=== block 1 ===
### src/rtl/tensor_write_sequencer.sv
// Command-driven tensor store sequencer: SET, SET_NTH, FILL and ASSIGN into a
// strided destination through one write port, with a contiguous source read port.
module tensor_write_sequencer #(
    parameter int unsigned DATA_W   = 32,
    parameter int unsigned ADDR_W   = 16,
    parameter int unsigned RANK     = 4,
    parameter int unsigned IDX_W    = 8,
    parameter int unsigned STRIDE_W = 16
) (
    input  logic                       clk,
    input  logic                       rst,
    input  logic                       cmd_valid,
    output logic                       cmd_ready,
    input  logic [1:0]                 cmd_op,
    input  logic [RANK*IDX_W-1:0]      cmd_shape,
    input  logic [RANK*STRIDE_W-1:0]   cmd_stride,
    input  logic [ADDR_W-1:0]          cmd_base,
    input  logic [RANK*IDX_W-1:0]      cmd_index,
    input  logic [ADDR_W-1:0]          cmd_n,
    input  logic [DATA_W-1:0]          cmd_val,
    input  logic [ADDR_W-1:0]          cmd_src_base,
    output logic                       mem_wr_en,
    input  logic                       mem_wr_ready,
    output logic [ADDR_W-1:0]          mem_wr_addr,
    output logic [DATA_W-1:0]          mem_wr_data,
    output logic                       src_rd_en,
    output logic [ADDR_W-1:0]          src_rd_addr,
    input  logic [DATA_W-1:0]          src_rd_data,
    output logic                       busy,
    output logic                       done,
    output logic                       err
);

    localparam int unsigned MW = IDX_W + STRIDE_W;
    localparam int unsigned PW = RANK * IDX_W + ADDR_W;

    localparam logic [1:0] OP_SET     = 2'd0;
    localparam logic [1:0] OP_SET_NTH = 2'd1;
    localparam logic [1:0] OP_FILL    = 2'd2;
    localparam logic [1:0] OP_ASSIGN  = 2'd3;

    typedef enum logic [2:0] {
        S_IDLE, S_CHECK, S_WALK, S_WRITE, S_RD, S_CAP, S_DONE
    } state_t;

    state_t                    state;
    logic [1:0]                op_q;
    logic [RANK*IDX_W-1:0]     shape_q;
    logic [RANK*STRIDE_W-1:0]  stride_q;
    logic [ADDR_W-1:0]         base_q;
    logic [ADDR_W-1:0]         n_q;
    logic [DATA_W-1:0]         val_q;
    logic [ADDR_W-1:0]         src_base_q;
    logic [RANK*IDX_W-1:0]     idx_q;
    logic [ADDR_W-1:0]         cnt_q;
    logic [ADDR_W-1:0]         k_q;

    logic [RANK*IDX_W-1:0]     idx_next;
    logic [ADDR_W-1:0]         off_cur;
    logic [ADDR_W-1:0]         off_next;
    logic [PW-1:0]             elem_count;
    logic                      carry;
    logic                      last;
    logic                      shape_zero;
    logic                      idx_oob;
    logic                      check_fail;

    // Odometer step (slice 0 is fastest), offsets of current/next index, element count.
    always_comb begin
        logic [IDX_W-1:0]    sh;
        logic [IDX_W-1:0]    ip;
        logic [IDX_W-1:0]    nx;
        logic [STRIDE_W-1:0] st;
        idx_next   = '0;
        off_cur    = base_q;
        off_next   = base_q;
        elem_count = PW'(1);
        carry      = 1'b1;
        shape_zero = 1'b0;
        idx_oob    = 1'b0;
        for (int p = 0; p < int'(RANK); p++) begin
            sh = shape_q[p*IDX_W +: IDX_W];
            ip = idx_q[p*IDX_W +: IDX_W];
            st = stride_q[p*STRIDE_W +: STRIDE_W];
            nx = ip;
            if (carry) begin
                if (ip == sh - IDX_W'(1)) begin
                    nx = '0;
                end else begin
                    nx    = ip + IDX_W'(1);
                    carry = 1'b0;
                end
            end
            idx_next[p*IDX_W +: IDX_W] = nx;
            off_cur    = off_cur + ADDR_W'(MW'(ip) * MW'(st));
            off_next   = off_next + ADDR_W'(MW'(nx) * MW'(st));
            elem_count = elem_count * PW'(sh);
            if (sh == '0) shape_zero = 1'b1;
            if (ip >= sh) idx_oob = 1'b1;
        end
        last       = carry;
        check_fail = shape_zero
                   || ((op_q == OP_SET) && idx_oob)
                   || ((op_q == OP_SET_NTH) && (PW'(n_q) >= elem_count));
    end

    always_ff @(posedge clk or posedge rst) begin
        if (rst) begin
            state       <= S_IDLE;
            cmd_ready   <= 1'b1;
            mem_wr_en   <= 1'b0;
            mem_wr_addr <= '0;
            mem_wr_data <= '0;
            src_rd_en   <= 1'b0;
            src_rd_addr <= '0;
            busy        <= 1'b0;
            done        <= 1'b0;
            err         <= 1'b0;
            op_q        <= '0;
            shape_q     <= '0;
            stride_q    <= '0;
            base_q      <= '0;
            n_q         <= '0;
            val_q       <= '0;
            src_base_q  <= '0;
            idx_q       <= '0;
            cnt_q       <= '0;
            k_q         <= '0;
        end else begin
            done <= 1'b0;
            err  <= 1'b0;
            case (state)
                S_IDLE: begin
                    if (cmd_valid && cmd_ready) begin
                        op_q       <= cmd_op;
                        shape_q    <= cmd_shape;
                        stride_q   <= cmd_stride;
                        base_q     <= cmd_base;
                        n_q        <= cmd_n;
                        val_q      <= cmd_val;
                        src_base_q <= cmd_src_base;
                        idx_q      <= (cmd_op == OP_SET) ? cmd_index : '0;
                        cnt_q      <= cmd_n;
                        k_q        <= '0;
                        cmd_ready  <= 1'b0;
                        busy       <= 1'b1;
                        state      <= S_CHECK;
                    end
                end
                S_CHECK: begin
                    if (check_fail) begin
                        done  <= 1'b1;
                        err   <= 1'b1;
                        state <= S_DONE;
                    end else if (op_q == OP_ASSIGN) begin
                        src_rd_en   <= 1'b1;
                        src_rd_addr <= src_base_q;
                        state       <= S_RD;
                    end else if ((op_q == OP_SET_NTH) && (n_q != '0)) begin
                        state <= S_WALK;
                    end else begin
                        mem_wr_en   <= 1'b1;
                        mem_wr_addr <= off_cur;
                        mem_wr_data <= val_q;
                        state       <= S_WRITE;
                    end
                end
                S_WALK: begin
                    idx_q <= idx_next;
                    cnt_q <= cnt_q - ADDR_W'(1);
                    if (cnt_q == ADDR_W'(1)) begin
                        mem_wr_en   <= 1'b1;
                        mem_wr_addr <= off_next;
                        mem_wr_data <= val_q;
                        state       <= S_WRITE;
                    end
                end
                S_WRITE: begin
                    if (mem_wr_ready) begin
                        if ((op_q == OP_SET) || (op_q == OP_SET_NTH) || last) begin
                            mem_wr_en <= 1'b0;
                            done      <= 1'b1;
                            state     <= S_DONE;
                        end else if (op_q == OP_FILL) begin
                            idx_q       <= idx_next;
                            mem_wr_addr <= off_next;
                        end else begin
                            mem_wr_en   <= 1'b0;
                            idx_q       <= idx_next;
                            k_q         <= k_q + ADDR_W'(1);
                            src_rd_en   <= 1'b1;
                            src_rd_addr <= src_base_q + k_q + ADDR_W'(1);
                            state       <= S_RD;
                        end
                    end
                end
                S_RD: begin
                    src_rd_en <= 1'b0;
                    state     <= S_CAP;
                end
                // Read data arrives one cycle after the strobe.
                S_CAP: begin
                    mem_wr_en   <= 1'b1;
                    mem_wr_addr <= off_cur;
                    mem_wr_data <= src_rd_data;
                    state       <= S_WRITE;
                end
                S_DONE: begin
                    busy      <= 1'b0;
                    cmd_ready <= 1'b1;
                    state     <= S_IDLE;
                end
                default: state <= S_IDLE;
            endcase
        end
    end

endmodule

### config.mk
export PLATFORM = sky130hd
export DESIGN_NAME = tensor_write_sequencer
export DESIGN_NICKNAME = d
export VERILOG_FILES = /design/src/rtl/tensor_write_sequencer.sv
export SDC_FILE = /design/constraint.sdc
export NUM_CORES = 2
export LEC_CHECK = 0
export CORE_ASPECT_RATIO = 1.25
export CORE_MARGIN = 2
export CORE_UTILIZATION = 41
export DETAILED_ROUTE_END_ITERATION = 6
export GPL_TIMING_DRIVEN = 0
export PLACE_DENSITY = 0.58
export SLEW_MARGIN = 40
export SYNTH_ARGS = -nofsm -noshare
export SYNTH_HDL_FRONTEND = slang
export SYNTH_SLANG_ARGS = --single-unit
### constraint.sdc
create_clock -name clk -period 17.1 [get_ports clk]
set_clock_uncertainty 0.05 [all_clocks]
set_input_delay 3.42 -clock clk [delete_from_list [all_inputs] [get_ports clk]]
set_output_delay 3.42 -clock clk [all_outputs]
set_load 0.03 [all_outputs]
=== block 2 ===
File: config.mk
export PLATFORM = sky130hd
export DESIGN_NAME = hamming74_rx
export DESIGN_NICKNAME = d
export VERILOG_FILES = /design/src/rtl/hamming74_pkg.sv /design/src/rtl/hm_dec.sv /design/src/rtl/hamming74_rx.sv
export SDC_FILE = /design/constraint.sdc
export NUM_CORES = 1
export LEC_CHECK = 0
export CAP_MARGIN = 20
export CORE_AREA = 3 3 52 54
export CTS_BUF_LIST = sky130_fd_sc_hd__clkbuf_8
export CTS_CLUSTER_SIZE = 10
export DETAILED_ROUTE_END_ITERATION = 6
export DIE_AREA = 0 0 55 57
export PLACE_DENSITY = 0.8
export SYNTH_ARGS = -nofsm -noshare
export SYNTH_HDL_FRONTEND = slang
export SYNTH_SLANG_ARGS = --single-unit
File: constraint.sdc
create_clock -name clk -period 8.4 [get_ports clk]
set_clock_uncertainty 0.1 [all_clocks]
set_input_delay 1.68 -clock clk [delete_from_list [all_inputs] [get_ports clk]]
set_output_delay 1.68 -clock clk [all_outputs]
set_load 0.01 [all_outputs]
File: src/rtl/hamming74_pkg.sv
// Shared Hamming(7,4) types, rx FSM states and codeword bit positions
// (position k of the code lives at bit k-1 of codeword_t).
package hamming74_pkg;

  typedef logic [6:0] codeword_t;
  typedef logic [3:0] info_t;
  typedef logic [2:0] synd_t;

  typedef enum logic [1:0] {
    IDLE  = 2'd0,
    SHIFT = 2'd1,
    DONE  = 2'd2
  } rx_state_t;

  localparam int P1_POS = 0;
  localparam int P2_POS = 1;
  localparam int D0_POS = 2;
  localparam int P3_POS = 3;
  localparam int D1_POS = 4;
  localparam int D2_POS = 5;
  localparam int D3_POS = 6;

endpackage

File: src/rtl/hm_dec.sv
// Combinational Hamming(7,4) decoder: syndrome, single-bit correction and
// extraction of the info word {d3,d2,d1,d0}.
module hm_dec
  import hamming74_pkg::*;
(
  input  codeword_t cw,
  output synd_t     synd,
  output info_t     info,
  output logic      corr
);

  codeword_t fixed;

  always_comb begin
    synd[0] = cw[P1_POS] ^ cw[D0_POS] ^ cw[D1_POS] ^ cw[D3_POS];
    synd[1] = cw[P2_POS] ^ cw[D0_POS] ^ cw[D2_POS] ^ cw[D3_POS];
    synd[2] = cw[P3_POS] ^ cw[D1_POS] ^ cw[D2_POS] ^ cw[D3_POS];
    fixed = cw;
    // A nonzero syndrome is the 1-based position of the bit to flip.
    if (synd != '0) fixed[synd - 3'd1] = ~cw[synd - 3'd1];
    corr = (synd != '0);
    info = {fixed[D3_POS], fixed[D2_POS], fixed[D1_POS], fixed[D0_POS]};
  end

endmodule

File: src/rtl/hamming74_rx.sv
// Serial Hamming(7,4) receiver with one-entry valid/ready output buffer.
// Define HAMMING74_RX_ERRCNT_EN to build the saturating corrected-error counter.
module hamming74_rx
  import hamming74_pkg::*;
#(
  parameter int CNT_W = 8
) (
  input  logic             clk,
  input  logic             rst_n,
  input  logic             bit_vld,
  input  logic             bit_in,
  input  logic             sof,
  output logic [3:0]       dout,
  output logic             dout_vld,
  input  logic             dout_rdy,
  output logic             corr,
  output logic [2:0]       synd,
  output logic             ovf,
  input  logic             clr,
  output logic [CNT_W-1:0] err_cnt
);

  rx_state_t state, state_nxt;
  logic [2:0] idx, idx_nxt;
  logic       wr;
  logic [2:0] wr_idx;
  codeword_t  cw;
  synd_t      dec_synd;
  info_t      dec_info;
  logic       dec_corr;
  logic       done, load, drop;

  always_comb begin
    state_nxt = state;
    idx_nxt   = idx;
    wr        = 1'b0;
    wr_idx    = idx;
    case (state)
      IDLE: begin
        if (bit_vld && sof) begin
          wr        = 1'b1;
          wr_idx    = 3'd0;
          idx_nxt   = 3'd1;
          state_nxt = SHIFT;
        end
      end
      SHIFT: begin
        if (bit_vld) begin
          wr = 1'b1;
          // A new sof restarts the frame; the partial word is silently lost.
          if (sof) begin
            wr_idx  = 3'd0;
            idx_nxt = 3'd1;
          end else if (idx == 3'd6) begin
            idx_nxt   = 3'd0;
            state_nxt = DONE;
          end else begin
            idx_nxt = idx + 3'd1;
          end
        end
      end
      DONE: begin
        if (bit_vld && sof) begin
          wr        = 1'b1;
          wr_idx    = 3'd0;
          idx_nxt   = 3'd1;
          state_nxt = SHIFT;
        end else begin
          idx_nxt   = 3'd0;
          state_nxt = IDLE;
        end
      end
      default: begin
        idx_nxt   = 3'd0;
        state_nxt = IDLE;
      end
    endcase
  end

  always_ff @(posedge clk or negedge rst_n) begin
    if (!rst_n) begin
      state <= IDLE;
      idx   <= 3'd0;
    end else begin
      state <= state_nxt;
      idx   <= idx_nxt;
    end
  end

  // Decode reads cw during DONE while c0 of the next frame may overwrite bit 0.
  always_ff @(posedge clk) begin
    if (wr) cw[wr_idx] <= bit_in;
  end

  hm_dec u_dec (
    .cw   (cw),
    .synd (dec_synd),
    .info (dec_info),
    .corr (dec_corr)
  );

  assign done = (state == DONE);
  assign load = done && (!dout_vld || dout_rdy);
  assign drop = done && dout_vld && !dout_rdy;

  always_ff @(posedge clk or negedge rst_n) begin
    if (!rst_n) begin
      dout     <= '0;
      dout_vld <= 1'b0;
      corr     <= 1'b0;
      synd     <= '0;
    end else if (load) begin
      dout     <= dec_info;
      dout_vld <= 1'b1;
      corr     <= dec_corr;
      synd     <= dec_synd;
    end else if (dout_rdy) begin
      dout_vld <= 1'b0;
    end
  end

  always_ff @(posedge clk or negedge rst_n) begin
    if (!rst_n)    ovf <= 1'b0;
    else if (clr)  ovf <= 1'b0;
    else if (drop) ovf <= 1'b1;
  end

`ifdef HAMMING74_RX_ERRCNT_EN
  function automatic logic [CNT_W-1:0] sat_inc(input logic [CNT_W-1:0] v);
    return (&v) ? v : v + 1'b1;
  endfunction

  // Dropped words still count: the error happened on the link regardless.
  always_ff @(posedge clk or negedge rst_n) begin
    if (!rst_n)                err_cnt <= '0;
    else if (clr)              err_cnt <= '0;
    else if (done && dec_corr) err_cnt <= sat_inc(err_cnt);
  end
`else
  assign err_cnt = '0;
`endif

endmodule

**Block 2: gate-type map**

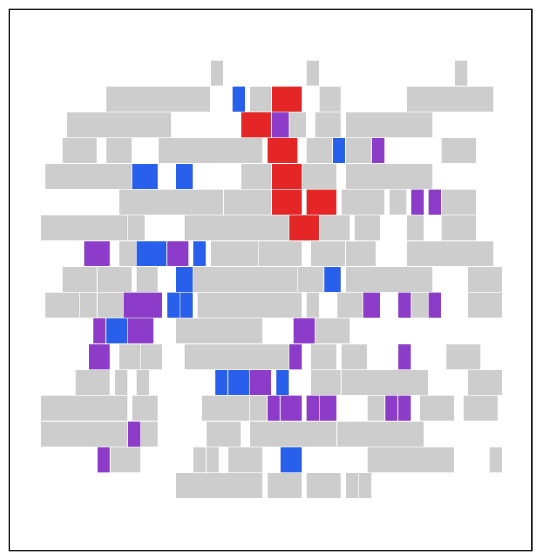
Key: purple = NAND gates [cells 25, most used nand2_1]; red = XOR/XNOR gates [cells 7, most used xor2_1]; blue = NOR gates [cells 15, most used nor2_1]
final instance count without filler cells: 166
fraction of area in multi-input gates: 0.400
most common cell after layout, fill and taps aside: sky130_fd_sc_hd__clkdlybuf4s50_1

==> git commit body, block 2 <==
Record implementation results from latest flow run

* Initial antenna violation count: 0
- In the global route stage, overall resource usage came out at 0.145.
- DIE WIDTH: 55 µm
- Largest registers: cw x7, dout x4
- Recorded from the global router log, the overflow total was 0.
- Looking at the cell usage after synthesis, the top flip-flop cell is sky130_fd_sc_hd__dfrtp_1.
- Die area: 3140 µm²
- Standard-cell rows: 17
- Post-cts hold buffer count: 0
* CP startpoint: bit_vld
- Fill cells: 196
* Critical Path Sink: cw[3]$_DFFE_PP_
- Power group with the highest consumption: registers
* Largest vdd supply drop: between 0.1 and 0.15 mV
- Run status: complete, no violations
* Number of cells upsized or downsized after cts: 0
- In the synthesized netlist the async set-or-reset flop fraction comes to 0.682.
- Ratio of cells with drive above 1 in the final layout: 0.0580
- TritonCTS buffer count: 3
* Total instance count after detailed placement: 162
- Register with the highest flop count: cw
block 2: worst max-delay path, stage by stage:
cell	delay [ns]
sky130_fd_sc_hd__clkdlybuf4s50_1	0.58
sky130_fd_sc_hd__nand4bb_1	0.22
sky130_fd_sc_hd__or2_2	0.37
sky130_fd_sc_hd__nor3b_1	0.30
block 2: layout make-up:
| class | count | area share |
|---|---|---|
| inverter | 3 | 0.00783 |
| sequential | 22 | 0.407 |
| multi-input combinational | 93 | 0.400 |
| clock inverter | 1 | 0.0209 |
| tap | 28 | 0.0243 |
| clock buffer | 3 | 0.0287 |
| timing repair buffer | 16 | 0.111 |
**Block 1: clock wiring as the flow saved it**

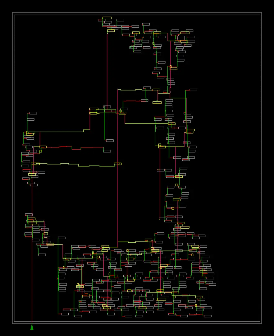
TritonCTS buffer count: 38
number of clock buffers in the layout: 45

==> git commit body, block 1 <==
Record implementation results from latest flow run

- The OpenROAD report gives the critical path a data arrival time of 16.45 ns.
* Largest family of logic cells by area: adder cells
- After synthesis the cells add up to slightly above 50000 µm².
- TritonCTS built the clock tree.
- Die area: 128000 µm²
- Flops & latches, synth: approximately 320
- Looking at the setup timing report, the critical path kind is reg2reg.
- Amount of wire on met3 after detailed routing: slightly below 9 mm
* Number of instances in the synthesized netlist: a little under 6000
- Area share of fa/ha/maj cells after synthesis: 0.437
- Commonest cells after routing, fill and taps aside: sky130_fd_sc_hd__nand2_1 (1224), sky130_fd_sc_hd__inv_1 (934), sky130_fd_sc_hd__fa_1 (905)
* Hold slack: ~0.42 ns
* Combined global-route utilization of all metal layers: 0.280
- The cell type that accounts for the most area after synthesis is sky130_fd_sc_hd__fa_1.
- Number of cells upsized or downsized after cts: 0
- The flow ran to the end, and the final reports show no timing, DRC or antenna violations.
- Total Wirelength: 177 mm
- Leading cell types by count after synthesis: sky130_fd_sc_hd__nand2_1 (1224), sky130_fd_sc_hd__inv_1 (936), sky130_fd_sc_hd__fa_1 (905)
* CP startpoint: shape_q[5]$_DFFE_PP0P_
- Worst Path Buf+Inv: 12
- Most crowded layer after global routing: met2
block 1: flip-flops by register name, summed over array words and instances (netlist names), 32 cells and up:
signal / flops
mem_wr_data: 32
idx_q: 32
val_q: 32
shape_q: 32
stride_q: 64
block 1: layout make-up:
class	instances	area (µm²)
repair buffers	325	3310
well taps	1617	2020
inverters	949	3580
multi-input cells	4259	39100
plain buffers	289	1110
fillers	12200	66400
clock inverters	25	410
flip-flops and latches	315	7890
clock buffers	45	1020
diodes	4	10.0
block 1: report_power, final:
part	internal, mW	switching (mW)
clock	0.557	0.391
combinational	0.0613	0.0467
sequential	0.749	0.00189

==> layout pictures side by side <==
The metal 2 layer.
shot_01.png
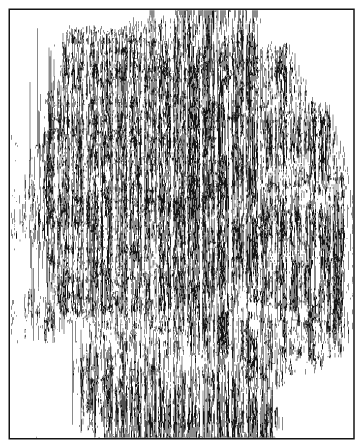
shot_02.png
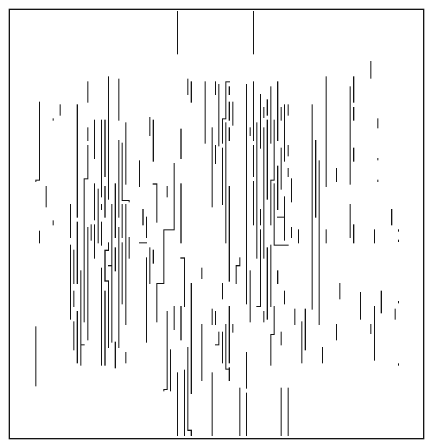
block 2: shot_02.png
block 1: shot_01.png

Key to shot_01.png:
The layer carries 89.2 mm of wire. The longest straight run is 110 µm.


=== block 3 ===
**Block 3: signal wires on met1**

Supply wires on this layer in grey.
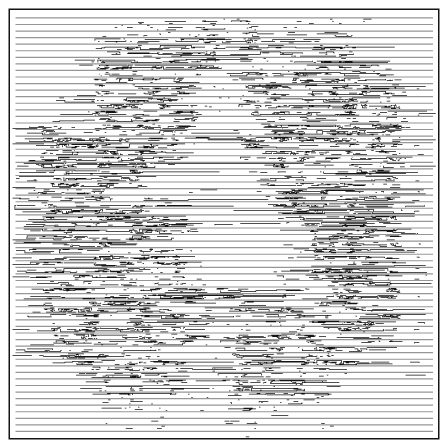

--- config.mk ---
export PLATFORM = sky130hd
export DESIGN_NAME = wishbone_timer_responder_flat
export DESIGN_NICKNAME = d
export VERILOG_FILES = /design/src/rtl/wishbone_timer_responder_if.sv /design/src/rtl/wishbone_timer_responder.sv /design/src/flat_wrapper.sv
export SDC_FILE = /design/constraint.sdc
export NUM_CORES = 1
export LEC_CHECK = 0
export CAP_MARGIN = 10
export CORE_MARGIN = 2
export CORE_UTILIZATION = 35
export DETAILED_ROUTE_END_ITERATION = 10
export HOLD_SLACK_MARGIN = 0.06
export PLACE_DENSITY = 0.6
export REMOVE_ABC_BUFFERS = 1
export SETUP_SLACK_MARGIN = 0.1
export SLEW_MARGIN = 40
export SYNTH_ARGS = -nofsm -noshare
export SYNTH_HDL_FRONTEND = slang
export SYNTH_SLANG_ARGS = --single-unit
--- constraint.sdc ---
create_clock -name clock -period 4.2 [get_ports clock]
set_input_delay 0.84 -clock clock [delete_from_list [all_inputs] [get_ports clock]]
set_output_delay 0.84 -clock clock [all_outputs]
set_load 0.005 [all_outputs]
--- src/rtl/wishbone_timer_responder_if.sv ---
// ----------------------------------------------------------------------------
// wishbone_if
// Wishbone bus bundle between a primary (initiator) and a secondary
// (responder).
//   cyc, stb  : bus cycle valid / request strobe (primary -> secondary)
//   we        : 1 = write, 0 = read
//   sel       : byte-lane enables for writes
//   addr      : byte address
//   dat_i_s   : write data into the secondary
//   tgd       : data tag (carried, not interpreted by the timer block)
//   dat_o_s   : read data out of the secondary
//   ack       : transfer acknowledge from the secondary
// ----------------------------------------------------------------------------
interface wishbone_if #(
  parameter int DATA_SIZE = 64,
  parameter int BYTE_NUM  = DATA_SIZE / 8
);
  logic                 cyc;
  logic                 stb;
  logic                 we;
  logic [BYTE_NUM-1:0]  sel;
  logic [63:0]          addr;
  logic [DATA_SIZE-1:0] dat_i_s;
  logic                 tgd;
  logic [DATA_SIZE-1:0] dat_o_s;
  logic                 ack;

  modport primary (
    output cyc, stb, we, sel, addr, dat_i_s, tgd,
    input  dat_o_s, ack
  );

  modport secondary (
    input  cyc, stb, we, sel, addr, dat_i_s, tgd,
    output dat_o_s, ack
  );
endinterface

--- src/rtl/wishbone_timer_responder.sv ---
// ----------------------------------------------------------------------------
// wishbone_timer_responder
// Machine-timer register block (msip, mtime, mtimecmp) as a Wishbone
// responder. One registered ack per request, byte-enabled writes, and
// registered timer / software interrupt outputs for the core.
//   clock     : system clock, rising edge
//   reset_n   : asynchronous active-low reset
//   wish_s    : Wishbone secondary port (offset decoded from addr[4:3])
//               0 = msip (bit 0), 1 = mtime, 2 = mtimecmp, 3 = reserved
//   timer_irq : mtime >= mtimecmp (unsigned), registered
//   soft_irq  : msip bit 0, registered
// Only DATA_SIZE = 64 is supported.
// ----------------------------------------------------------------------------
module wishbone_timer_responder #(
  parameter int          DATA_SIZE      = 64,
  parameter int          BYTE_NUM       = DATA_SIZE / 8,
  parameter int          CLOCK_DIV      = 4,
  parameter logic [63:0] MTIMECMP_RESET = 64'hFFFF_FFFF_FFFF_FFFF
) (
  input  logic          clock,
  input  logic          reset_n,
  wishbone_if.secondary wish_s,
  output logic          timer_irq,
  output logic          soft_irq
);

  localparam int PRESC_W = (CLOCK_DIV > 1) ? $clog2(CLOCK_DIV) : 1;
  localparam logic [PRESC_W-1:0] PRESC_MAX = PRESC_W'(CLOCK_DIV - 1);

  typedef enum logic [1:0] {
    IDLE = 2'd0,
    ACK  = 2'd1,
    HOLD = 2'd2
  } state_t;

  state_t               state_r, state_next_s;
  logic                 ack_r, ack_next_s;
  logic [63:0]          dat_o_r, dat_o_next_s;
  logic [63:0]          mtime_r, mtime_next_s, mtime_inc_s;
  logic [63:0]          mtimecmp_r, mtimecmp_next_s;
  logic                 msip_r, msip_next_s;
  logic [PRESC_W-1:0]   presc_r, presc_next_s;
  logic                 timer_irq_r, soft_irq_r;
  logic                 req_s, access_s, wr_s, tick_s;
  logic [1:0]           offset_s;
  logic [63:0]          read_val_s;
  logic                 unused_s;

  // Replace only the byte lanes enabled in be with the new value.
  function automatic logic [63:0] merge_bytes(input logic [63:0] old_v,
                                              input logic [63:0] new_v,
                                              input logic [7:0]  be);
    logic [63:0] res;
    res = old_v;
    for (int i = 0; i < 8; i++) begin
      if (be[i]) begin
        res[i*8 +: 8] = new_v[i*8 +: 8];
      end else begin
        res[i*8 +: 8] = old_v[i*8 +: 8];
      end
    end
    return res;
  endfunction

  assign req_s    = wish_s.cyc & wish_s.stb;
  assign offset_s = wish_s.addr[4:3];
  assign tick_s   = (presc_r == PRESC_MAX);
  assign wr_s     = access_s & wish_s.we;
  // Address bits outside the register window and the tag are not decoded.
  assign unused_s = ^{wish_s.tgd, wish_s.addr[63:5], wish_s.addr[2:0]};

  // Read multiplexer over the current (pre-edge) register values.
  always_comb begin
    read_val_s = 64'd0;
    case (offset_s)
      2'd0:    read_val_s = {63'd0, msip_r};
      2'd1:    read_val_s = mtime_r;
      2'd2:    read_val_s = mtimecmp_r;
      default: read_val_s = 64'd0;
    endcase
  end

  // Bus FSM next state: accept only from IDLE, so a held strobe is acked once.
  always_comb begin
    state_next_s = state_r;
    ack_next_s   = 1'b0;
    dat_o_next_s = 64'd0;
    access_s     = 1'b0;
    case (state_r)
      IDLE: begin
        if (req_s) begin
          state_next_s = ACK;
          ack_next_s   = 1'b1;
          access_s     = 1'b1;
          dat_o_next_s = wish_s.we ? 64'd0 : read_val_s;
        end else begin
          state_next_s = IDLE;
        end
      end
      ACK: begin
        if (req_s) begin
          state_next_s = HOLD;
        end else begin
          state_next_s = IDLE;
        end
      end
      HOLD: begin
        if (req_s) begin
          state_next_s = HOLD;
        end else begin
          state_next_s = IDLE;
        end
      end
      default: state_next_s = IDLE;
    endcase
  end

  // Timer register next values; a write merges over the already-ticked mtime.
  always_comb begin
    presc_next_s    = tick_s ? {PRESC_W{1'b0}} : presc_r + {{(PRESC_W-1){1'b0}}, 1'b1};
    mtime_inc_s     = tick_s ? mtime_r + 64'd1 : mtime_r;
    mtime_next_s    = mtime_inc_s;
    mtimecmp_next_s = mtimecmp_r;
    msip_next_s     = msip_r;
    if (wr_s) begin
      case (offset_s)
        2'd0: begin
          if (wish_s.sel[0]) begin
            msip_next_s = wish_s.dat_i_s[0];
          end else begin
            msip_next_s = msip_r;
          end
        end
        2'd1:    mtime_next_s    = merge_bytes(mtime_inc_s, wish_s.dat_i_s, wish_s.sel);
        2'd2:    mtimecmp_next_s = merge_bytes(mtimecmp_r, wish_s.dat_i_s, wish_s.sel);
        default: mtime_next_s    = mtime_inc_s;
      endcase
    end else begin
      mtime_next_s = mtime_inc_s;
    end
  end

  // Bus FSM state and registered response.
  always_ff @(posedge clock or negedge reset_n) begin
    if (!reset_n) begin
      state_r <= IDLE;
      ack_r   <= 1'b0;
      dat_o_r <= 64'd0;
    end else begin
      state_r <= state_next_s;
      ack_r   <= ack_next_s;
      dat_o_r <= dat_o_next_s;
    end
  end

  // Timer registers and prescaler.
  always_ff @(posedge clock or negedge reset_n) begin
    if (!reset_n) begin
      presc_r    <= {PRESC_W{1'b0}};
      mtime_r    <= 64'd0;
      mtimecmp_r <= MTIMECMP_RESET;
      msip_r     <= 1'b0;
    end else begin
      presc_r    <= presc_next_s;
      mtime_r    <= mtime_next_s;
      mtimecmp_r <= mtimecmp_next_s;
      msip_r     <= msip_next_s;
    end
  end

  // Interrupts follow the register state with one cycle of delay.
  always_ff @(posedge clock or negedge reset_n) begin
    if (!reset_n) begin
      timer_irq_r <= 1'b0;
      soft_irq_r  <= 1'b0;
    end else begin
      timer_irq_r <= (mtime_r >= mtimecmp_r);
      soft_irq_r  <= msip_r;
    end
  end

  assign wish_s.ack     = ack_r;
  assign wish_s.dat_o_s = dat_o_r;
  assign timer_irq      = timer_irq_r;
  assign soft_irq       = soft_irq_r;

endmodule

--- src/flat_wrapper.sv ---
// flat-port wrapper written by rule: the top's interface ports become plain ports
module wishbone_timer_responder_flat 
#(
  parameter int          DATA_SIZE      = 64,
  parameter int          BYTE_NUM       = DATA_SIZE / 8,
  parameter int          CLOCK_DIV      = 4,
  parameter logic [63:0] MTIMECMP_RESET = 64'hFFFF_FFFF_FFFF_FFFF
)
  (clock, reset_n, timer_irq, soft_irq, wish_s_cyc, wish_s_stb, wish_s_we, wish_s_sel, wish_s_addr, wish_s_dat_i_s, wish_s_tgd, wish_s_dat_o_s, wish_s_ack);
  wishbone_if #(.DATA_SIZE(DATA_SIZE), .BYTE_NUM(BYTE_NUM)) wish_s_i ();
  input  logic clock;
  input  logic reset_n;
  output logic timer_irq;
  output logic soft_irq;
  input wire logic [$bits(wish_s_i.cyc)-1:0] wish_s_cyc;
  input wire logic [$bits(wish_s_i.stb)-1:0] wish_s_stb;
  input wire logic [$bits(wish_s_i.we)-1:0] wish_s_we;
  input wire logic [$bits(wish_s_i.sel)-1:0] wish_s_sel;
  input wire logic [$bits(wish_s_i.addr)-1:0] wish_s_addr;
  input wire logic [$bits(wish_s_i.dat_i_s)-1:0] wish_s_dat_i_s;
  input wire logic [$bits(wish_s_i.tgd)-1:0] wish_s_tgd;
  output wire logic [$bits(wish_s_i.dat_o_s)-1:0] wish_s_dat_o_s;
  output wire logic [$bits(wish_s_i.ack)-1:0] wish_s_ack;
  assign wish_s_i.cyc = wish_s_cyc;
  assign wish_s_i.stb = wish_s_stb;
  assign wish_s_i.we = wish_s_we;
  assign wish_s_i.sel = wish_s_sel;
  assign wish_s_i.addr = wish_s_addr;
  assign wish_s_i.dat_i_s = wish_s_dat_i_s;
  assign wish_s_i.tgd = wish_s_tgd;
  assign wish_s_dat_o_s = wish_s_i.dat_o_s;
  assign wish_s_ack = wish_s_i.ack;
  wishbone_timer_responder #(.DATA_SIZE(DATA_SIZE), .BYTE_NUM(BYTE_NUM), .CLOCK_DIV(CLOCK_DIV), .MTIMECMP_RESET(MTIMECMP_RESET)) u_core (.clock(clock), .reset_n(reset_n), .wish_s(wish_s_i), .timer_irq(timer_irq), .soft_irq(soft_irq));
endmodule
=== block 4 ===
### src/rtl/if_fetch_unit.sv
// if_fetch_unit: instruction-fetch stage owning the PC, one outstanding imem
// request and a single hold register feeding the enable-less IF/ID register.
//
// Ports:
//   clk, rst (async, active-high)
//   stall, redirect, redirect_pc   : hazard / control-flow inputs from ID/EX
//   imem_req, imem_addr            : request strobe and address (always accepted)
//   imem_ack, imem_rdata           : one-cycle response pulse and data
//   PR0_valid, PR0_PC_plus1,
//   PR0_instruction_in             : hand-off to IF/ID, all-zero bubble otherwise
//
// Optional feature: define IF_PREFETCH_EN to issue the next request in the
// same cycle an instruction is consumed (2 cycles/instr on 1-cycle memory).
module if_fetch_unit #(
    parameter int                ADDR_W   = 12,
    parameter int                INSTR_W  = 19,
    parameter logic [ADDR_W-1:0] RESET_PC = '0
) (
    input  logic               clk,
    input  logic               rst,
    input  logic               stall,
    input  logic               redirect,
    input  logic [ADDR_W-1:0]  redirect_pc,
    output logic               imem_req,
    output logic [ADDR_W-1:0]  imem_addr,
    input  logic               imem_ack,
    input  logic [INSTR_W-1:0] imem_rdata,
    output logic               PR0_valid,
    output logic [ADDR_W-1:0]  PR0_PC_plus1,
    output logic [INSTR_W-1:0] PR0_instruction_in
);

    typedef enum logic [1:0] {
        S_REQ  = 2'd0,
        S_WAIT = 2'd1,
        S_HAVE = 2'd2
    } state_t;

    state_t             state_q, state_d;
    logic [ADDR_W-1:0]  pc_q, pc_d;
    logic               kill_q, kill_d;
    logic [INSTR_W-1:0] hold_instr_q, hold_instr_d;
    logic [ADDR_W-1:0]  hold_pc1_q, hold_pc1_d;

    logic [ADDR_W-1:0]  pc_inc;
    logic               consume;

    // Wraps modulo 2^ADDR_W by construction.
    assign pc_inc  = pc_q + {{(ADDR_W-1){1'b0}}, 1'b1};
    assign consume = (state_q == S_HAVE) & ~stall & ~redirect;

    always_ff @(posedge clk or posedge rst) begin
        if (rst) begin
            state_q      <= S_REQ;
            pc_q         <= RESET_PC;
            kill_q       <= 1'b0;
            hold_instr_q <= '0;
            hold_pc1_q   <= '0;
        end else begin
            state_q      <= state_d;
            pc_q         <= pc_d;
            kill_q       <= kill_d;
            hold_instr_q <= hold_instr_d;
            hold_pc1_q   <= hold_pc1_d;
        end
    end

    always_comb begin
        state_d      = state_q;
        pc_d         = pc_q;
        kill_d       = kill_q;
        hold_instr_d = hold_instr_q;
        hold_pc1_d   = hold_pc1_q;
        unique case (state_q)
            S_REQ: begin
                // A stray ack here belongs to a request abandoned by reset.
                if (redirect) begin
                    pc_d = redirect_pc;
                end else begin
                    state_d = S_WAIT;
                end
            end
            S_WAIT: begin
                if (imem_ack) begin
                    kill_d = 1'b0;
                    if (kill_q | redirect) begin
                        state_d = S_REQ;
                        if (redirect) begin
                            pc_d = redirect_pc;
                        end
                    end else begin
                        hold_instr_d = imem_rdata;
                        hold_pc1_d   = pc_inc;
                        state_d      = S_HAVE;
                    end
                end else if (redirect) begin
                    // Request is in flight: remember to drop its response.
                    pc_d   = redirect_pc;
                    kill_d = 1'b1;
                end
            end
            S_HAVE: begin
                if (redirect) begin
                    pc_d    = redirect_pc;
                    state_d = S_REQ;
                end else if (!stall) begin
                    pc_d = pc_inc;
`ifdef IF_PREFETCH_EN
                    state_d = S_WAIT;
`else
                    state_d = S_REQ;
`endif
                end
            end
            default: begin
                state_d = S_REQ;
            end
        endcase
    end

    // Outputs are forced to zero while reset is held, not just after it.
    always_comb begin
        imem_req           = 1'b0;
        imem_addr          = '0;
        PR0_valid          = 1'b0;
        PR0_PC_plus1       = '0;
        PR0_instruction_in = '0;
        if (!rst) begin
            imem_addr = pc_q;
            if (state_q == S_REQ) begin
                imem_req = ~redirect;
            end
`ifdef IF_PREFETCH_EN
            if (consume) begin
                imem_req  = 1'b1;
                imem_addr = pc_inc;
            end
`endif
            PR0_valid = consume;
            if (consume) begin
                PR0_PC_plus1       = hold_pc1_q;
                PR0_instruction_in = hold_instr_q;
            end
        end
    end

endmodule
### config.mk
export PLATFORM = sky130hd
export DESIGN_NAME = if_fetch_unit
export DESIGN_NICKNAME = d
export VERILOG_FILES = /design/src/rtl/if_fetch_unit.sv
export SDC_FILE = /design/constraint.sdc
export NUM_CORES = 1
export LEC_CHECK = 0
export CORE_MARGIN = 2
export CORE_UTILIZATION = 35
export CTS_BUF_LIST = sky130_fd_sc_hd__clkbuf_8
export DETAILED_ROUTE_END_ITERATION = 7
export GPL_TIMING_DRIVEN = 0
export SLEW_MARGIN = 20
export SYNTH_ARGS = -nofsm -noshare
export SYNTH_HDL_FRONTEND = slang
export SYNTH_SLANG_ARGS = --single-unit
### constraint.sdc
create_clock -name clk -period 2.4 [get_ports clk]
set_clock_uncertainty 0.2 [all_clocks]
set_input_delay 0.24 -clock clk [delete_from_list [all_inputs] [get_ports clk]]
set_output_delay 0.24 -clock clk [all_outputs]
set_load 0.03 [all_outputs]
=== block 5 ===
--- src/rtl/ram_dma_pkg.sv ---
// ram_dma_pkg: FSM states, register map, command codes and status bits shared by the RAM DMA controller.
package ram_dma_pkg;

    typedef enum logic [3:0] {
        S_IDLE,
        S_REQ,
        S_START,
        S_RD_BEAT,
        S_WR_PREFETCH,
        S_WR_BEAT,
        S_NEXT,
        S_DONE,
        S_ERR
    } state_t;

    localparam logic [2:0] REG_BUS_ADDR   = 3'd0;
    localparam logic [2:0] REG_MEM_ADDR   = 3'd1;
    localparam logic [2:0] REG_BLOCK_SIZE = 3'd2;
    localparam logic [2:0] REG_BURST_SIZE = 3'd3;
    localparam logic [2:0] REG_CONTROL    = 3'd4;
    localparam logic [2:0] REG_STATUS     = 3'd5;

    localparam logic [31:0] CMD_BUS2MEM = 32'd1;
    localparam logic [31:0] CMD_MEM2BUS = 32'd2;

    localparam int ST_BUSY  = 0;
    localparam int ST_ERROR = 1;
    localparam int ST_DONE  = 2;

    // Beats in the next burst: the remaining word count capped at burstSize+1.
    function automatic logic [15:0] burst_beats(input logic [15:0] remaining, input logic [7:0] burst_size);
        logic [15:0] cap;
        cap = {8'd0, burst_size} + 16'd1;
        return (remaining < cap) ? remaining : cap;
    endfunction

endpackage

--- src/rtl/ram_dma_cfg_regs.sv ---
// ram_dma_cfg_regs: processor-side register window with busy write-lock and registered read mux.
module ram_dma_cfg_regs
    import ram_dma_pkg::*;
#(
    parameter int AW = 9
) (
    input  logic          clock,
    input  logic          reset,
    input  logic          valid,
    input  logic          write_enable,
    input  logic [2:0]    reg_sel,
    input  logic [31:0]   data_in,
    output logic [31:0]   data_out,
    output logic          ack,
    input  logic          lock,
    input  logic          busy,
    input  logic          error,
    input  logic          done,
    output logic [31:0]   bus_start_addr,
    output logic [AW-1:0] mem_start_addr,
    output logic [15:0]   block_size,
    output logic [7:0]    burst_size,
    output logic          start_bus2mem,
    output logic          start_mem2bus,
    output logic          status_clear
);

    logic        wr;
    logic        cfg_wr;
    logic [31:0] rd_mux;

    assign wr            = valid && write_enable;
    assign cfg_wr        = wr && !lock;
    assign start_bus2mem = cfg_wr && reg_sel == REG_CONTROL && data_in == CMD_BUS2MEM;
    assign start_mem2bus = cfg_wr && reg_sel == REG_CONTROL && data_in == CMD_MEM2BUS;
    assign status_clear  = wr && reg_sel == REG_STATUS;

    // Read mux; control is write-only and unused indices read as zero.
    always_comb begin
        rd_mux = '0;
        case (reg_sel)
            REG_BUS_ADDR:   rd_mux = bus_start_addr;
            REG_MEM_ADDR:   rd_mux = 32'(mem_start_addr);
            REG_BLOCK_SIZE: rd_mux = 32'(block_size);
            REG_BURST_SIZE: rd_mux = 32'(burst_size);
            REG_STATUS:     rd_mux = {29'd0, done, error, busy};
            default:        rd_mux = '0;
        endcase
    end

    // Register file updates plus the one-cycle registered acknowledge and read data.
    always_ff @(posedge clock) begin
        if (!reset) begin
            data_out       <= '0;
            ack            <= 1'b0;
            bus_start_addr <= '0;
            mem_start_addr <= '0;
            block_size     <= '0;
            burst_size     <= '0;
        end else begin
            ack      <= valid;
            data_out <= (valid && !write_enable) ? rd_mux : '0;
            if (cfg_wr && reg_sel == REG_BUS_ADDR)   bus_start_addr <= {data_in[31:2], 2'b00};
            if (cfg_wr && reg_sel == REG_MEM_ADDR)   mem_start_addr <= data_in[AW-1:0];
            if (cfg_wr && reg_sel == REG_BLOCK_SIZE) block_size     <= data_in[15:0];
            if (cfg_wr && reg_sel == REG_BURST_SIZE) burst_size     <= data_in[7:0];
        end
    end

endmodule

--- src/rtl/ram_dma_controller.sv ---
// ram_dma_controller: SSRAM port-B DMA sequencer between scratch memory and system bus; RAM_DMA_IRQ_EN adds an irq output.
module ram_dma_controller
    import ram_dma_pkg::*;
#(
    parameter int nrOfEntries = 512,
    parameter int bitwidth    = 32
) (
    input  logic                           clock,
    input  logic                           reset,
    input  logic                           cfgValid,
    input  logic                           cfgWriteEnable,
    input  logic [2:0]                     cfgRegSel,
    input  logic [31:0]                    cfgDataIn,
    output logic [31:0]                    cfgDataOut,
    output logic                           cfgDone,
    output logic                           busRequest,
    input  logic                           busGrant,
    output logic                           busStart,
    output logic [31:0]                    busAddress,
    output logic [7:0]                     busBurstLen,
    output logic                           busReadNotWrite,
    input  logic [bitwidth-1:0]            busDataIn,
    input  logic                           busDataValidIn,
    output logic [bitwidth-1:0]            busDataOut,
    output logic                           busDataValidOut,
    input  logic                           busBusyIn,
    input  logic                           busErrorIn,
    output logic                           busEndOut,
    output logic [$clog2(nrOfEntries)-1:0] memAddress,
    output logic                           memWriteEnable,
    output logic [bitwidth-1:0]            memDataOut,
    input  logic [bitwidth-1:0]            memDataIn
`ifdef RAM_DMA_IRQ_EN
    ,
    output logic                           irq
`endif
);

    localparam int AW = $clog2(nrOfEntries);

    state_t              state, state_next;
    logic                busy, error, done;
    logic                dir;
    logic                fresh;
    logic [15:0]         rem;
    logic [31:0]         bus_addr;
    logic [AW-1:0]       mem_addr;
    logic [7:0]          burst_len, beat_cnt;
    logic [bitwidth-1:0] wdata_hold;
    logic [31:0]         bus_start_addr;
    logic [AW-1:0]       mem_start_addr;
    logic [15:0]         block_size;
    logic [7:0]          burst_size;
    logic                start_bus2mem, start_mem2bus, status_clear, start_any;
    logic [15:0]         beats_now, beats_done, rem_after;
    logic                last;

    assign start_any       = start_bus2mem || start_mem2bus;
    assign beats_now       = burst_beats(rem, burst_size);
    assign beats_done      = {8'd0, burst_len} + 16'd1;
    assign rem_after       = rem - beats_done;
    assign last            = beat_cnt == 8'd0;
    assign busAddress      = bus_addr;
    assign busBurstLen     = burst_len;
    assign busReadNotWrite = dir;
    assign memAddress      = mem_addr;

`ifdef RAM_DMA_IRQ_EN
    assign irq = done || error;
`endif

    ram_dma_cfg_regs #(.AW(AW)) u_cfg (
        .clock          (clock),
        .reset          (reset),
        .valid          (cfgValid),
        .write_enable   (cfgWriteEnable),
        .reg_sel        (cfgRegSel),
        .data_in        (cfgDataIn),
        .data_out       (cfgDataOut),
        .ack            (cfgDone),
        .lock           (state != S_IDLE),
        .busy           (busy),
        .error          (error),
        .done           (done),
        .bus_start_addr (bus_start_addr),
        .mem_start_addr (mem_start_addr),
        .block_size     (block_size),
        .burst_size     (burst_size),
        .start_bus2mem  (start_bus2mem),
        .start_mem2bus  (start_mem2bus),
        .status_clear   (status_clear)
    );

    // Next-state and bus/memory strobes; a bus error from any active state wins.
    always_comb begin
        state_next      = state;
        busRequest      = 1'b0;
        busStart        = 1'b0;
        memWriteEnable  = 1'b0;
        memDataOut      = '0;
        busDataValidOut = 1'b0;
        busDataOut      = '0;
        busEndOut       = 1'b0;
        case (state)
            S_IDLE:        state_next = (start_any && block_size != 16'd0) ? S_REQ : S_IDLE;
            S_REQ: begin
                busRequest = 1'b1;
                state_next = busGrant ? S_START : S_REQ;
            end
            S_START: begin
                busRequest = 1'b1;
                busStart   = 1'b1;
                state_next = dir ? S_RD_BEAT : S_WR_PREFETCH;
            end
            S_RD_BEAT: begin
                busRequest     = 1'b1;
                memWriteEnable = busDataValidIn;
                memDataOut     = busDataValidIn ? busDataIn : '0;
                state_next     = (busDataValidIn && last) ? S_NEXT : S_RD_BEAT;
            end
            S_WR_PREFETCH: begin
                busRequest = 1'b1;
                state_next = S_WR_BEAT;
            end
            S_WR_BEAT: begin
                busRequest      = 1'b1;
                busDataValidOut = 1'b1;
                busDataOut      = fresh ? memDataIn : wdata_hold;
                state_next      = (!busBusyIn && last) ? S_NEXT : S_WR_BEAT;
            end
            S_NEXT: begin
                busEndOut  = !dir;
                state_next = (rem_after == 16'd0) ? S_DONE : S_REQ;
            end
            default:       state_next = S_IDLE;
        endcase
        if (state != S_IDLE && busErrorIn) state_next = S_ERR;
    end

    // State register, transfer counters and status flags; fresh marks a word just arriving from the SSRAM.
    always_ff @(posedge clock) begin
        if (!reset) begin
            state      <= S_IDLE;
            busy       <= 1'b0;
            error      <= 1'b0;
            done       <= 1'b0;
            dir        <= 1'b0;
            fresh      <= 1'b0;
            rem        <= '0;
            bus_addr   <= '0;
            mem_addr   <= '0;
            burst_len  <= '0;
            beat_cnt   <= '0;
            wdata_hold <= '0;
        end else begin
            state <= state_next;
            fresh <= 1'b0;
            if (status_clear) begin
                done  <= 1'b0;
                error <= 1'b0;
            end
            case (state)
                S_IDLE: if (start_any) begin
                    dir      <= start_bus2mem;
                    rem      <= block_size;
                    bus_addr <= bus_start_addr;
                    mem_addr <= mem_start_addr;
                    error    <= 1'b0;
                    busy     <= block_size != 16'd0;
                    done     <= block_size == 16'd0;
                end
                S_REQ: if (busGrant) begin
                    burst_len <= 8'(beats_now - 16'd1);
                    beat_cnt  <= 8'(beats_now - 16'd1);
                end
                S_RD_BEAT: if (busDataValidIn) begin
                    mem_addr <= mem_addr + 1'b1;
                    beat_cnt <= beat_cnt - 8'd1;
                end
                S_WR_PREFETCH: begin
                    mem_addr <= mem_addr + 1'b1;
                    fresh    <= 1'b1;
                end
                S_WR_BEAT: begin
                    wdata_hold <= busDataOut;
                    if (!busBusyIn) begin
                        mem_addr <= mem_addr + 1'b1;
                        beat_cnt <= beat_cnt - 8'd1;
                        fresh    <= 1'b1;
                    end
                end
                S_NEXT: begin
                    rem      <= rem_after;
                    bus_addr <= bus_addr + {14'd0, beats_done, 2'b00};
                end
                S_DONE: begin
                    done <= 1'b1;
                    busy <= 1'b0;
                end
                default: ;
            endcase
            if (state != S_IDLE && busErrorIn) begin
                busy  <= 1'b0;
                error <= 1'b1;
                done  <= 1'b0;
            end
        end
    end

endmodule

--- config.mk ---
export PLATFORM = sky130hd
export DESIGN_NAME = ram_dma_controller
export DESIGN_NICKNAME = d
export VERILOG_FILES = /design/src/rtl/ram_dma_pkg.sv /design/src/rtl/ram_dma_cfg_regs.sv /design/src/rtl/ram_dma_controller.sv
export SDC_FILE = /design/constraint.sdc
export NUM_CORES = 1
export LEC_CHECK = 0
export CAP_MARGIN = 20
export CORE_ASPECT_RATIO = 0.7
export CORE_UTILIZATION = 35
export CTS_CLUSTER_SIZE = 28
export DETAILED_ROUTE_END_ITERATION = 8
export MAX_ROUTING_LAYER = met4
export PLACE_DENSITY_LB_ADDON = 0.2
export SLEW_MARGIN = 30
export SYNTH_ARGS = -nofsm -noshare
export SYNTH_HDL_FRONTEND = slang
export SYNTH_SLANG_ARGS = --single-unit
--- constraint.sdc ---
create_clock -name clock -period 4.2 [get_ports clock]
set_input_delay 0.63 -clock clock [delete_from_list [all_inputs] [get_ports clock]]
set_output_delay 0.63 -clock clock [all_outputs]
set_load 0.01 [all_outputs]
**Block 3: metal 3**

Scale bar: 50 µm. Cells faint in the background.
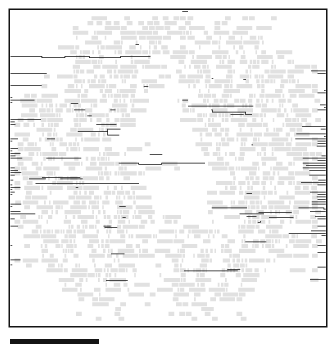
102 nets have wire on it. The longest straight run is 57.7 µm.
vias post-DR: 7878
Total Wirelength: 26.6 mm
met3 Resource Use GR: 0.0296

Notes on 'signal wires on met1' of block 3 above:
The layer carries 12100 µm of wire. 1169 nets have wire on it. The wires run mostly horizontal. The layer holds 46% of the routed length.
met1 Use GR: 0.232

==> git commit body, block 3 <==
Record implementation results from latest flow run

* Run status: complete, no violations
* Buffers, non-clock: around 150
- The share of total power dissipated in sequential elements is 0.475.
- Clock tree synthesis inserted a total of 17 buffers.
- Slew Limit Fails: 0
- Height of the die: 177 µm
* Depth of the CTS H-tree: 4
* Number of buffers between clock root and the deepest sink: 2
* Cell family with the largest share of critical-path delay: simple AND/OR/NAND/NOR gates
* Pin count of the biggest net entering global routing: 85
- Post-layout worst setup margin: about 1.3 ns
- CP startpoint: u_core.mtimecmp_r[61]$_DFFE_PN1P_
- The final timing report lists clock skew as between 0.015 and 0.02 ns.
* Yosys warnings: 0
- Of the synthesized area, sequential elements account for 0.481.
- Ratio of cells with drive above 1 in the final layout: 0.173
- Area used by multi-input combinational logic: ~5000 µm²
- Die area: 31500 µm²
- Area share of and/or/nand/nor cells after synthesis: 0.163
* Initial antenna violation count: 0
- Worst Setup End Kind: flip-flop
- In this run the number of cells on the critical path is 9.
- Per the synthesis report, the number of distinct cell types is 51.
- Wire segments on met3 add up to between 1 and 1.5 mm in the final route.
- Critical Path Sink: u_core.timer_irq$_DFF_PN0_
* Arrival time reported for the critical path endpoint: 3.25 ns
* Async set-reset flop share out of synthesis: 1.00
==> block 3: how the worst min path moves through the flow <==
stage,end,slack (ns),cells past startpoint
after floorplan,u_core.soft_irq$_DFF_PN0_,0.37,0
after global placement,u_core.soft_irq$_DFF_PN0_,0.39,0
after detailed placement,u_core.soft_irq$_DFF_PN0_,0.39,0
after CTS,u_core.soft_irq$_DFF_PN0_,0.41,0
after global routing,u_core.soft_irq$_DFF_PN0_,0.42,0
final,u_core.wish_s.dat_o_s[36]$_DFF_PN0_,0.41,1
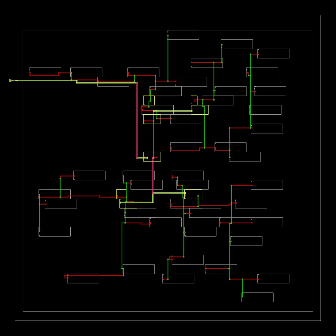
**Above:** block 4 (clock wiring as the flow saved it).
TritonCTS buffer count: 5
Clock net power: 0.471 mW

==> git commit body, block 4 <==
Record implementation results from latest flow run

- Run status: complete, no violations
- Top achievable clock speed: between 400 and 500 MHz
* Cell family with the largest share of critical-path delay: buffers and inverters
- MI comb cells: 188
- Setup total negative slack on the finished layout was measured at 0 ns.
* Leading cell types by count after synthesis: sky130_fd_sc_hd__dfrtp_1 (46), sky130_fd_sc_hd__and2_1 (32), sky130_fd_sc_hd__nand2_1 (23), sky130_fd_sc_hd__o21ai_0 (23), sky130_fd_sc_hd__mux2_2 (20)
- The library cells used most frequently in the layout, excluding fill and tap cells, are sky130_fd_sc_hd__dfrtp_1 (46), sky130_fd_sc_hd__clkdlybuf4s50_1 (40), sky130_fd_sc_hd__buf_6 (31).
- Floorplan net count: 291
* Clk tree area frac: 0.0248
- After detailed routing, the average wire length per cell comes to approximately 14 µm.
* Depth of the CTS H-tree: 2
- Final instance count without filler cells: 443
- Critical Path Sink: imem_addr[4]
* GP Congestion: between 0.7 and 0.8
- Data required, critical path: 1.96 ns
- Combined global-route utilization of all metal layers: 0.160
- The data arrival time reported for the critical path is between 1.5 and 2 ns.
- Logic inverters: 1
* Synth area leader: sky130_fd_sc_hd__dfrtp_1
- Yosys reports a chip area of approximately 2500 µm².
- The first global-routing pass estimated roughly 10 mm of wire.
- The type recorded for the worst min-delay path is reg2reg.
* Depth of the worst register-to-register path: 5
- Die area: 7870 µm²
* Slew at the pin with the worst max-slew slack: between 0.5 and 0.6 ns
- OpenROAD emitted warnings numbering 27.
- The timing report notes that buffer and inverter cells on the critical path total 3.
- Hold analysis shows the worst path with a depth of 2.
* Area share of and/or/nand/nor cells after synthesis: 0.252
==> block 4: sequential cells by signal, indices dropped and copies added (netlist names) <==
register      cells
state_q           2
hold_instr_q     19
kill_q            1
hold_pc1_q       12
pc_q             12
==> block 4: what timing repair did <==
action	4_1_cts	5_1_grt
buffers inserted	2	1
gates resized	190	60
gates cloned	1	1
pin swaps	0	1
setup endpoints to repair	41	38
==> block 4: where the power goes <==
part | total (mW) | switching [mW] | internal [mW]
combinational | 0.892 | 0.427 | 0.465
clock | 0.471 | 0.267 | 0.205
sequential | 1.27 | 0.177 | 1.09
**Block 5: clock wiring as the flow saved it**

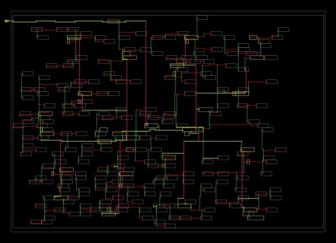
Max Clock Skew: 0.0107 ns
number of clock buffers in the layout: 32

==> git commit body, block 5 <==
Record implementation results from latest flow run

- Post-cts hold buffer count: 0
* Vias per std cell: 5.46
- Portion of the post-synthesis area used by sequential elements: 0.381
* Met1 Use GR: 0.364
* Capture point of the worst reg-to-reg path: beat_cnt[4]$_SDFFE_PN0P_
- Measured along the x axis, the die boundary spans 213 µm.
* Internal power: 3.24 mW
- Detailed routing placed a total of 3.89 mm of wire on met3.
- Across all hold checks on the routed design, the worst slack comes to 0.452 ns.
- Tracing the worst setup path back leads to its startpoint at u_cfg.burst_size[4]$_SDFFE_PN0P_.
- Antenna cells: 0
- Along the critical path, the tally of buffer and inverter instances is 1.
- Highest-delay cell along the critical path: sky130_fd_sc_hd__dfxtp_1
* Run status: complete, no violations
- Clock network power for this build is about 2.0 mW.
- Clk tree area frac: 0.0499
* Ratio of cells with drive above 1 in the final layout: 0.0547
- The number of placed instances, taps included, is 1998.
==> block 5: kinds of logic (layout without fill, tap and decap cells) <==
logic type,count (synthesis),in the layout,synth area share
flip-flops,208,208,0.381
XOR/XNOR,36,36,0.0288
multiplexers,68,68,0.0633
AND/OR/NAND/NOR,590,590,0.251
AND-OR/OR-AND,340,340,0.190
other,1,2,0.000343
adder cells (fa/ha/maj),33,33,0.0391
buffers and inverters,120,350,0.0460

=== block 6 ===
**Block 6: signal wires on met4**

Supply wires on this layer in grey. Cells faint in the background.
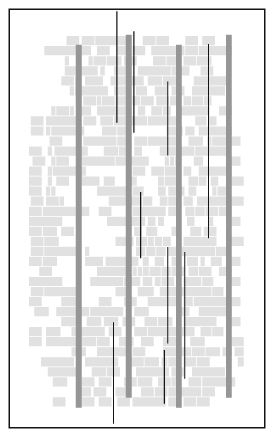

## src/rtl/alu_pkg.sv

```systemverilog
// Shared ALU definitions: selector codes, issue-controller state encoding and opcode legality.
package alu_pkg;

    localparam logic [7:0] OP_ADD = 8'h01;
    localparam logic [7:0] OP_SUB = 8'h02;
    localparam logic [7:0] OP_MUL = 8'h03;
    localparam logic [7:0] OP_DIV = 8'h04;
    localparam logic [7:0] OP_SHL = 8'h0D;
    localparam logic [7:0] OP_SHR = 8'h0E;
    localparam logic [7:0] OP_CMP = 8'h0F;

    typedef enum logic [1:0] {
        IDLE    = 2'd0,
        DRIVE   = 2'd1,
        CAPTURE = 2'd2,
        RESP    = 2'd3
    } state_t;

    function automatic logic is_legal_op(input logic [7:0] op);
        case (op)
            OP_ADD, OP_SUB, OP_MUL, OP_DIV,
            OP_SHL, OP_SHR, OP_CMP: is_legal_op = 1'b1;
            default:                is_legal_op = 1'b0;
        endcase
    endfunction

endpackage

```

## src/rtl/alu_issue_ctrl.sv

```systemverilog
// Issues one op at a time to the combinational ALU, holds inputs SETTLE_CYC cycles, captures
// X/Flags into a response held until rsp_ready (legal: SETTLE_CYC+2 edges, illegal: 1 edge).
module alu_issue_ctrl
    import alu_pkg::*;
#(
    parameter int SETTLE_CYC = 1,
    parameter int TAG_W      = 4,
    parameter int DIVZ_BIT   = 0
) (
    input  logic             clk,
    input  logic             rst_n,
    input  logic             req_valid,
    output logic             req_ready,
    input  logic [7:0]       req_op,
    input  logic [7:0]       req_a,
    input  logic [7:0]       req_b,
    input  logic [TAG_W-1:0] req_tag,
    output logic [7:0]       alu_a,
    output logic [7:0]       alu_b,
    output logic [7:0]       alu_sel,
    input  logic [7:0]       alu_x,
    input  logic [7:0]       alu_flags,
    output logic             rsp_valid,
    input  logic             rsp_ready,
    output logic [7:0]       rsp_x,
    output logic [7:0]       rsp_flags,
    output logic [TAG_W-1:0] rsp_tag,
    output logic             rsp_err,
    output logic [7:0]       flags_q,
    output logic             busy
);

    localparam logic [3:0] SETTLE_INIT = 4'(SETTLE_CYC - 1);

    state_t             r_state;
    state_t             w_next;
    logic [3:0]         r_cnt;
    logic [7:0]         r_alu_a;
    logic [7:0]         r_alu_b;
    logic [7:0]         r_alu_sel;
    logic [7:0]         r_rsp_x;
    logic [7:0]         r_rsp_flags;
    logic [TAG_W-1:0]   r_rsp_tag;
    logic               r_rsp_err;
    logic [7:0]         r_flags_q;
    logic               w_xfer;
    logic               w_legal;

    assign w_xfer  = req_valid && (r_state == IDLE);
    assign w_legal = is_legal_op(req_op);

    always_ff @(posedge clk or negedge rst_n) begin
        if (!rst_n) begin
            r_state <= IDLE;
        end else begin
            r_state <= w_next;
        end
    end

    always_comb begin
        w_next = r_state;
        case (r_state)
            IDLE:    if (w_xfer) w_next = w_legal ? DRIVE : RESP;
            DRIVE:   if (r_cnt == 4'd0) w_next = CAPTURE;
            CAPTURE: w_next = RESP;
            RESP:    if (rsp_ready) w_next = IDLE;
            default: w_next = IDLE;
        endcase
    end

    // ALU inputs only change on acceptance and on response completion, never mid-settle.
    always_ff @(posedge clk or negedge rst_n) begin
        if (!rst_n) begin
            r_cnt       <= 4'd0;
            r_alu_a     <= 8'd0;
            r_alu_b     <= 8'd0;
            r_alu_sel   <= 8'd0;
            r_rsp_x     <= 8'd0;
            r_rsp_flags <= 8'd0;
            r_rsp_tag   <= '0;
            r_rsp_err   <= 1'b0;
            r_flags_q   <= 8'd0;
        end else begin
            case (r_state)
                IDLE: begin
                    if (w_xfer) begin
                        r_rsp_tag <= req_tag;
                        if (w_legal) begin
                            r_alu_a   <= req_a;
                            r_alu_b   <= req_b;
                            r_alu_sel <= req_op;
                            r_cnt     <= SETTLE_INIT;
                        end else begin
                            r_rsp_x     <= 8'd0;
                            r_rsp_flags <= 8'd0;
                            r_rsp_err   <= 1'b1;
                        end
                    end
                end
                DRIVE: begin
                    if (r_cnt != 4'd0) r_cnt <= r_cnt - 4'd1;
                end
                CAPTURE: begin
                    r_rsp_x     <= alu_x;
                    r_rsp_flags <= alu_flags;
                    r_flags_q   <= alu_flags;
                    r_rsp_err   <= alu_flags[DIVZ_BIT] && (r_alu_sel == OP_DIV);
                end
                RESP: begin
                    if (rsp_ready) r_alu_sel <= 8'd0;
                end
                default: ;
            endcase
        end
    end

    assign req_ready = (r_state == IDLE);
    assign rsp_valid = (r_state == RESP);
    assign busy      = (r_state != IDLE);
    assign alu_a     = r_alu_a;
    assign alu_b     = r_alu_b;
    assign alu_sel   = r_alu_sel;
    assign rsp_x     = r_rsp_x;
    assign rsp_flags = r_rsp_flags;
    assign rsp_tag   = r_rsp_tag;
    assign rsp_err   = r_rsp_err;
    assign flags_q   = r_flags_q;

endmodule

```

## config.mk

```make
export PLATFORM = sky130hd
export DESIGN_NAME = alu_issue_ctrl
export DESIGN_NICKNAME = d
export VERILOG_FILES = /design/src/rtl/alu_pkg.sv /design/src/rtl/alu_issue_ctrl.sv
export SDC_FILE = /design/constraint.sdc
export NUM_CORES = 1
export LEC_CHECK = 0
export CAP_MARGIN = 20
export CORE_ASPECT_RATIO = 1.75
export CORE_MARGIN = 5
export CORE_UTILIZATION = 43
export DETAILED_ROUTE_END_ITERATION = 8
export HOLD_SLACK_MARGIN = 0.08
export MAX_ROUTING_LAYER = met4
export PLACE_DENSITY = 0.8
export SKIP_LAST_GASP = 1
export SYNTH_ARGS = -nofsm -noshare
export SYNTH_HDL_FRONTEND = slang
export SYNTH_SLANG_ARGS = --single-unit
```

## constraint.sdc

```tcl
create_clock -name clk -period 2.79 [get_ports clk]
set_input_delay 0.279 -clock clk [delete_from_list [all_inputs] [get_ports clk]]
set_output_delay 0.279 -clock clk [all_outputs]
set_load 0.01 [all_outputs]
```

=== block 7 ===
File: src/rtl/bt_pkg.sv
// Shared types and constants for the HC-05 UART word receive path.
// BT_RX_PARITY_EN adds the PARITY state to the receiver state enum.
package bt_pkg;

  typedef enum logic [2:0] {
    ST_IDLE,
    ST_START,
    ST_DATA,
`ifdef BT_RX_PARITY_EN
    ST_PARITY,
`endif
    ST_STOP,
    ST_WAIT_IDLE
  } rx_state_t;

  localparam logic [7:0] CHAR_LF = 8'h0A;
  localparam logic [7:0] CHAR_CR = 8'h0D;

  // 100 MHz system clock at 38400 baud
  localparam int BAUD_DIV_DEFAULT = 2604;

  typedef struct packed {
    logic        line_end;
    logic [15:0] word;
  } fifo_entry_t;

  function automatic logic has_lf(input logic [15:0] w);
    return (w[15:8] == CHAR_LF) || (w[7:0] == CHAR_LF);
  endfunction

endpackage

File: src/rtl/bt_uart_rx_word_if.sv
// Word stream from the receiver to the host-side consumer.
// Valid/ready handshake; a pop happens when both are high.
interface bt_uart_rx_word_if;
  logic [15:0] word_out;
  logic        word_line_end;
  logic        word_valid;
  logic        word_ready;

  modport master (
    output word_out,
    output word_line_end,
    output word_valid,
    input  word_ready
  );

  modport slave (
    input  word_out,
    input  word_line_end,
    input  word_valid,
    output word_ready
  );
endinterface

File: src/rtl/bt_word_fifo.sv
// Generic first-word-fall-through FIFO; DEPTH must be a power of two.
// Head data reads as zero while empty.
module bt_word_fifo #(
  parameter int DEPTH = 4,
  parameter int WIDTH = 17
) (
  input  logic             clock,
  input  logic             reset,
  input  logic             push,
  input  logic [WIDTH-1:0] push_data,
  input  logic             pop,
  output logic [WIDTH-1:0] pop_data,
  output logic             not_empty,
  output logic             overflow
);
  localparam int AW = $clog2(DEPTH);

  logic [WIDTH-1:0] mem [DEPTH];
  logic [AW-1:0]    rd_ptr;
  logic [AW-1:0]    wr_ptr;
  logic [AW:0]      count;
  logic             empty;
  logic             full;
  logic             do_push;
  logic             do_pop;

  assign empty    = (count == '0);
  assign full     = (count == (AW+1)'(DEPTH));
  assign do_pop   = pop && !empty;
  // a pop frees the slot in the same cycle, so a push into a full FIFO still lands
  assign do_push  = push && (!full || do_pop);
  assign overflow = push && !do_push;

  assign not_empty = !empty;
  assign pop_data  = empty ? '0 : mem[rd_ptr];

  always_ff @(posedge clock) begin
    if (do_push) mem[wr_ptr] <= push_data;
  end

  always_ff @(posedge clock or posedge reset) begin
    if (reset) begin
      rd_ptr <= '0;
      wr_ptr <= '0;
      count  <= '0;
    end else begin
      if (do_push) wr_ptr <= wr_ptr + AW'(1);
      if (do_pop)  rd_ptr <= rd_ptr + AW'(1);
      case ({do_push, do_pop})
        2'b10:   count <= count + (AW+1)'(1);
        2'b01:   count <= count - (AW+1)'(1);
        default: count <= count;
      endcase
    end
  end

endmodule

File: src/rtl/bt_uart_rx_word.sv
// HC-05 response receiver: 8N1 bytes packed in pairs into 16-bit words and queued.
// Define BT_RX_PARITY_EN for 8E1 frames with a parity_err pulse output.
module bt_uart_rx_word
  import bt_pkg::*;
#(
  parameter int CLKS_PER_BIT = BAUD_DIV_DEFAULT,
  parameter int FIFO_DEPTH   = 4
) (
  input  logic              clock,
  input  logic              reset,
  input  logic              fpga_rxd,
  input  logic              err_clear,
  bt_uart_rx_word_if.master word_if,
  output logic              framing_err,
  output logic              framing_seen,
  output logic              overrun,
  output logic              rx_busy
`ifdef BT_RX_PARITY_EN
  ,
  output logic              parity_err
`endif
);
  localparam int CW = $clog2(CLKS_PER_BIT + 1);
  localparam logic [CW-1:0] HALF_BIT = CW'(CLKS_PER_BIT / 2);
  localparam logic [CW-1:0] FULL_BIT = CW'(CLKS_PER_BIT);

  logic        rxd_meta;
  logic        rxd_s;
  rx_state_t   state;
  logic [CW-1:0] cnt;
  logic        tick_done;
  logic [2:0]  bit_idx;
  logic [7:0]  shreg;
  logic        byte_valid;
  logic [7:0]  byte_data;
  logic        hw_full;
  logic [7:0]  hw_byte;
  logic        push;
  fifo_entry_t push_entry;
  fifo_entry_t head;
  logic        head_valid;
  logic        fifo_ovf;
`ifdef BT_RX_PARITY_EN
  logic        par_bad;
`endif

  always_ff @(posedge clock or posedge reset) begin
    if (reset) begin
      rxd_meta <= 1'b1;
      rxd_s    <= 1'b1;
    end else begin
      rxd_meta <= fpga_rxd;
      rxd_s    <= rxd_meta;
    end
  end

  // counter expires after exactly the loaded number of cycles
  assign tick_done = (cnt == CW'(1));
  assign rx_busy   = (state != ST_IDLE);

  always_ff @(posedge clock or posedge reset) begin
    if (reset) begin
      state        <= ST_IDLE;
      cnt          <= '0;
      bit_idx      <= '0;
      shreg        <= '0;
      byte_valid   <= 1'b0;
      byte_data    <= '0;
      framing_err  <= 1'b0;
      framing_seen <= 1'b0;
`ifdef BT_RX_PARITY_EN
      parity_err   <= 1'b0;
      par_bad      <= 1'b0;
`endif
    end else begin
      framing_err <= 1'b0;
      byte_valid  <= 1'b0;
`ifdef BT_RX_PARITY_EN
      parity_err  <= 1'b0;
`endif
      if (state != ST_IDLE && state != ST_WAIT_IDLE) cnt <= cnt - CW'(1);
      if (err_clear) framing_seen <= 1'b0;

      case (state)
        ST_IDLE: begin
          if (!rxd_s) begin
            cnt   <= HALF_BIT;
            state <= ST_START;
          end
        end
        ST_START: begin
          if (tick_done) begin
            if (!rxd_s) begin
              state   <= ST_DATA;
              bit_idx <= '0;
              cnt     <= FULL_BIT;
            end else begin
              state <= ST_IDLE;
            end
          end
        end
        ST_DATA: begin
          if (tick_done) begin
            shreg <= {rxd_s, shreg[7:1]};
            cnt   <= FULL_BIT;
            if (bit_idx == 3'd7) begin
`ifdef BT_RX_PARITY_EN
              state <= ST_PARITY;
`else
              state <= ST_STOP;
`endif
            end else begin
              bit_idx <= bit_idx + 3'd1;
            end
          end
        end
`ifdef BT_RX_PARITY_EN
        ST_PARITY: begin
          if (tick_done) begin
            cnt   <= FULL_BIT;
            state <= ST_STOP;
            if (rxd_s != ^shreg) begin
              par_bad    <= 1'b1;
              parity_err <= 1'b1;
            end else begin
              par_bad <= 1'b0;
            end
          end
        end
`endif
        ST_STOP: begin
          if (tick_done) begin
            if (rxd_s) begin
              state     <= ST_IDLE;
              byte_data <= shreg;
`ifdef BT_RX_PARITY_EN
              byte_valid <= !par_bad;
`else
              byte_valid <= 1'b1;
`endif
            end else begin
              framing_err  <= 1'b1;
              framing_seen <= 1'b1;
              state        <= ST_WAIT_IDLE;
            end
          end
        end
        ST_WAIT_IDLE: begin
          if (rxd_s) state <= ST_IDLE;
        end
        default: state <= ST_IDLE;
      endcase
    end
  end

  // A leading LF is flushed on its own so line ends reach the host without waiting for a partner byte.
  always_comb begin
    push       = 1'b0;
    push_entry = '0;
    if (byte_valid) begin
      if (hw_full) begin
        push                = 1'b1;
        push_entry.word     = {hw_byte, byte_data};
        push_entry.line_end = has_lf({hw_byte, byte_data});
      end else if (byte_data == CHAR_LF) begin
        push                = 1'b1;
        push_entry.word     = {CHAR_LF, 8'h00};
        push_entry.line_end = 1'b1;
      end
    end
  end

  always_ff @(posedge clock or posedge reset) begin
    if (reset) begin
      hw_full <= 1'b0;
      hw_byte <= '0;
    end else if (byte_valid) begin
      if (hw_full) begin
        hw_full <= 1'b0;
      end else if (byte_data != CHAR_LF) begin
        hw_full <= 1'b1;
        hw_byte <= byte_data;
      end
    end
  end

  bt_word_fifo #(
    .DEPTH (FIFO_DEPTH),
    .WIDTH ($bits(fifo_entry_t))
  ) u_fifo (
    .clock     (clock),
    .reset     (reset),
    .push      (push),
    .push_data (push_entry),
    .pop       (word_if.word_ready),
    .pop_data  (head),
    .not_empty (head_valid),
    .overflow  (fifo_ovf)
  );

  assign word_if.word_out      = head.word;
  assign word_if.word_line_end = head.line_end;
  assign word_if.word_valid    = head_valid;

  always_ff @(posedge clock or posedge reset) begin
    if (reset)         overrun <= 1'b0;
    else if (fifo_ovf) overrun <= 1'b1;
    else if (err_clear) overrun <= 1'b0;
  end

endmodule
File: src/flat_wrapper.sv
// flat-port wrapper written by rule: the top's interface ports become plain ports
module bt_uart_rx_word_flat import bt_pkg::*;
#(
  parameter int CLKS_PER_BIT = BAUD_DIV_DEFAULT,
  parameter int FIFO_DEPTH   = 4
)
  (clock, reset, fpga_rxd, err_clear, framing_err, framing_seen, overrun, rx_busy, word_if_word_out, word_if_word_line_end, word_if_word_valid, word_if_word_ready);
  bt_uart_rx_word_if word_if_i ();
  input  logic clock;
  input  logic reset;
  input  logic fpga_rxd;
  input  logic err_clear;
  output logic framing_err;
  output logic framing_seen;
  output logic overrun;
  output logic rx_busy;
  output wire logic [$bits(word_if_i.word_out)-1:0] word_if_word_out;
  output wire logic [$bits(word_if_i.word_line_end)-1:0] word_if_word_line_end;
  output wire logic [$bits(word_if_i.word_valid)-1:0] word_if_word_valid;
  input wire logic [$bits(word_if_i.word_ready)-1:0] word_if_word_ready;
  assign word_if_word_out = word_if_i.word_out;
  assign word_if_word_line_end = word_if_i.word_line_end;
  assign word_if_word_valid = word_if_i.word_valid;
  assign word_if_i.word_ready = word_if_word_ready;
  bt_uart_rx_word #(.CLKS_PER_BIT(CLKS_PER_BIT), .FIFO_DEPTH(FIFO_DEPTH)) u_core (.clock(clock), .reset(reset), .fpga_rxd(fpga_rxd), .err_clear(err_clear), .word_if(word_if_i), .framing_err(framing_err), .framing_seen(framing_seen), .overrun(overrun), .rx_busy(rx_busy));
endmodule
File: config.mk
export PLATFORM = sky130hd
export DESIGN_NAME = bt_uart_rx_word_flat
export DESIGN_NICKNAME = d
export VERILOG_FILES = /design/src/rtl/bt_pkg.sv /design/src/rtl/bt_uart_rx_word_if.sv /design/src/rtl/bt_word_fifo.sv /design/src/rtl/bt_uart_rx_word.sv /design/src/flat_wrapper.sv
export SDC_FILE = /design/constraint.sdc
export NUM_CORES = 1
export LEC_CHECK = 0
export CAP_MARGIN = 30
export CORE_MARGIN = 1.5
export CORE_UTILIZATION = 25
export CTS_CLUSTER_DIAMETER = 100
export DETAILED_ROUTE_END_ITERATION = 12
export SYNTH_ARGS = -nofsm -noshare
export SYNTH_HDL_FRONTEND = slang
export SYNTH_SLANG_ARGS = --single-unit
export TNS_END_PERCENT = 5
File: constraint.sdc
create_clock -name clock -period 2.9 [get_ports clock]
set_input_delay 0.435 -clock clock [delete_from_list [all_inputs] [get_ports clock]]
set_output_delay 0.435 -clock clock [all_outputs]
set_load 0.05 [all_outputs]
=== block 8 ===
===== src/rtl/turn_state_sequencer.sv =====
// Two-player turn sequencer producing the 4-bit game state word.
// Optional per-turn timeout enabled by defining TURN_TIMEOUT_EN.
module turn_state_sequencer #(
  parameter int ROUNDS  = 3,
  parameter int ROUND_W = 2,
  parameter int TIMEOUT = 15,
  parameter int TIMER_W = 4
) (
  input  logic               clk,
  input  logic               reset,
  input  logic               start,
  input  logic               p1_btn,
  input  logic               p2_btn,
  output logic [3:0]         state,
  output logic [ROUND_W-1:0] round_cnt,
  output logic               p1_ack,
  output logic               p2_ack,
  output logic               done
);

  typedef enum logic [3:0] {
    S_IDLE      = 4'b0000,
    S_DEAL      = 4'b0001,
    S_P1_TURN   = 4'b0010,
    S_P1_HANDED = 4'b0011,
    S_P2_HANDED = 4'b0100,
    S_P2_TURN   = 4'b0101,
    S_SCORE     = 4'b0110,
    S_GAME_OVER = 4'b1000
  } state_e;

  localparam logic [ROUND_W-1:0] RMAX = ROUND_W'(ROUNDS);

  state_e             state_q, state_d;
  logic [ROUND_W-1:0] rnd_q, rnd_d;
  logic [ROUND_W-1:0] rnd_inc;
  logic               p1_ack_q, p1_ack_d;
  logic               p2_ack_q, p2_ack_d;
  logic               start_q, p1_q, p2_q;
  logic               start_rise, p1_rise, p2_rise;
  logic               tmo;

  assign start_rise = start & ~start_q;
  assign p1_rise    = p1_btn & ~p1_q;
  assign p2_rise    = p2_btn & ~p2_q;
  assign rnd_inc    = rnd_q + 1'b1;

`ifdef TURN_TIMEOUT_EN
  logic [TIMER_W-1:0] timer_q, timer_d;
  logic               in_turn;

  assign in_turn = (state_q == S_P1_TURN) ||
                   (state_q == S_P2_TURN);
  assign tmo     = timer_q == TIMER_W'(TIMEOUT - 1);

  // Timer restarts whenever a turn state is (re)entered.
  always_comb begin
    timer_d = '0;
    if (in_turn && (state_d == state_q)) begin
      timer_d = timer_q + 1'b1;
    end
  end

  always_ff @(posedge clk or posedge reset) begin
    if (reset) begin
      timer_q <= '0;
    end else begin
      timer_q <= timer_d;
    end
  end
`else
  logic unused_cfg;
  assign unused_cfg = ^{TIMEOUT, TIMER_W};
  assign tmo        = 1'b0;
`endif

  always_comb begin
    state_d  = state_q;
    rnd_d    = rnd_q;
    p1_ack_d = 1'b0;
    p2_ack_d = 1'b0;
    unique case (state_q)
      S_IDLE: begin
        if (start_rise) state_d = S_DEAL;
      end
      S_DEAL: begin
        rnd_d   = '0;
        state_d = S_P1_TURN;
      end
      S_P1_TURN: begin
        if (p1_rise) begin
          state_d  = S_P1_HANDED;
          p1_ack_d = 1'b1;
        end else if (tmo) begin
          state_d = S_P1_HANDED;
        end
      end
      S_P1_HANDED: begin
        state_d = S_P2_TURN;
      end
      S_P2_TURN: begin
        if (p2_rise) begin
          state_d  = S_P2_HANDED;
          p2_ack_d = 1'b1;
        end else if (tmo) begin
          state_d = S_P2_HANDED;
        end
      end
      S_P2_HANDED: begin
        if (rnd_q != RMAX) rnd_d = rnd_inc;
        if (rnd_inc == RMAX || rnd_q == RMAX) begin
          state_d = S_SCORE;
        end else begin
          state_d = S_P1_TURN;
        end
      end
      S_SCORE: begin
        state_d = S_GAME_OVER;
      end
      S_GAME_OVER: begin
        if (start_rise) state_d = S_DEAL;
      end
      default: begin
        state_d = S_IDLE;
      end
    endcase
  end

  always_ff @(posedge clk or posedge reset) begin
    if (reset) begin
      state_q  <= S_IDLE;
      rnd_q    <= '0;
      p1_ack_q <= 1'b0;
      p2_ack_q <= 1'b0;
      start_q  <= 1'b0;
      p1_q     <= 1'b0;
      p2_q     <= 1'b0;
    end else begin
      state_q  <= state_d;
      rnd_q    <= rnd_d;
      p1_ack_q <= p1_ack_d;
      p2_ack_q <= p2_ack_d;
      start_q  <= start;
      p1_q     <= p1_btn;
      p2_q     <= p2_btn;
    end
  end

  assign state     = state_q;
  assign round_cnt = rnd_q;
  assign p1_ack    = p1_ack_q;
  assign p2_ack    = p2_ack_q;
  assign done      = (state_q == S_GAME_OVER);

endmodule


===== config.mk =====
export PLATFORM = sky130hd
export DESIGN_NAME = turn_state_sequencer
export DESIGN_NICKNAME = d
export VERILOG_FILES = /design/src/rtl/turn_state_sequencer.sv
export SDC_FILE = /design/constraint.sdc
export NUM_CORES = 1
export LEC_CHECK = 0
export ABC_AREA = 1
export CAP_MARGIN = 10
export CORE_MARGIN = 2
export CORE_UTILIZATION = 30
export CTS_BUF_LIST = sky130_fd_sc_hd__clkbuf_8 sky130_fd_sc_hd__clkbuf_16
export DETAILED_ROUTE_END_ITERATION = 10
export REMOVE_ABC_BUFFERS = 1
export SLEW_MARGIN = 20
export SYNTH_ARGS = -nofsm -noshare
export SYNTH_HDL_FRONTEND = slang
export SYNTH_SLANG_ARGS = --single-unit

===== constraint.sdc =====
create_clock -name clk -period 1.8 [get_ports clk]
set_input_delay 0.36 -clock clk [delete_from_list [all_inputs] [get_ports clk]]
set_output_delay 0.36 -clock clk [all_outputs]
set_load 0.01 [all_outputs]

=== block 9 ===
[config.mk]
export PLATFORM = sky130hd
export DESIGN_NAME = acc_apb_master
export DESIGN_NICKNAME = d
export VERILOG_FILES = /design/src/rtl/acc_apb_master.sv
export SDC_FILE = /design/constraint.sdc
export NUM_CORES = 1
export LEC_CHECK = 0
export CORE_ASPECT_RATIO = 1.2
export CORE_UTILIZATION = 36
export DETAILED_ROUTE_END_ITERATION = 16
export HOLD_SLACK_MARGIN = 0.02
export PLACE_DENSITY = 0.84
export SETUP_SLACK_MARGIN = 0.1
export SYNTH_ARGS = -nofsm -noshare
export SYNTH_HDL_FRONTEND = slang
export SYNTH_SLANG_ARGS = --single-unit
[constraint.sdc]
create_clock -name clk -period 2.5 [get_ports clk]
set_input_delay 0.5 -clock clk [delete_from_list [all_inputs] [get_ports clk]]
set_output_delay 0.5 -clock clk [all_outputs]
set_load 0.03 [all_outputs]
[src/rtl/acc_apb_master.sv]
// Command/response to APB3 master bridge: one outstanding transfer, registered APB outputs.
// Optional ACCESS-phase timeout abort is built in when ACC_APB_TIMEOUT_EN is defined.
module acc_apb_master #(
    parameter int APB_ADDR_WIDTH = 13,
    parameter int TIMEOUT_CYCLES = 16
) (
    input  logic                      clk,
    input  logic                      rst,
    input  logic                      cmd_valid,
    output logic                      cmd_ready,
    input  logic                      cmd_write,
    input  logic [APB_ADDR_WIDTH-1:0] cmd_addr,
    input  logic [31:0]               cmd_wdata,
    output logic                      rsp_valid,
    input  logic                      rsp_ready,
    output logic [31:0]               rsp_rdata,
    output logic                      rsp_err,
    output logic                      timeout,
    output logic [APB_ADDR_WIDTH-1:0] PADDR,
    output logic [31:0]               PWDATA,
    output logic                      PWRITE,
    output logic                      PSEL,
    output logic                      PENABLE,
    input  logic [31:0]               PRDATA,
    input  logic                      PREADY,
    input  logic                      PSLVERR
);

    typedef enum logic [1:0] {IDLE, SETUP, ACCESS} state_t;
    state_t state;

`ifdef ACC_APB_TIMEOUT_EN
    localparam int WCW = $clog2(TIMEOUT_CYCLES + 1);
    localparam logic [WCW-1:0] WAIT_MAX  = WCW'(TIMEOUT_CYCLES);
    localparam logic [WCW-1:0] WAIT_LAST = WCW'(TIMEOUT_CYCLES - 1);
    logic [WCW-1:0] wait_cnt;
`else
    assign timeout = 1'b0;
`endif

    // A pending response blocks new commands so responses never overlap.
    assign cmd_ready = (state == IDLE) && !rsp_valid;

    always_ff @(posedge clk or posedge rst) begin
        if (rst) begin
            state     <= IDLE;
            PSEL      <= 1'b0;
            PENABLE   <= 1'b0;
            PWRITE    <= 1'b0;
            PADDR     <= '0;
            PWDATA    <= '0;
            rsp_valid <= 1'b0;
            rsp_rdata <= '0;
            rsp_err   <= 1'b0;
`ifdef ACC_APB_TIMEOUT_EN
            timeout   <= 1'b0;
            wait_cnt  <= '0;
`endif
        end else begin
`ifdef ACC_APB_TIMEOUT_EN
            timeout <= 1'b0;
`endif
            if (rsp_valid && rsp_ready)
                rsp_valid <= 1'b0;

            unique case (state)
                IDLE: begin
                    if (cmd_valid && cmd_ready) begin
                        PADDR  <= cmd_addr;
                        PWRITE <= cmd_write;
                        PWDATA <= cmd_wdata;
                        PSEL   <= 1'b1;
                        state  <= SETUP;
                    end
                end
                SETUP: begin
                    PENABLE <= 1'b1;
                    state   <= ACCESS;
`ifdef ACC_APB_TIMEOUT_EN
                    wait_cnt <= '0;
`endif
                end
                ACCESS: begin
                    if (PREADY) begin
                        PSEL      <= 1'b0;
                        PENABLE   <= 1'b0;
                        rsp_valid <= 1'b1;
                        rsp_rdata <= PWRITE ? 32'h0 : PRDATA;
                        rsp_err   <= PSLVERR;
                        state     <= IDLE;
                    end
`ifdef ACC_APB_TIMEOUT_EN
                    else begin
                        if (wait_cnt != WAIT_MAX)
                            wait_cnt <= wait_cnt + 1'b1;
                        // This edge ends the last permitted stalled ACCESS cycle.
                        if (wait_cnt == WAIT_LAST) begin
                            PSEL      <= 1'b0;
                            PENABLE   <= 1'b0;
                            rsp_valid <= 1'b1;
                            rsp_rdata <= 32'h0;
                            rsp_err   <= 1'b1;
                            timeout   <= 1'b1;
                            state     <= IDLE;
                        end
                    end
`endif
                end
                default: state <= IDLE;
            endcase
        end
    end

endmodule

**Block 8: the metal 2 layer**

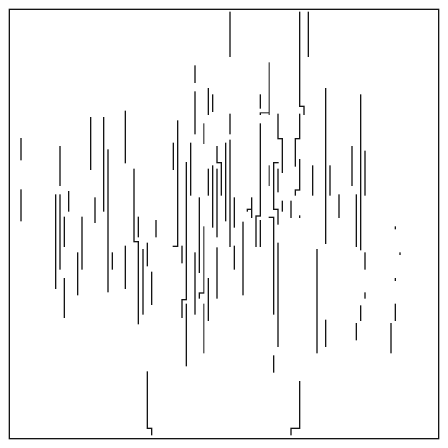
The layer holds 46% of the routed length. 72 nets have wire on it.
vias post-DR: 440
Total Wirelength: 1.03 mm
met2 demand-to-capacity share in global routing: 0.194

==> git commit body, block 8 <==
Record implementation results from latest flow run

- Run status: complete, no violations
- TritonCTS buffer count: 3
- The power report lists the combinational group at 0.475 mW.
* HP Class: in2async
* Total instance count after detailed placement: 92
* Area share of and/or/nand/nor cells after synthesis: 0.300
- Depth of the worst register-to-register path: 4
- At the pin with the least slew margin, the transition time is 0.425 ns.
- Share of the synthesized area in the top cell type: 0.541
* Setup slack at placement: 0.228 ns
- Post-Route Setup TNS: 0 ns
- Depth of the CTS H-tree: 1
- Top-level port count: 14
- Ratio of final minimum period to clock period: 0.903
- The number of different library cells used by synthesis comes to 12.
- Largest register FFs: 4
- The skew report gives the latency at the later pin of the worst-skew pair as 0.24 ns.
- Final antenna-violating net count: 0
- Data required, critical path: around 1.4 ns
- Largest family of logic cells by area: simple AND/OR/NAND/NOR gates
- Yosys mapped a number of flops with a built-in enable equal to 0.
* Initial antenna violation count: 0
- Yosys stat cell total: 61
- In this run the post-CTS setup repair buffer count came out at 0.
- Critical Path Sink: state[1]
block 8: final cells by class:
class / instances / area (µm²) / area share
Tap cell: 16 / 20.0 / 0.0279
Inverter: 11 / 41.3 / 0.0575
Clock buffer: 3 / 41.3 / 0.0575
Clock inverter: 1 / 3.75 / 0.00523
Multi-Input combinational cell: 39 / 193 / 0.268
Timing Repair Buffer: 15 / 144 / 0.200
Sequential cell: 11 / 275 / 0.383
block 8: metal layers:
layer	vias to the layer above	global-route usage	routed length, µm
met4	0	0.0529	12
met1	200	0.158	467
li1	226	-	-
met2	12	0.194	471
met5	-	0	0
met3	2	0.0720	78
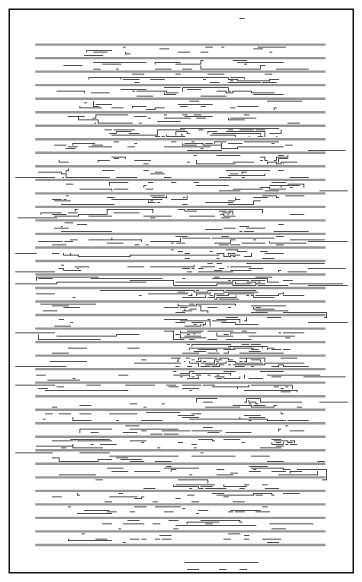
**Above:** block 6 (signal wires on met1).
Supply wires on this layer in grey.
326 nets have wire on it. The wires run mostly horizontal. The layer carries 2580 µm of wire.
met1 Use GR: 0.197
vias post-DR: 2080
Total Wirelength: 6.90 mm

Notes on 'signal wires on met4' of block 6 above:
The layer holds 3.6% of the routed length. 8 nets have wire on it.

==> git commit body, block 6 <==
Record implementation results from latest flow run

* Starting DRC count in detailed routing: 149
- Share of the synthesized area in the top cell type: 0.566
* Logic inverters: 14
- Post-synthesis, Yosys gives the total cell area as 2610 µm².
* Power drawn by the combinational cells: 1.82 mW
* Post-detail-place hpwl: 5.15 mm
- Run status: complete, no violations
- Number of instances in the synthesized netlist: 206
- The pre-antenna-repair detailed-routing pass consisted of 5 iterations.
* Register area: roughly 1500 µm²
* Internal power: approximately 2.5 mW
* Warning total across the stage logs: 30
- The number of global-route vias before repair came to 2236.
- The core region is 5880 µm².
- TritonRoute output was used to compute an average wire per cell of around 17 µm.
- The power report attributes to the clock group a share of 0.182.
* Pin count of the biggest net entering global routing: 31
* Yosys warnings: 0
- Final number of setup-violating endpoints: 0
- The post-synth count of flops with an enable pin is 0.
- Capture point of the worst reg-to-reg path: alu_sel[1]$_DFFE_PN0P_
* Mux frac, synth: 0.164
* Largest family of logic cells by area: multiplexers
- For this design the top-level I/O count stands at 104.
- The synthesis report gives the async set-or-reset register share as 1.00.
* Commonest cells after routing, fill and taps aside: sky130_fd_sc_hd__clkdlybuf4s50_1 (102), sky130_fd_sc_hd__dfrtp_1 (59), sky130_fd_sc_hd__mux2_2 (29)
- The number of cells reported by Yosys stat comes to 206.
- Final global-route overflow total: 0
* Sequential share of power: 0.344
-- block 6: routing by layer --
layer / wire length, µm / vias to the layer above
li1: - / 970
met1: 2580 / 1022
met2: 3790 / 69
met3: 281 / 19
met4: 248 / 0
met5: 0 / -
-- block 6: per-stage QoR --
stage	total power [mW]	instance area, µm²
after global routing	4.08	3930
after floorplan	2.31	2610
after global placement	3.12	3740
after detailed placement	3.17	3740
final	3.83	3930
after CTS	3.88	3930
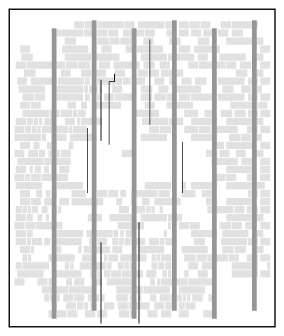
**Above:** block 9 (signal wires on met4).
Supply wires on this layer in grey. Cells faint in the background.
The wires run mostly vertical. The layer holds 2.2% of the routed length. The longest straight run is 34.0 µm. The layer carries 175 µm of wire. 5 nets have wire on it.
Total Wirelength: 7.78 mm
vias post-DR: 2458

**Block 9: metal 3**

Scale bar: 20 µm. Cells faint in the background.
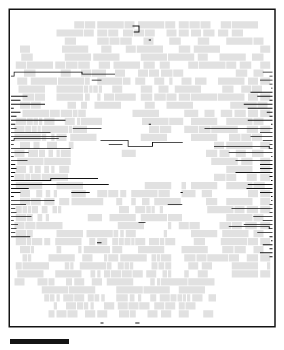
The layer carries 589 µm of wire. The layer holds 7.6% of the routed length. The longest straight run is 32.9 µm.
met3 Resource Use GR: 0.0470

==> git commit body, block 9 <==
Record implementation results from latest flow run

* Run status: complete, no violations
- The CTS report gives the tree buffer count as 9.
- TritonCTS clock tree: done
* Xor/xnor share: 0
- Non-clock buffering overhead in the final layout: 0.328
- The design has 84 sequential cells.
- Layout net count: 509
* Crit Path Class: reg2out
- Average cell area after synthesis: 12.8 µm²
- Seq. pwr: 2.35 mW
- After clock tree synthesis, the repair step resized 0 gates.
- Post-synthesis compound-gate area fraction: 0.0544
* Synth area leader: sky130_fd_sc_hd__dfrtp_1
* Yosys stat cell total: about 260
- Arrival time reported for the critical path endpoint: 1.73 ns
- Most common cell after layout, fill and taps aside: sky130_fd_sc_hd__clkdlybuf4s50_1
block 9: layer usage:
| layer | GRT usage | vias up | part of all wire |
|---|---|---|---|
| met4 | 0.0703 | 0 | 0.022 |
| met3 | 0.0470 | 15 | 0.076 |
| met1 | 0.201 | 1153 | 0.40 |
| met5 | 0 | - | 0 |
| li1 | - | 1189 | - |
| met2 | 0.284 | 101 | 0.51 |
block 9: cell usage after synthesis (all sizes together):
cell type,n
nand2,33
inv,3
buf,12
nand3b,1
nand2b,33
conb,1
nor2,2
clkbuf,4
mux2,48
dfrtp,84
nor4b,1
nor3,1
a21oi,2
o21ai,34
**Block 7: signal wires on met1**

Supply wires on this layer in grey.
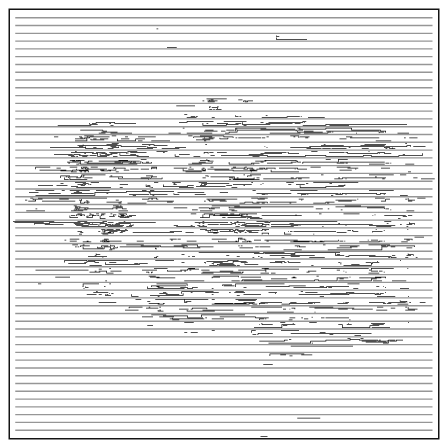
The longest straight run is 35.4 µm. The layer carries 4440 µm of wire.
Total Wirelength: 9.92 mm
met1 Use GR: 0.122

**Block 7: metal 3**

Scale bar: 50 µm. Cells faint in the background.
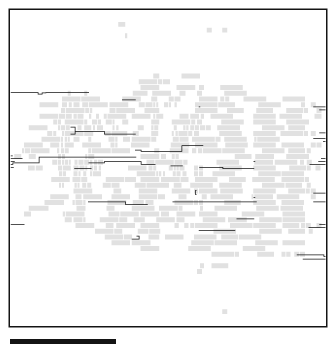
The layer carries 446 µm of wire. 27 nets have wire on it. The wires run mostly horizontal. The longest straight run is 45.8 µm.
met3 Resource Use GR: 0.0284
vias post-DR: 2998

==> git commit body, block 7 <==
Record implementation results from latest flow run

- The STA report counts the stages on the worst setup path as 2.
- After detailed placement, the design holds a cell count of 658.
- Capture point of the worst reg-to-reg path: u_core.u_fifo.count[2]$_DFFE_PP0P_
- The number of warnings reported in the stage logs is 30.
- The run finished with clean final reports.
- The largest registers in the layout are u_core.u_fifo.mem x68, u_core.cnt x12.
* Crit path cell chain: or3_1 > clkdlybuf4s50_1
- Measured along the x axis, the die boundary spans 150 µm.
- Yosys warnings: 0
- Clock group share of total power: 0.475
- After global routing, the most crowded layer is met2.
- Cell types occupying the most area after synthesis: sky130_fd_sc_hd__edfxtp_1 (38%), sky130_fd_sc_hd__dfrtp_1 (25%), sky130_fd_sc_hd__mux4_2 (7.1%)
- The highest layer touched by signal routing is met4.
* Via count of the first global-routing pass: 3200
- Each instance of the synthesized netlist takes up on average 14.9 µm².
- Floorplan core density: 0.256
- Largest family of logic cells by area: multiplexers
- Synthesis inferred 124 register bits.
==> block 7: area by class of cell <==
type	count	area (µm²)	area share
Clock inverter	13	168	0.0256
Inverter	13	48.8	0.00745
Sequential cell	124	3450	0.526
Multi-Input combinational cell	210	1810	0.276
Clock buffer	19	433	0.0661
Tap cell	275	344	0.0525
Timing Repair Buffer	36	305	0.0466
==> block 7: power by group through the flow <==
stage	Combinational [mW]	Clock [mW]	Sequential [mW]
final	0.452	2.14	1.91
after global routing	0.506	2.28	1.92
after CTS	0.469	2.17	1.91
after detailed placement	0.465	0	1.95
after global placement	0.456	0	1.94
after floorplan	0.352	0	1.94


==> notes/layouts.md <==
Pictures saved along the way, in no particular order.

Signal wires on met4.
Supply wires on this layer in grey. Cells faint in the background.
image #1
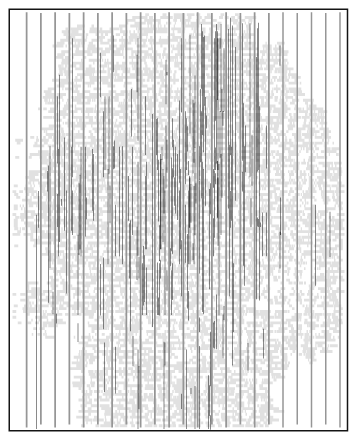
image #2
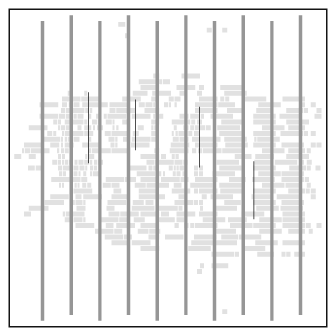
image #3
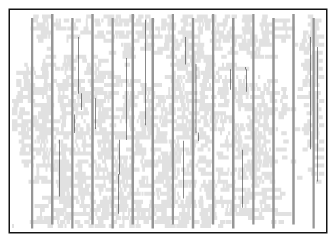
image #4
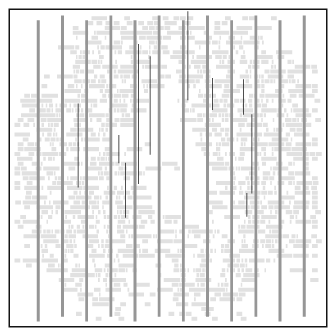
Block 1 is image #1.
Block 5 is image #3.
Block 7 is image #2.
Block 3 is image #4.


==> screenshots <==
Metal 3.
picture 1
Scale bar: 10 µm. Cells faint in the background.
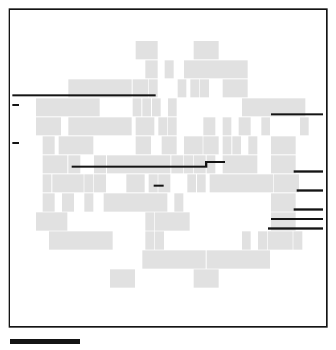
picture 2
Scale bar: 20 µm. Cells faint in the background.
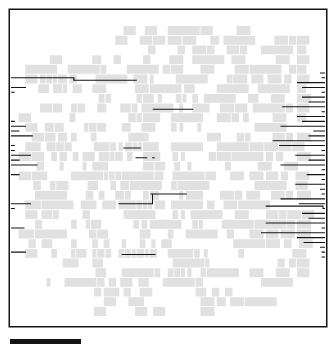
picture 3
Scale bar: 20 µm. Cells faint in the background.
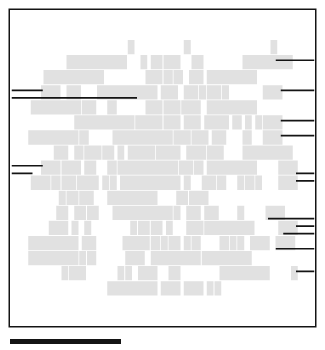
picture 4
Scale bar: 50 µm. Cells faint in the background.
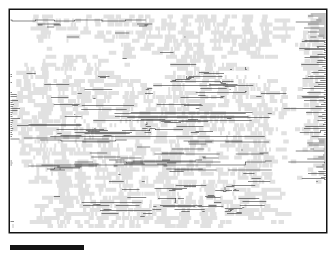
picture 5
Scale bar: 100 µm. Cells faint in the background.
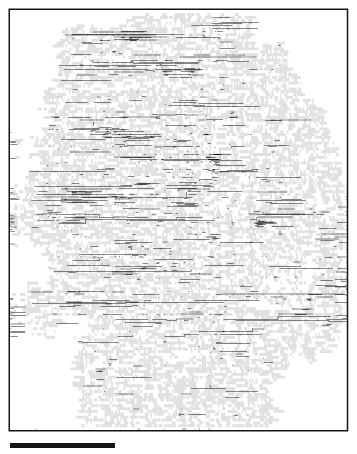
picture 6
Scale bar: 20 µm. Cells faint in the background.
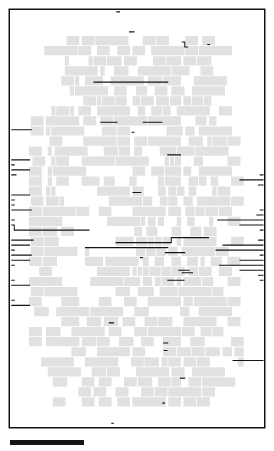
The one with the largest die is picture 5.
The one with the smallest die is picture 1.
For block 8, see picture 1.
For block 6, see picture 6.
For block 5, see picture 4.
For block 1, see picture 5.
For block 4, see picture 2.
For block 2, see picture 3.

Key to picture 1:
The wires run mostly horizontal. The layer carries 78.2 µm of wire. The layer holds 7.6% of the routed length.

Power figures rest on the tool's default switching activity, not on a simulated workload.
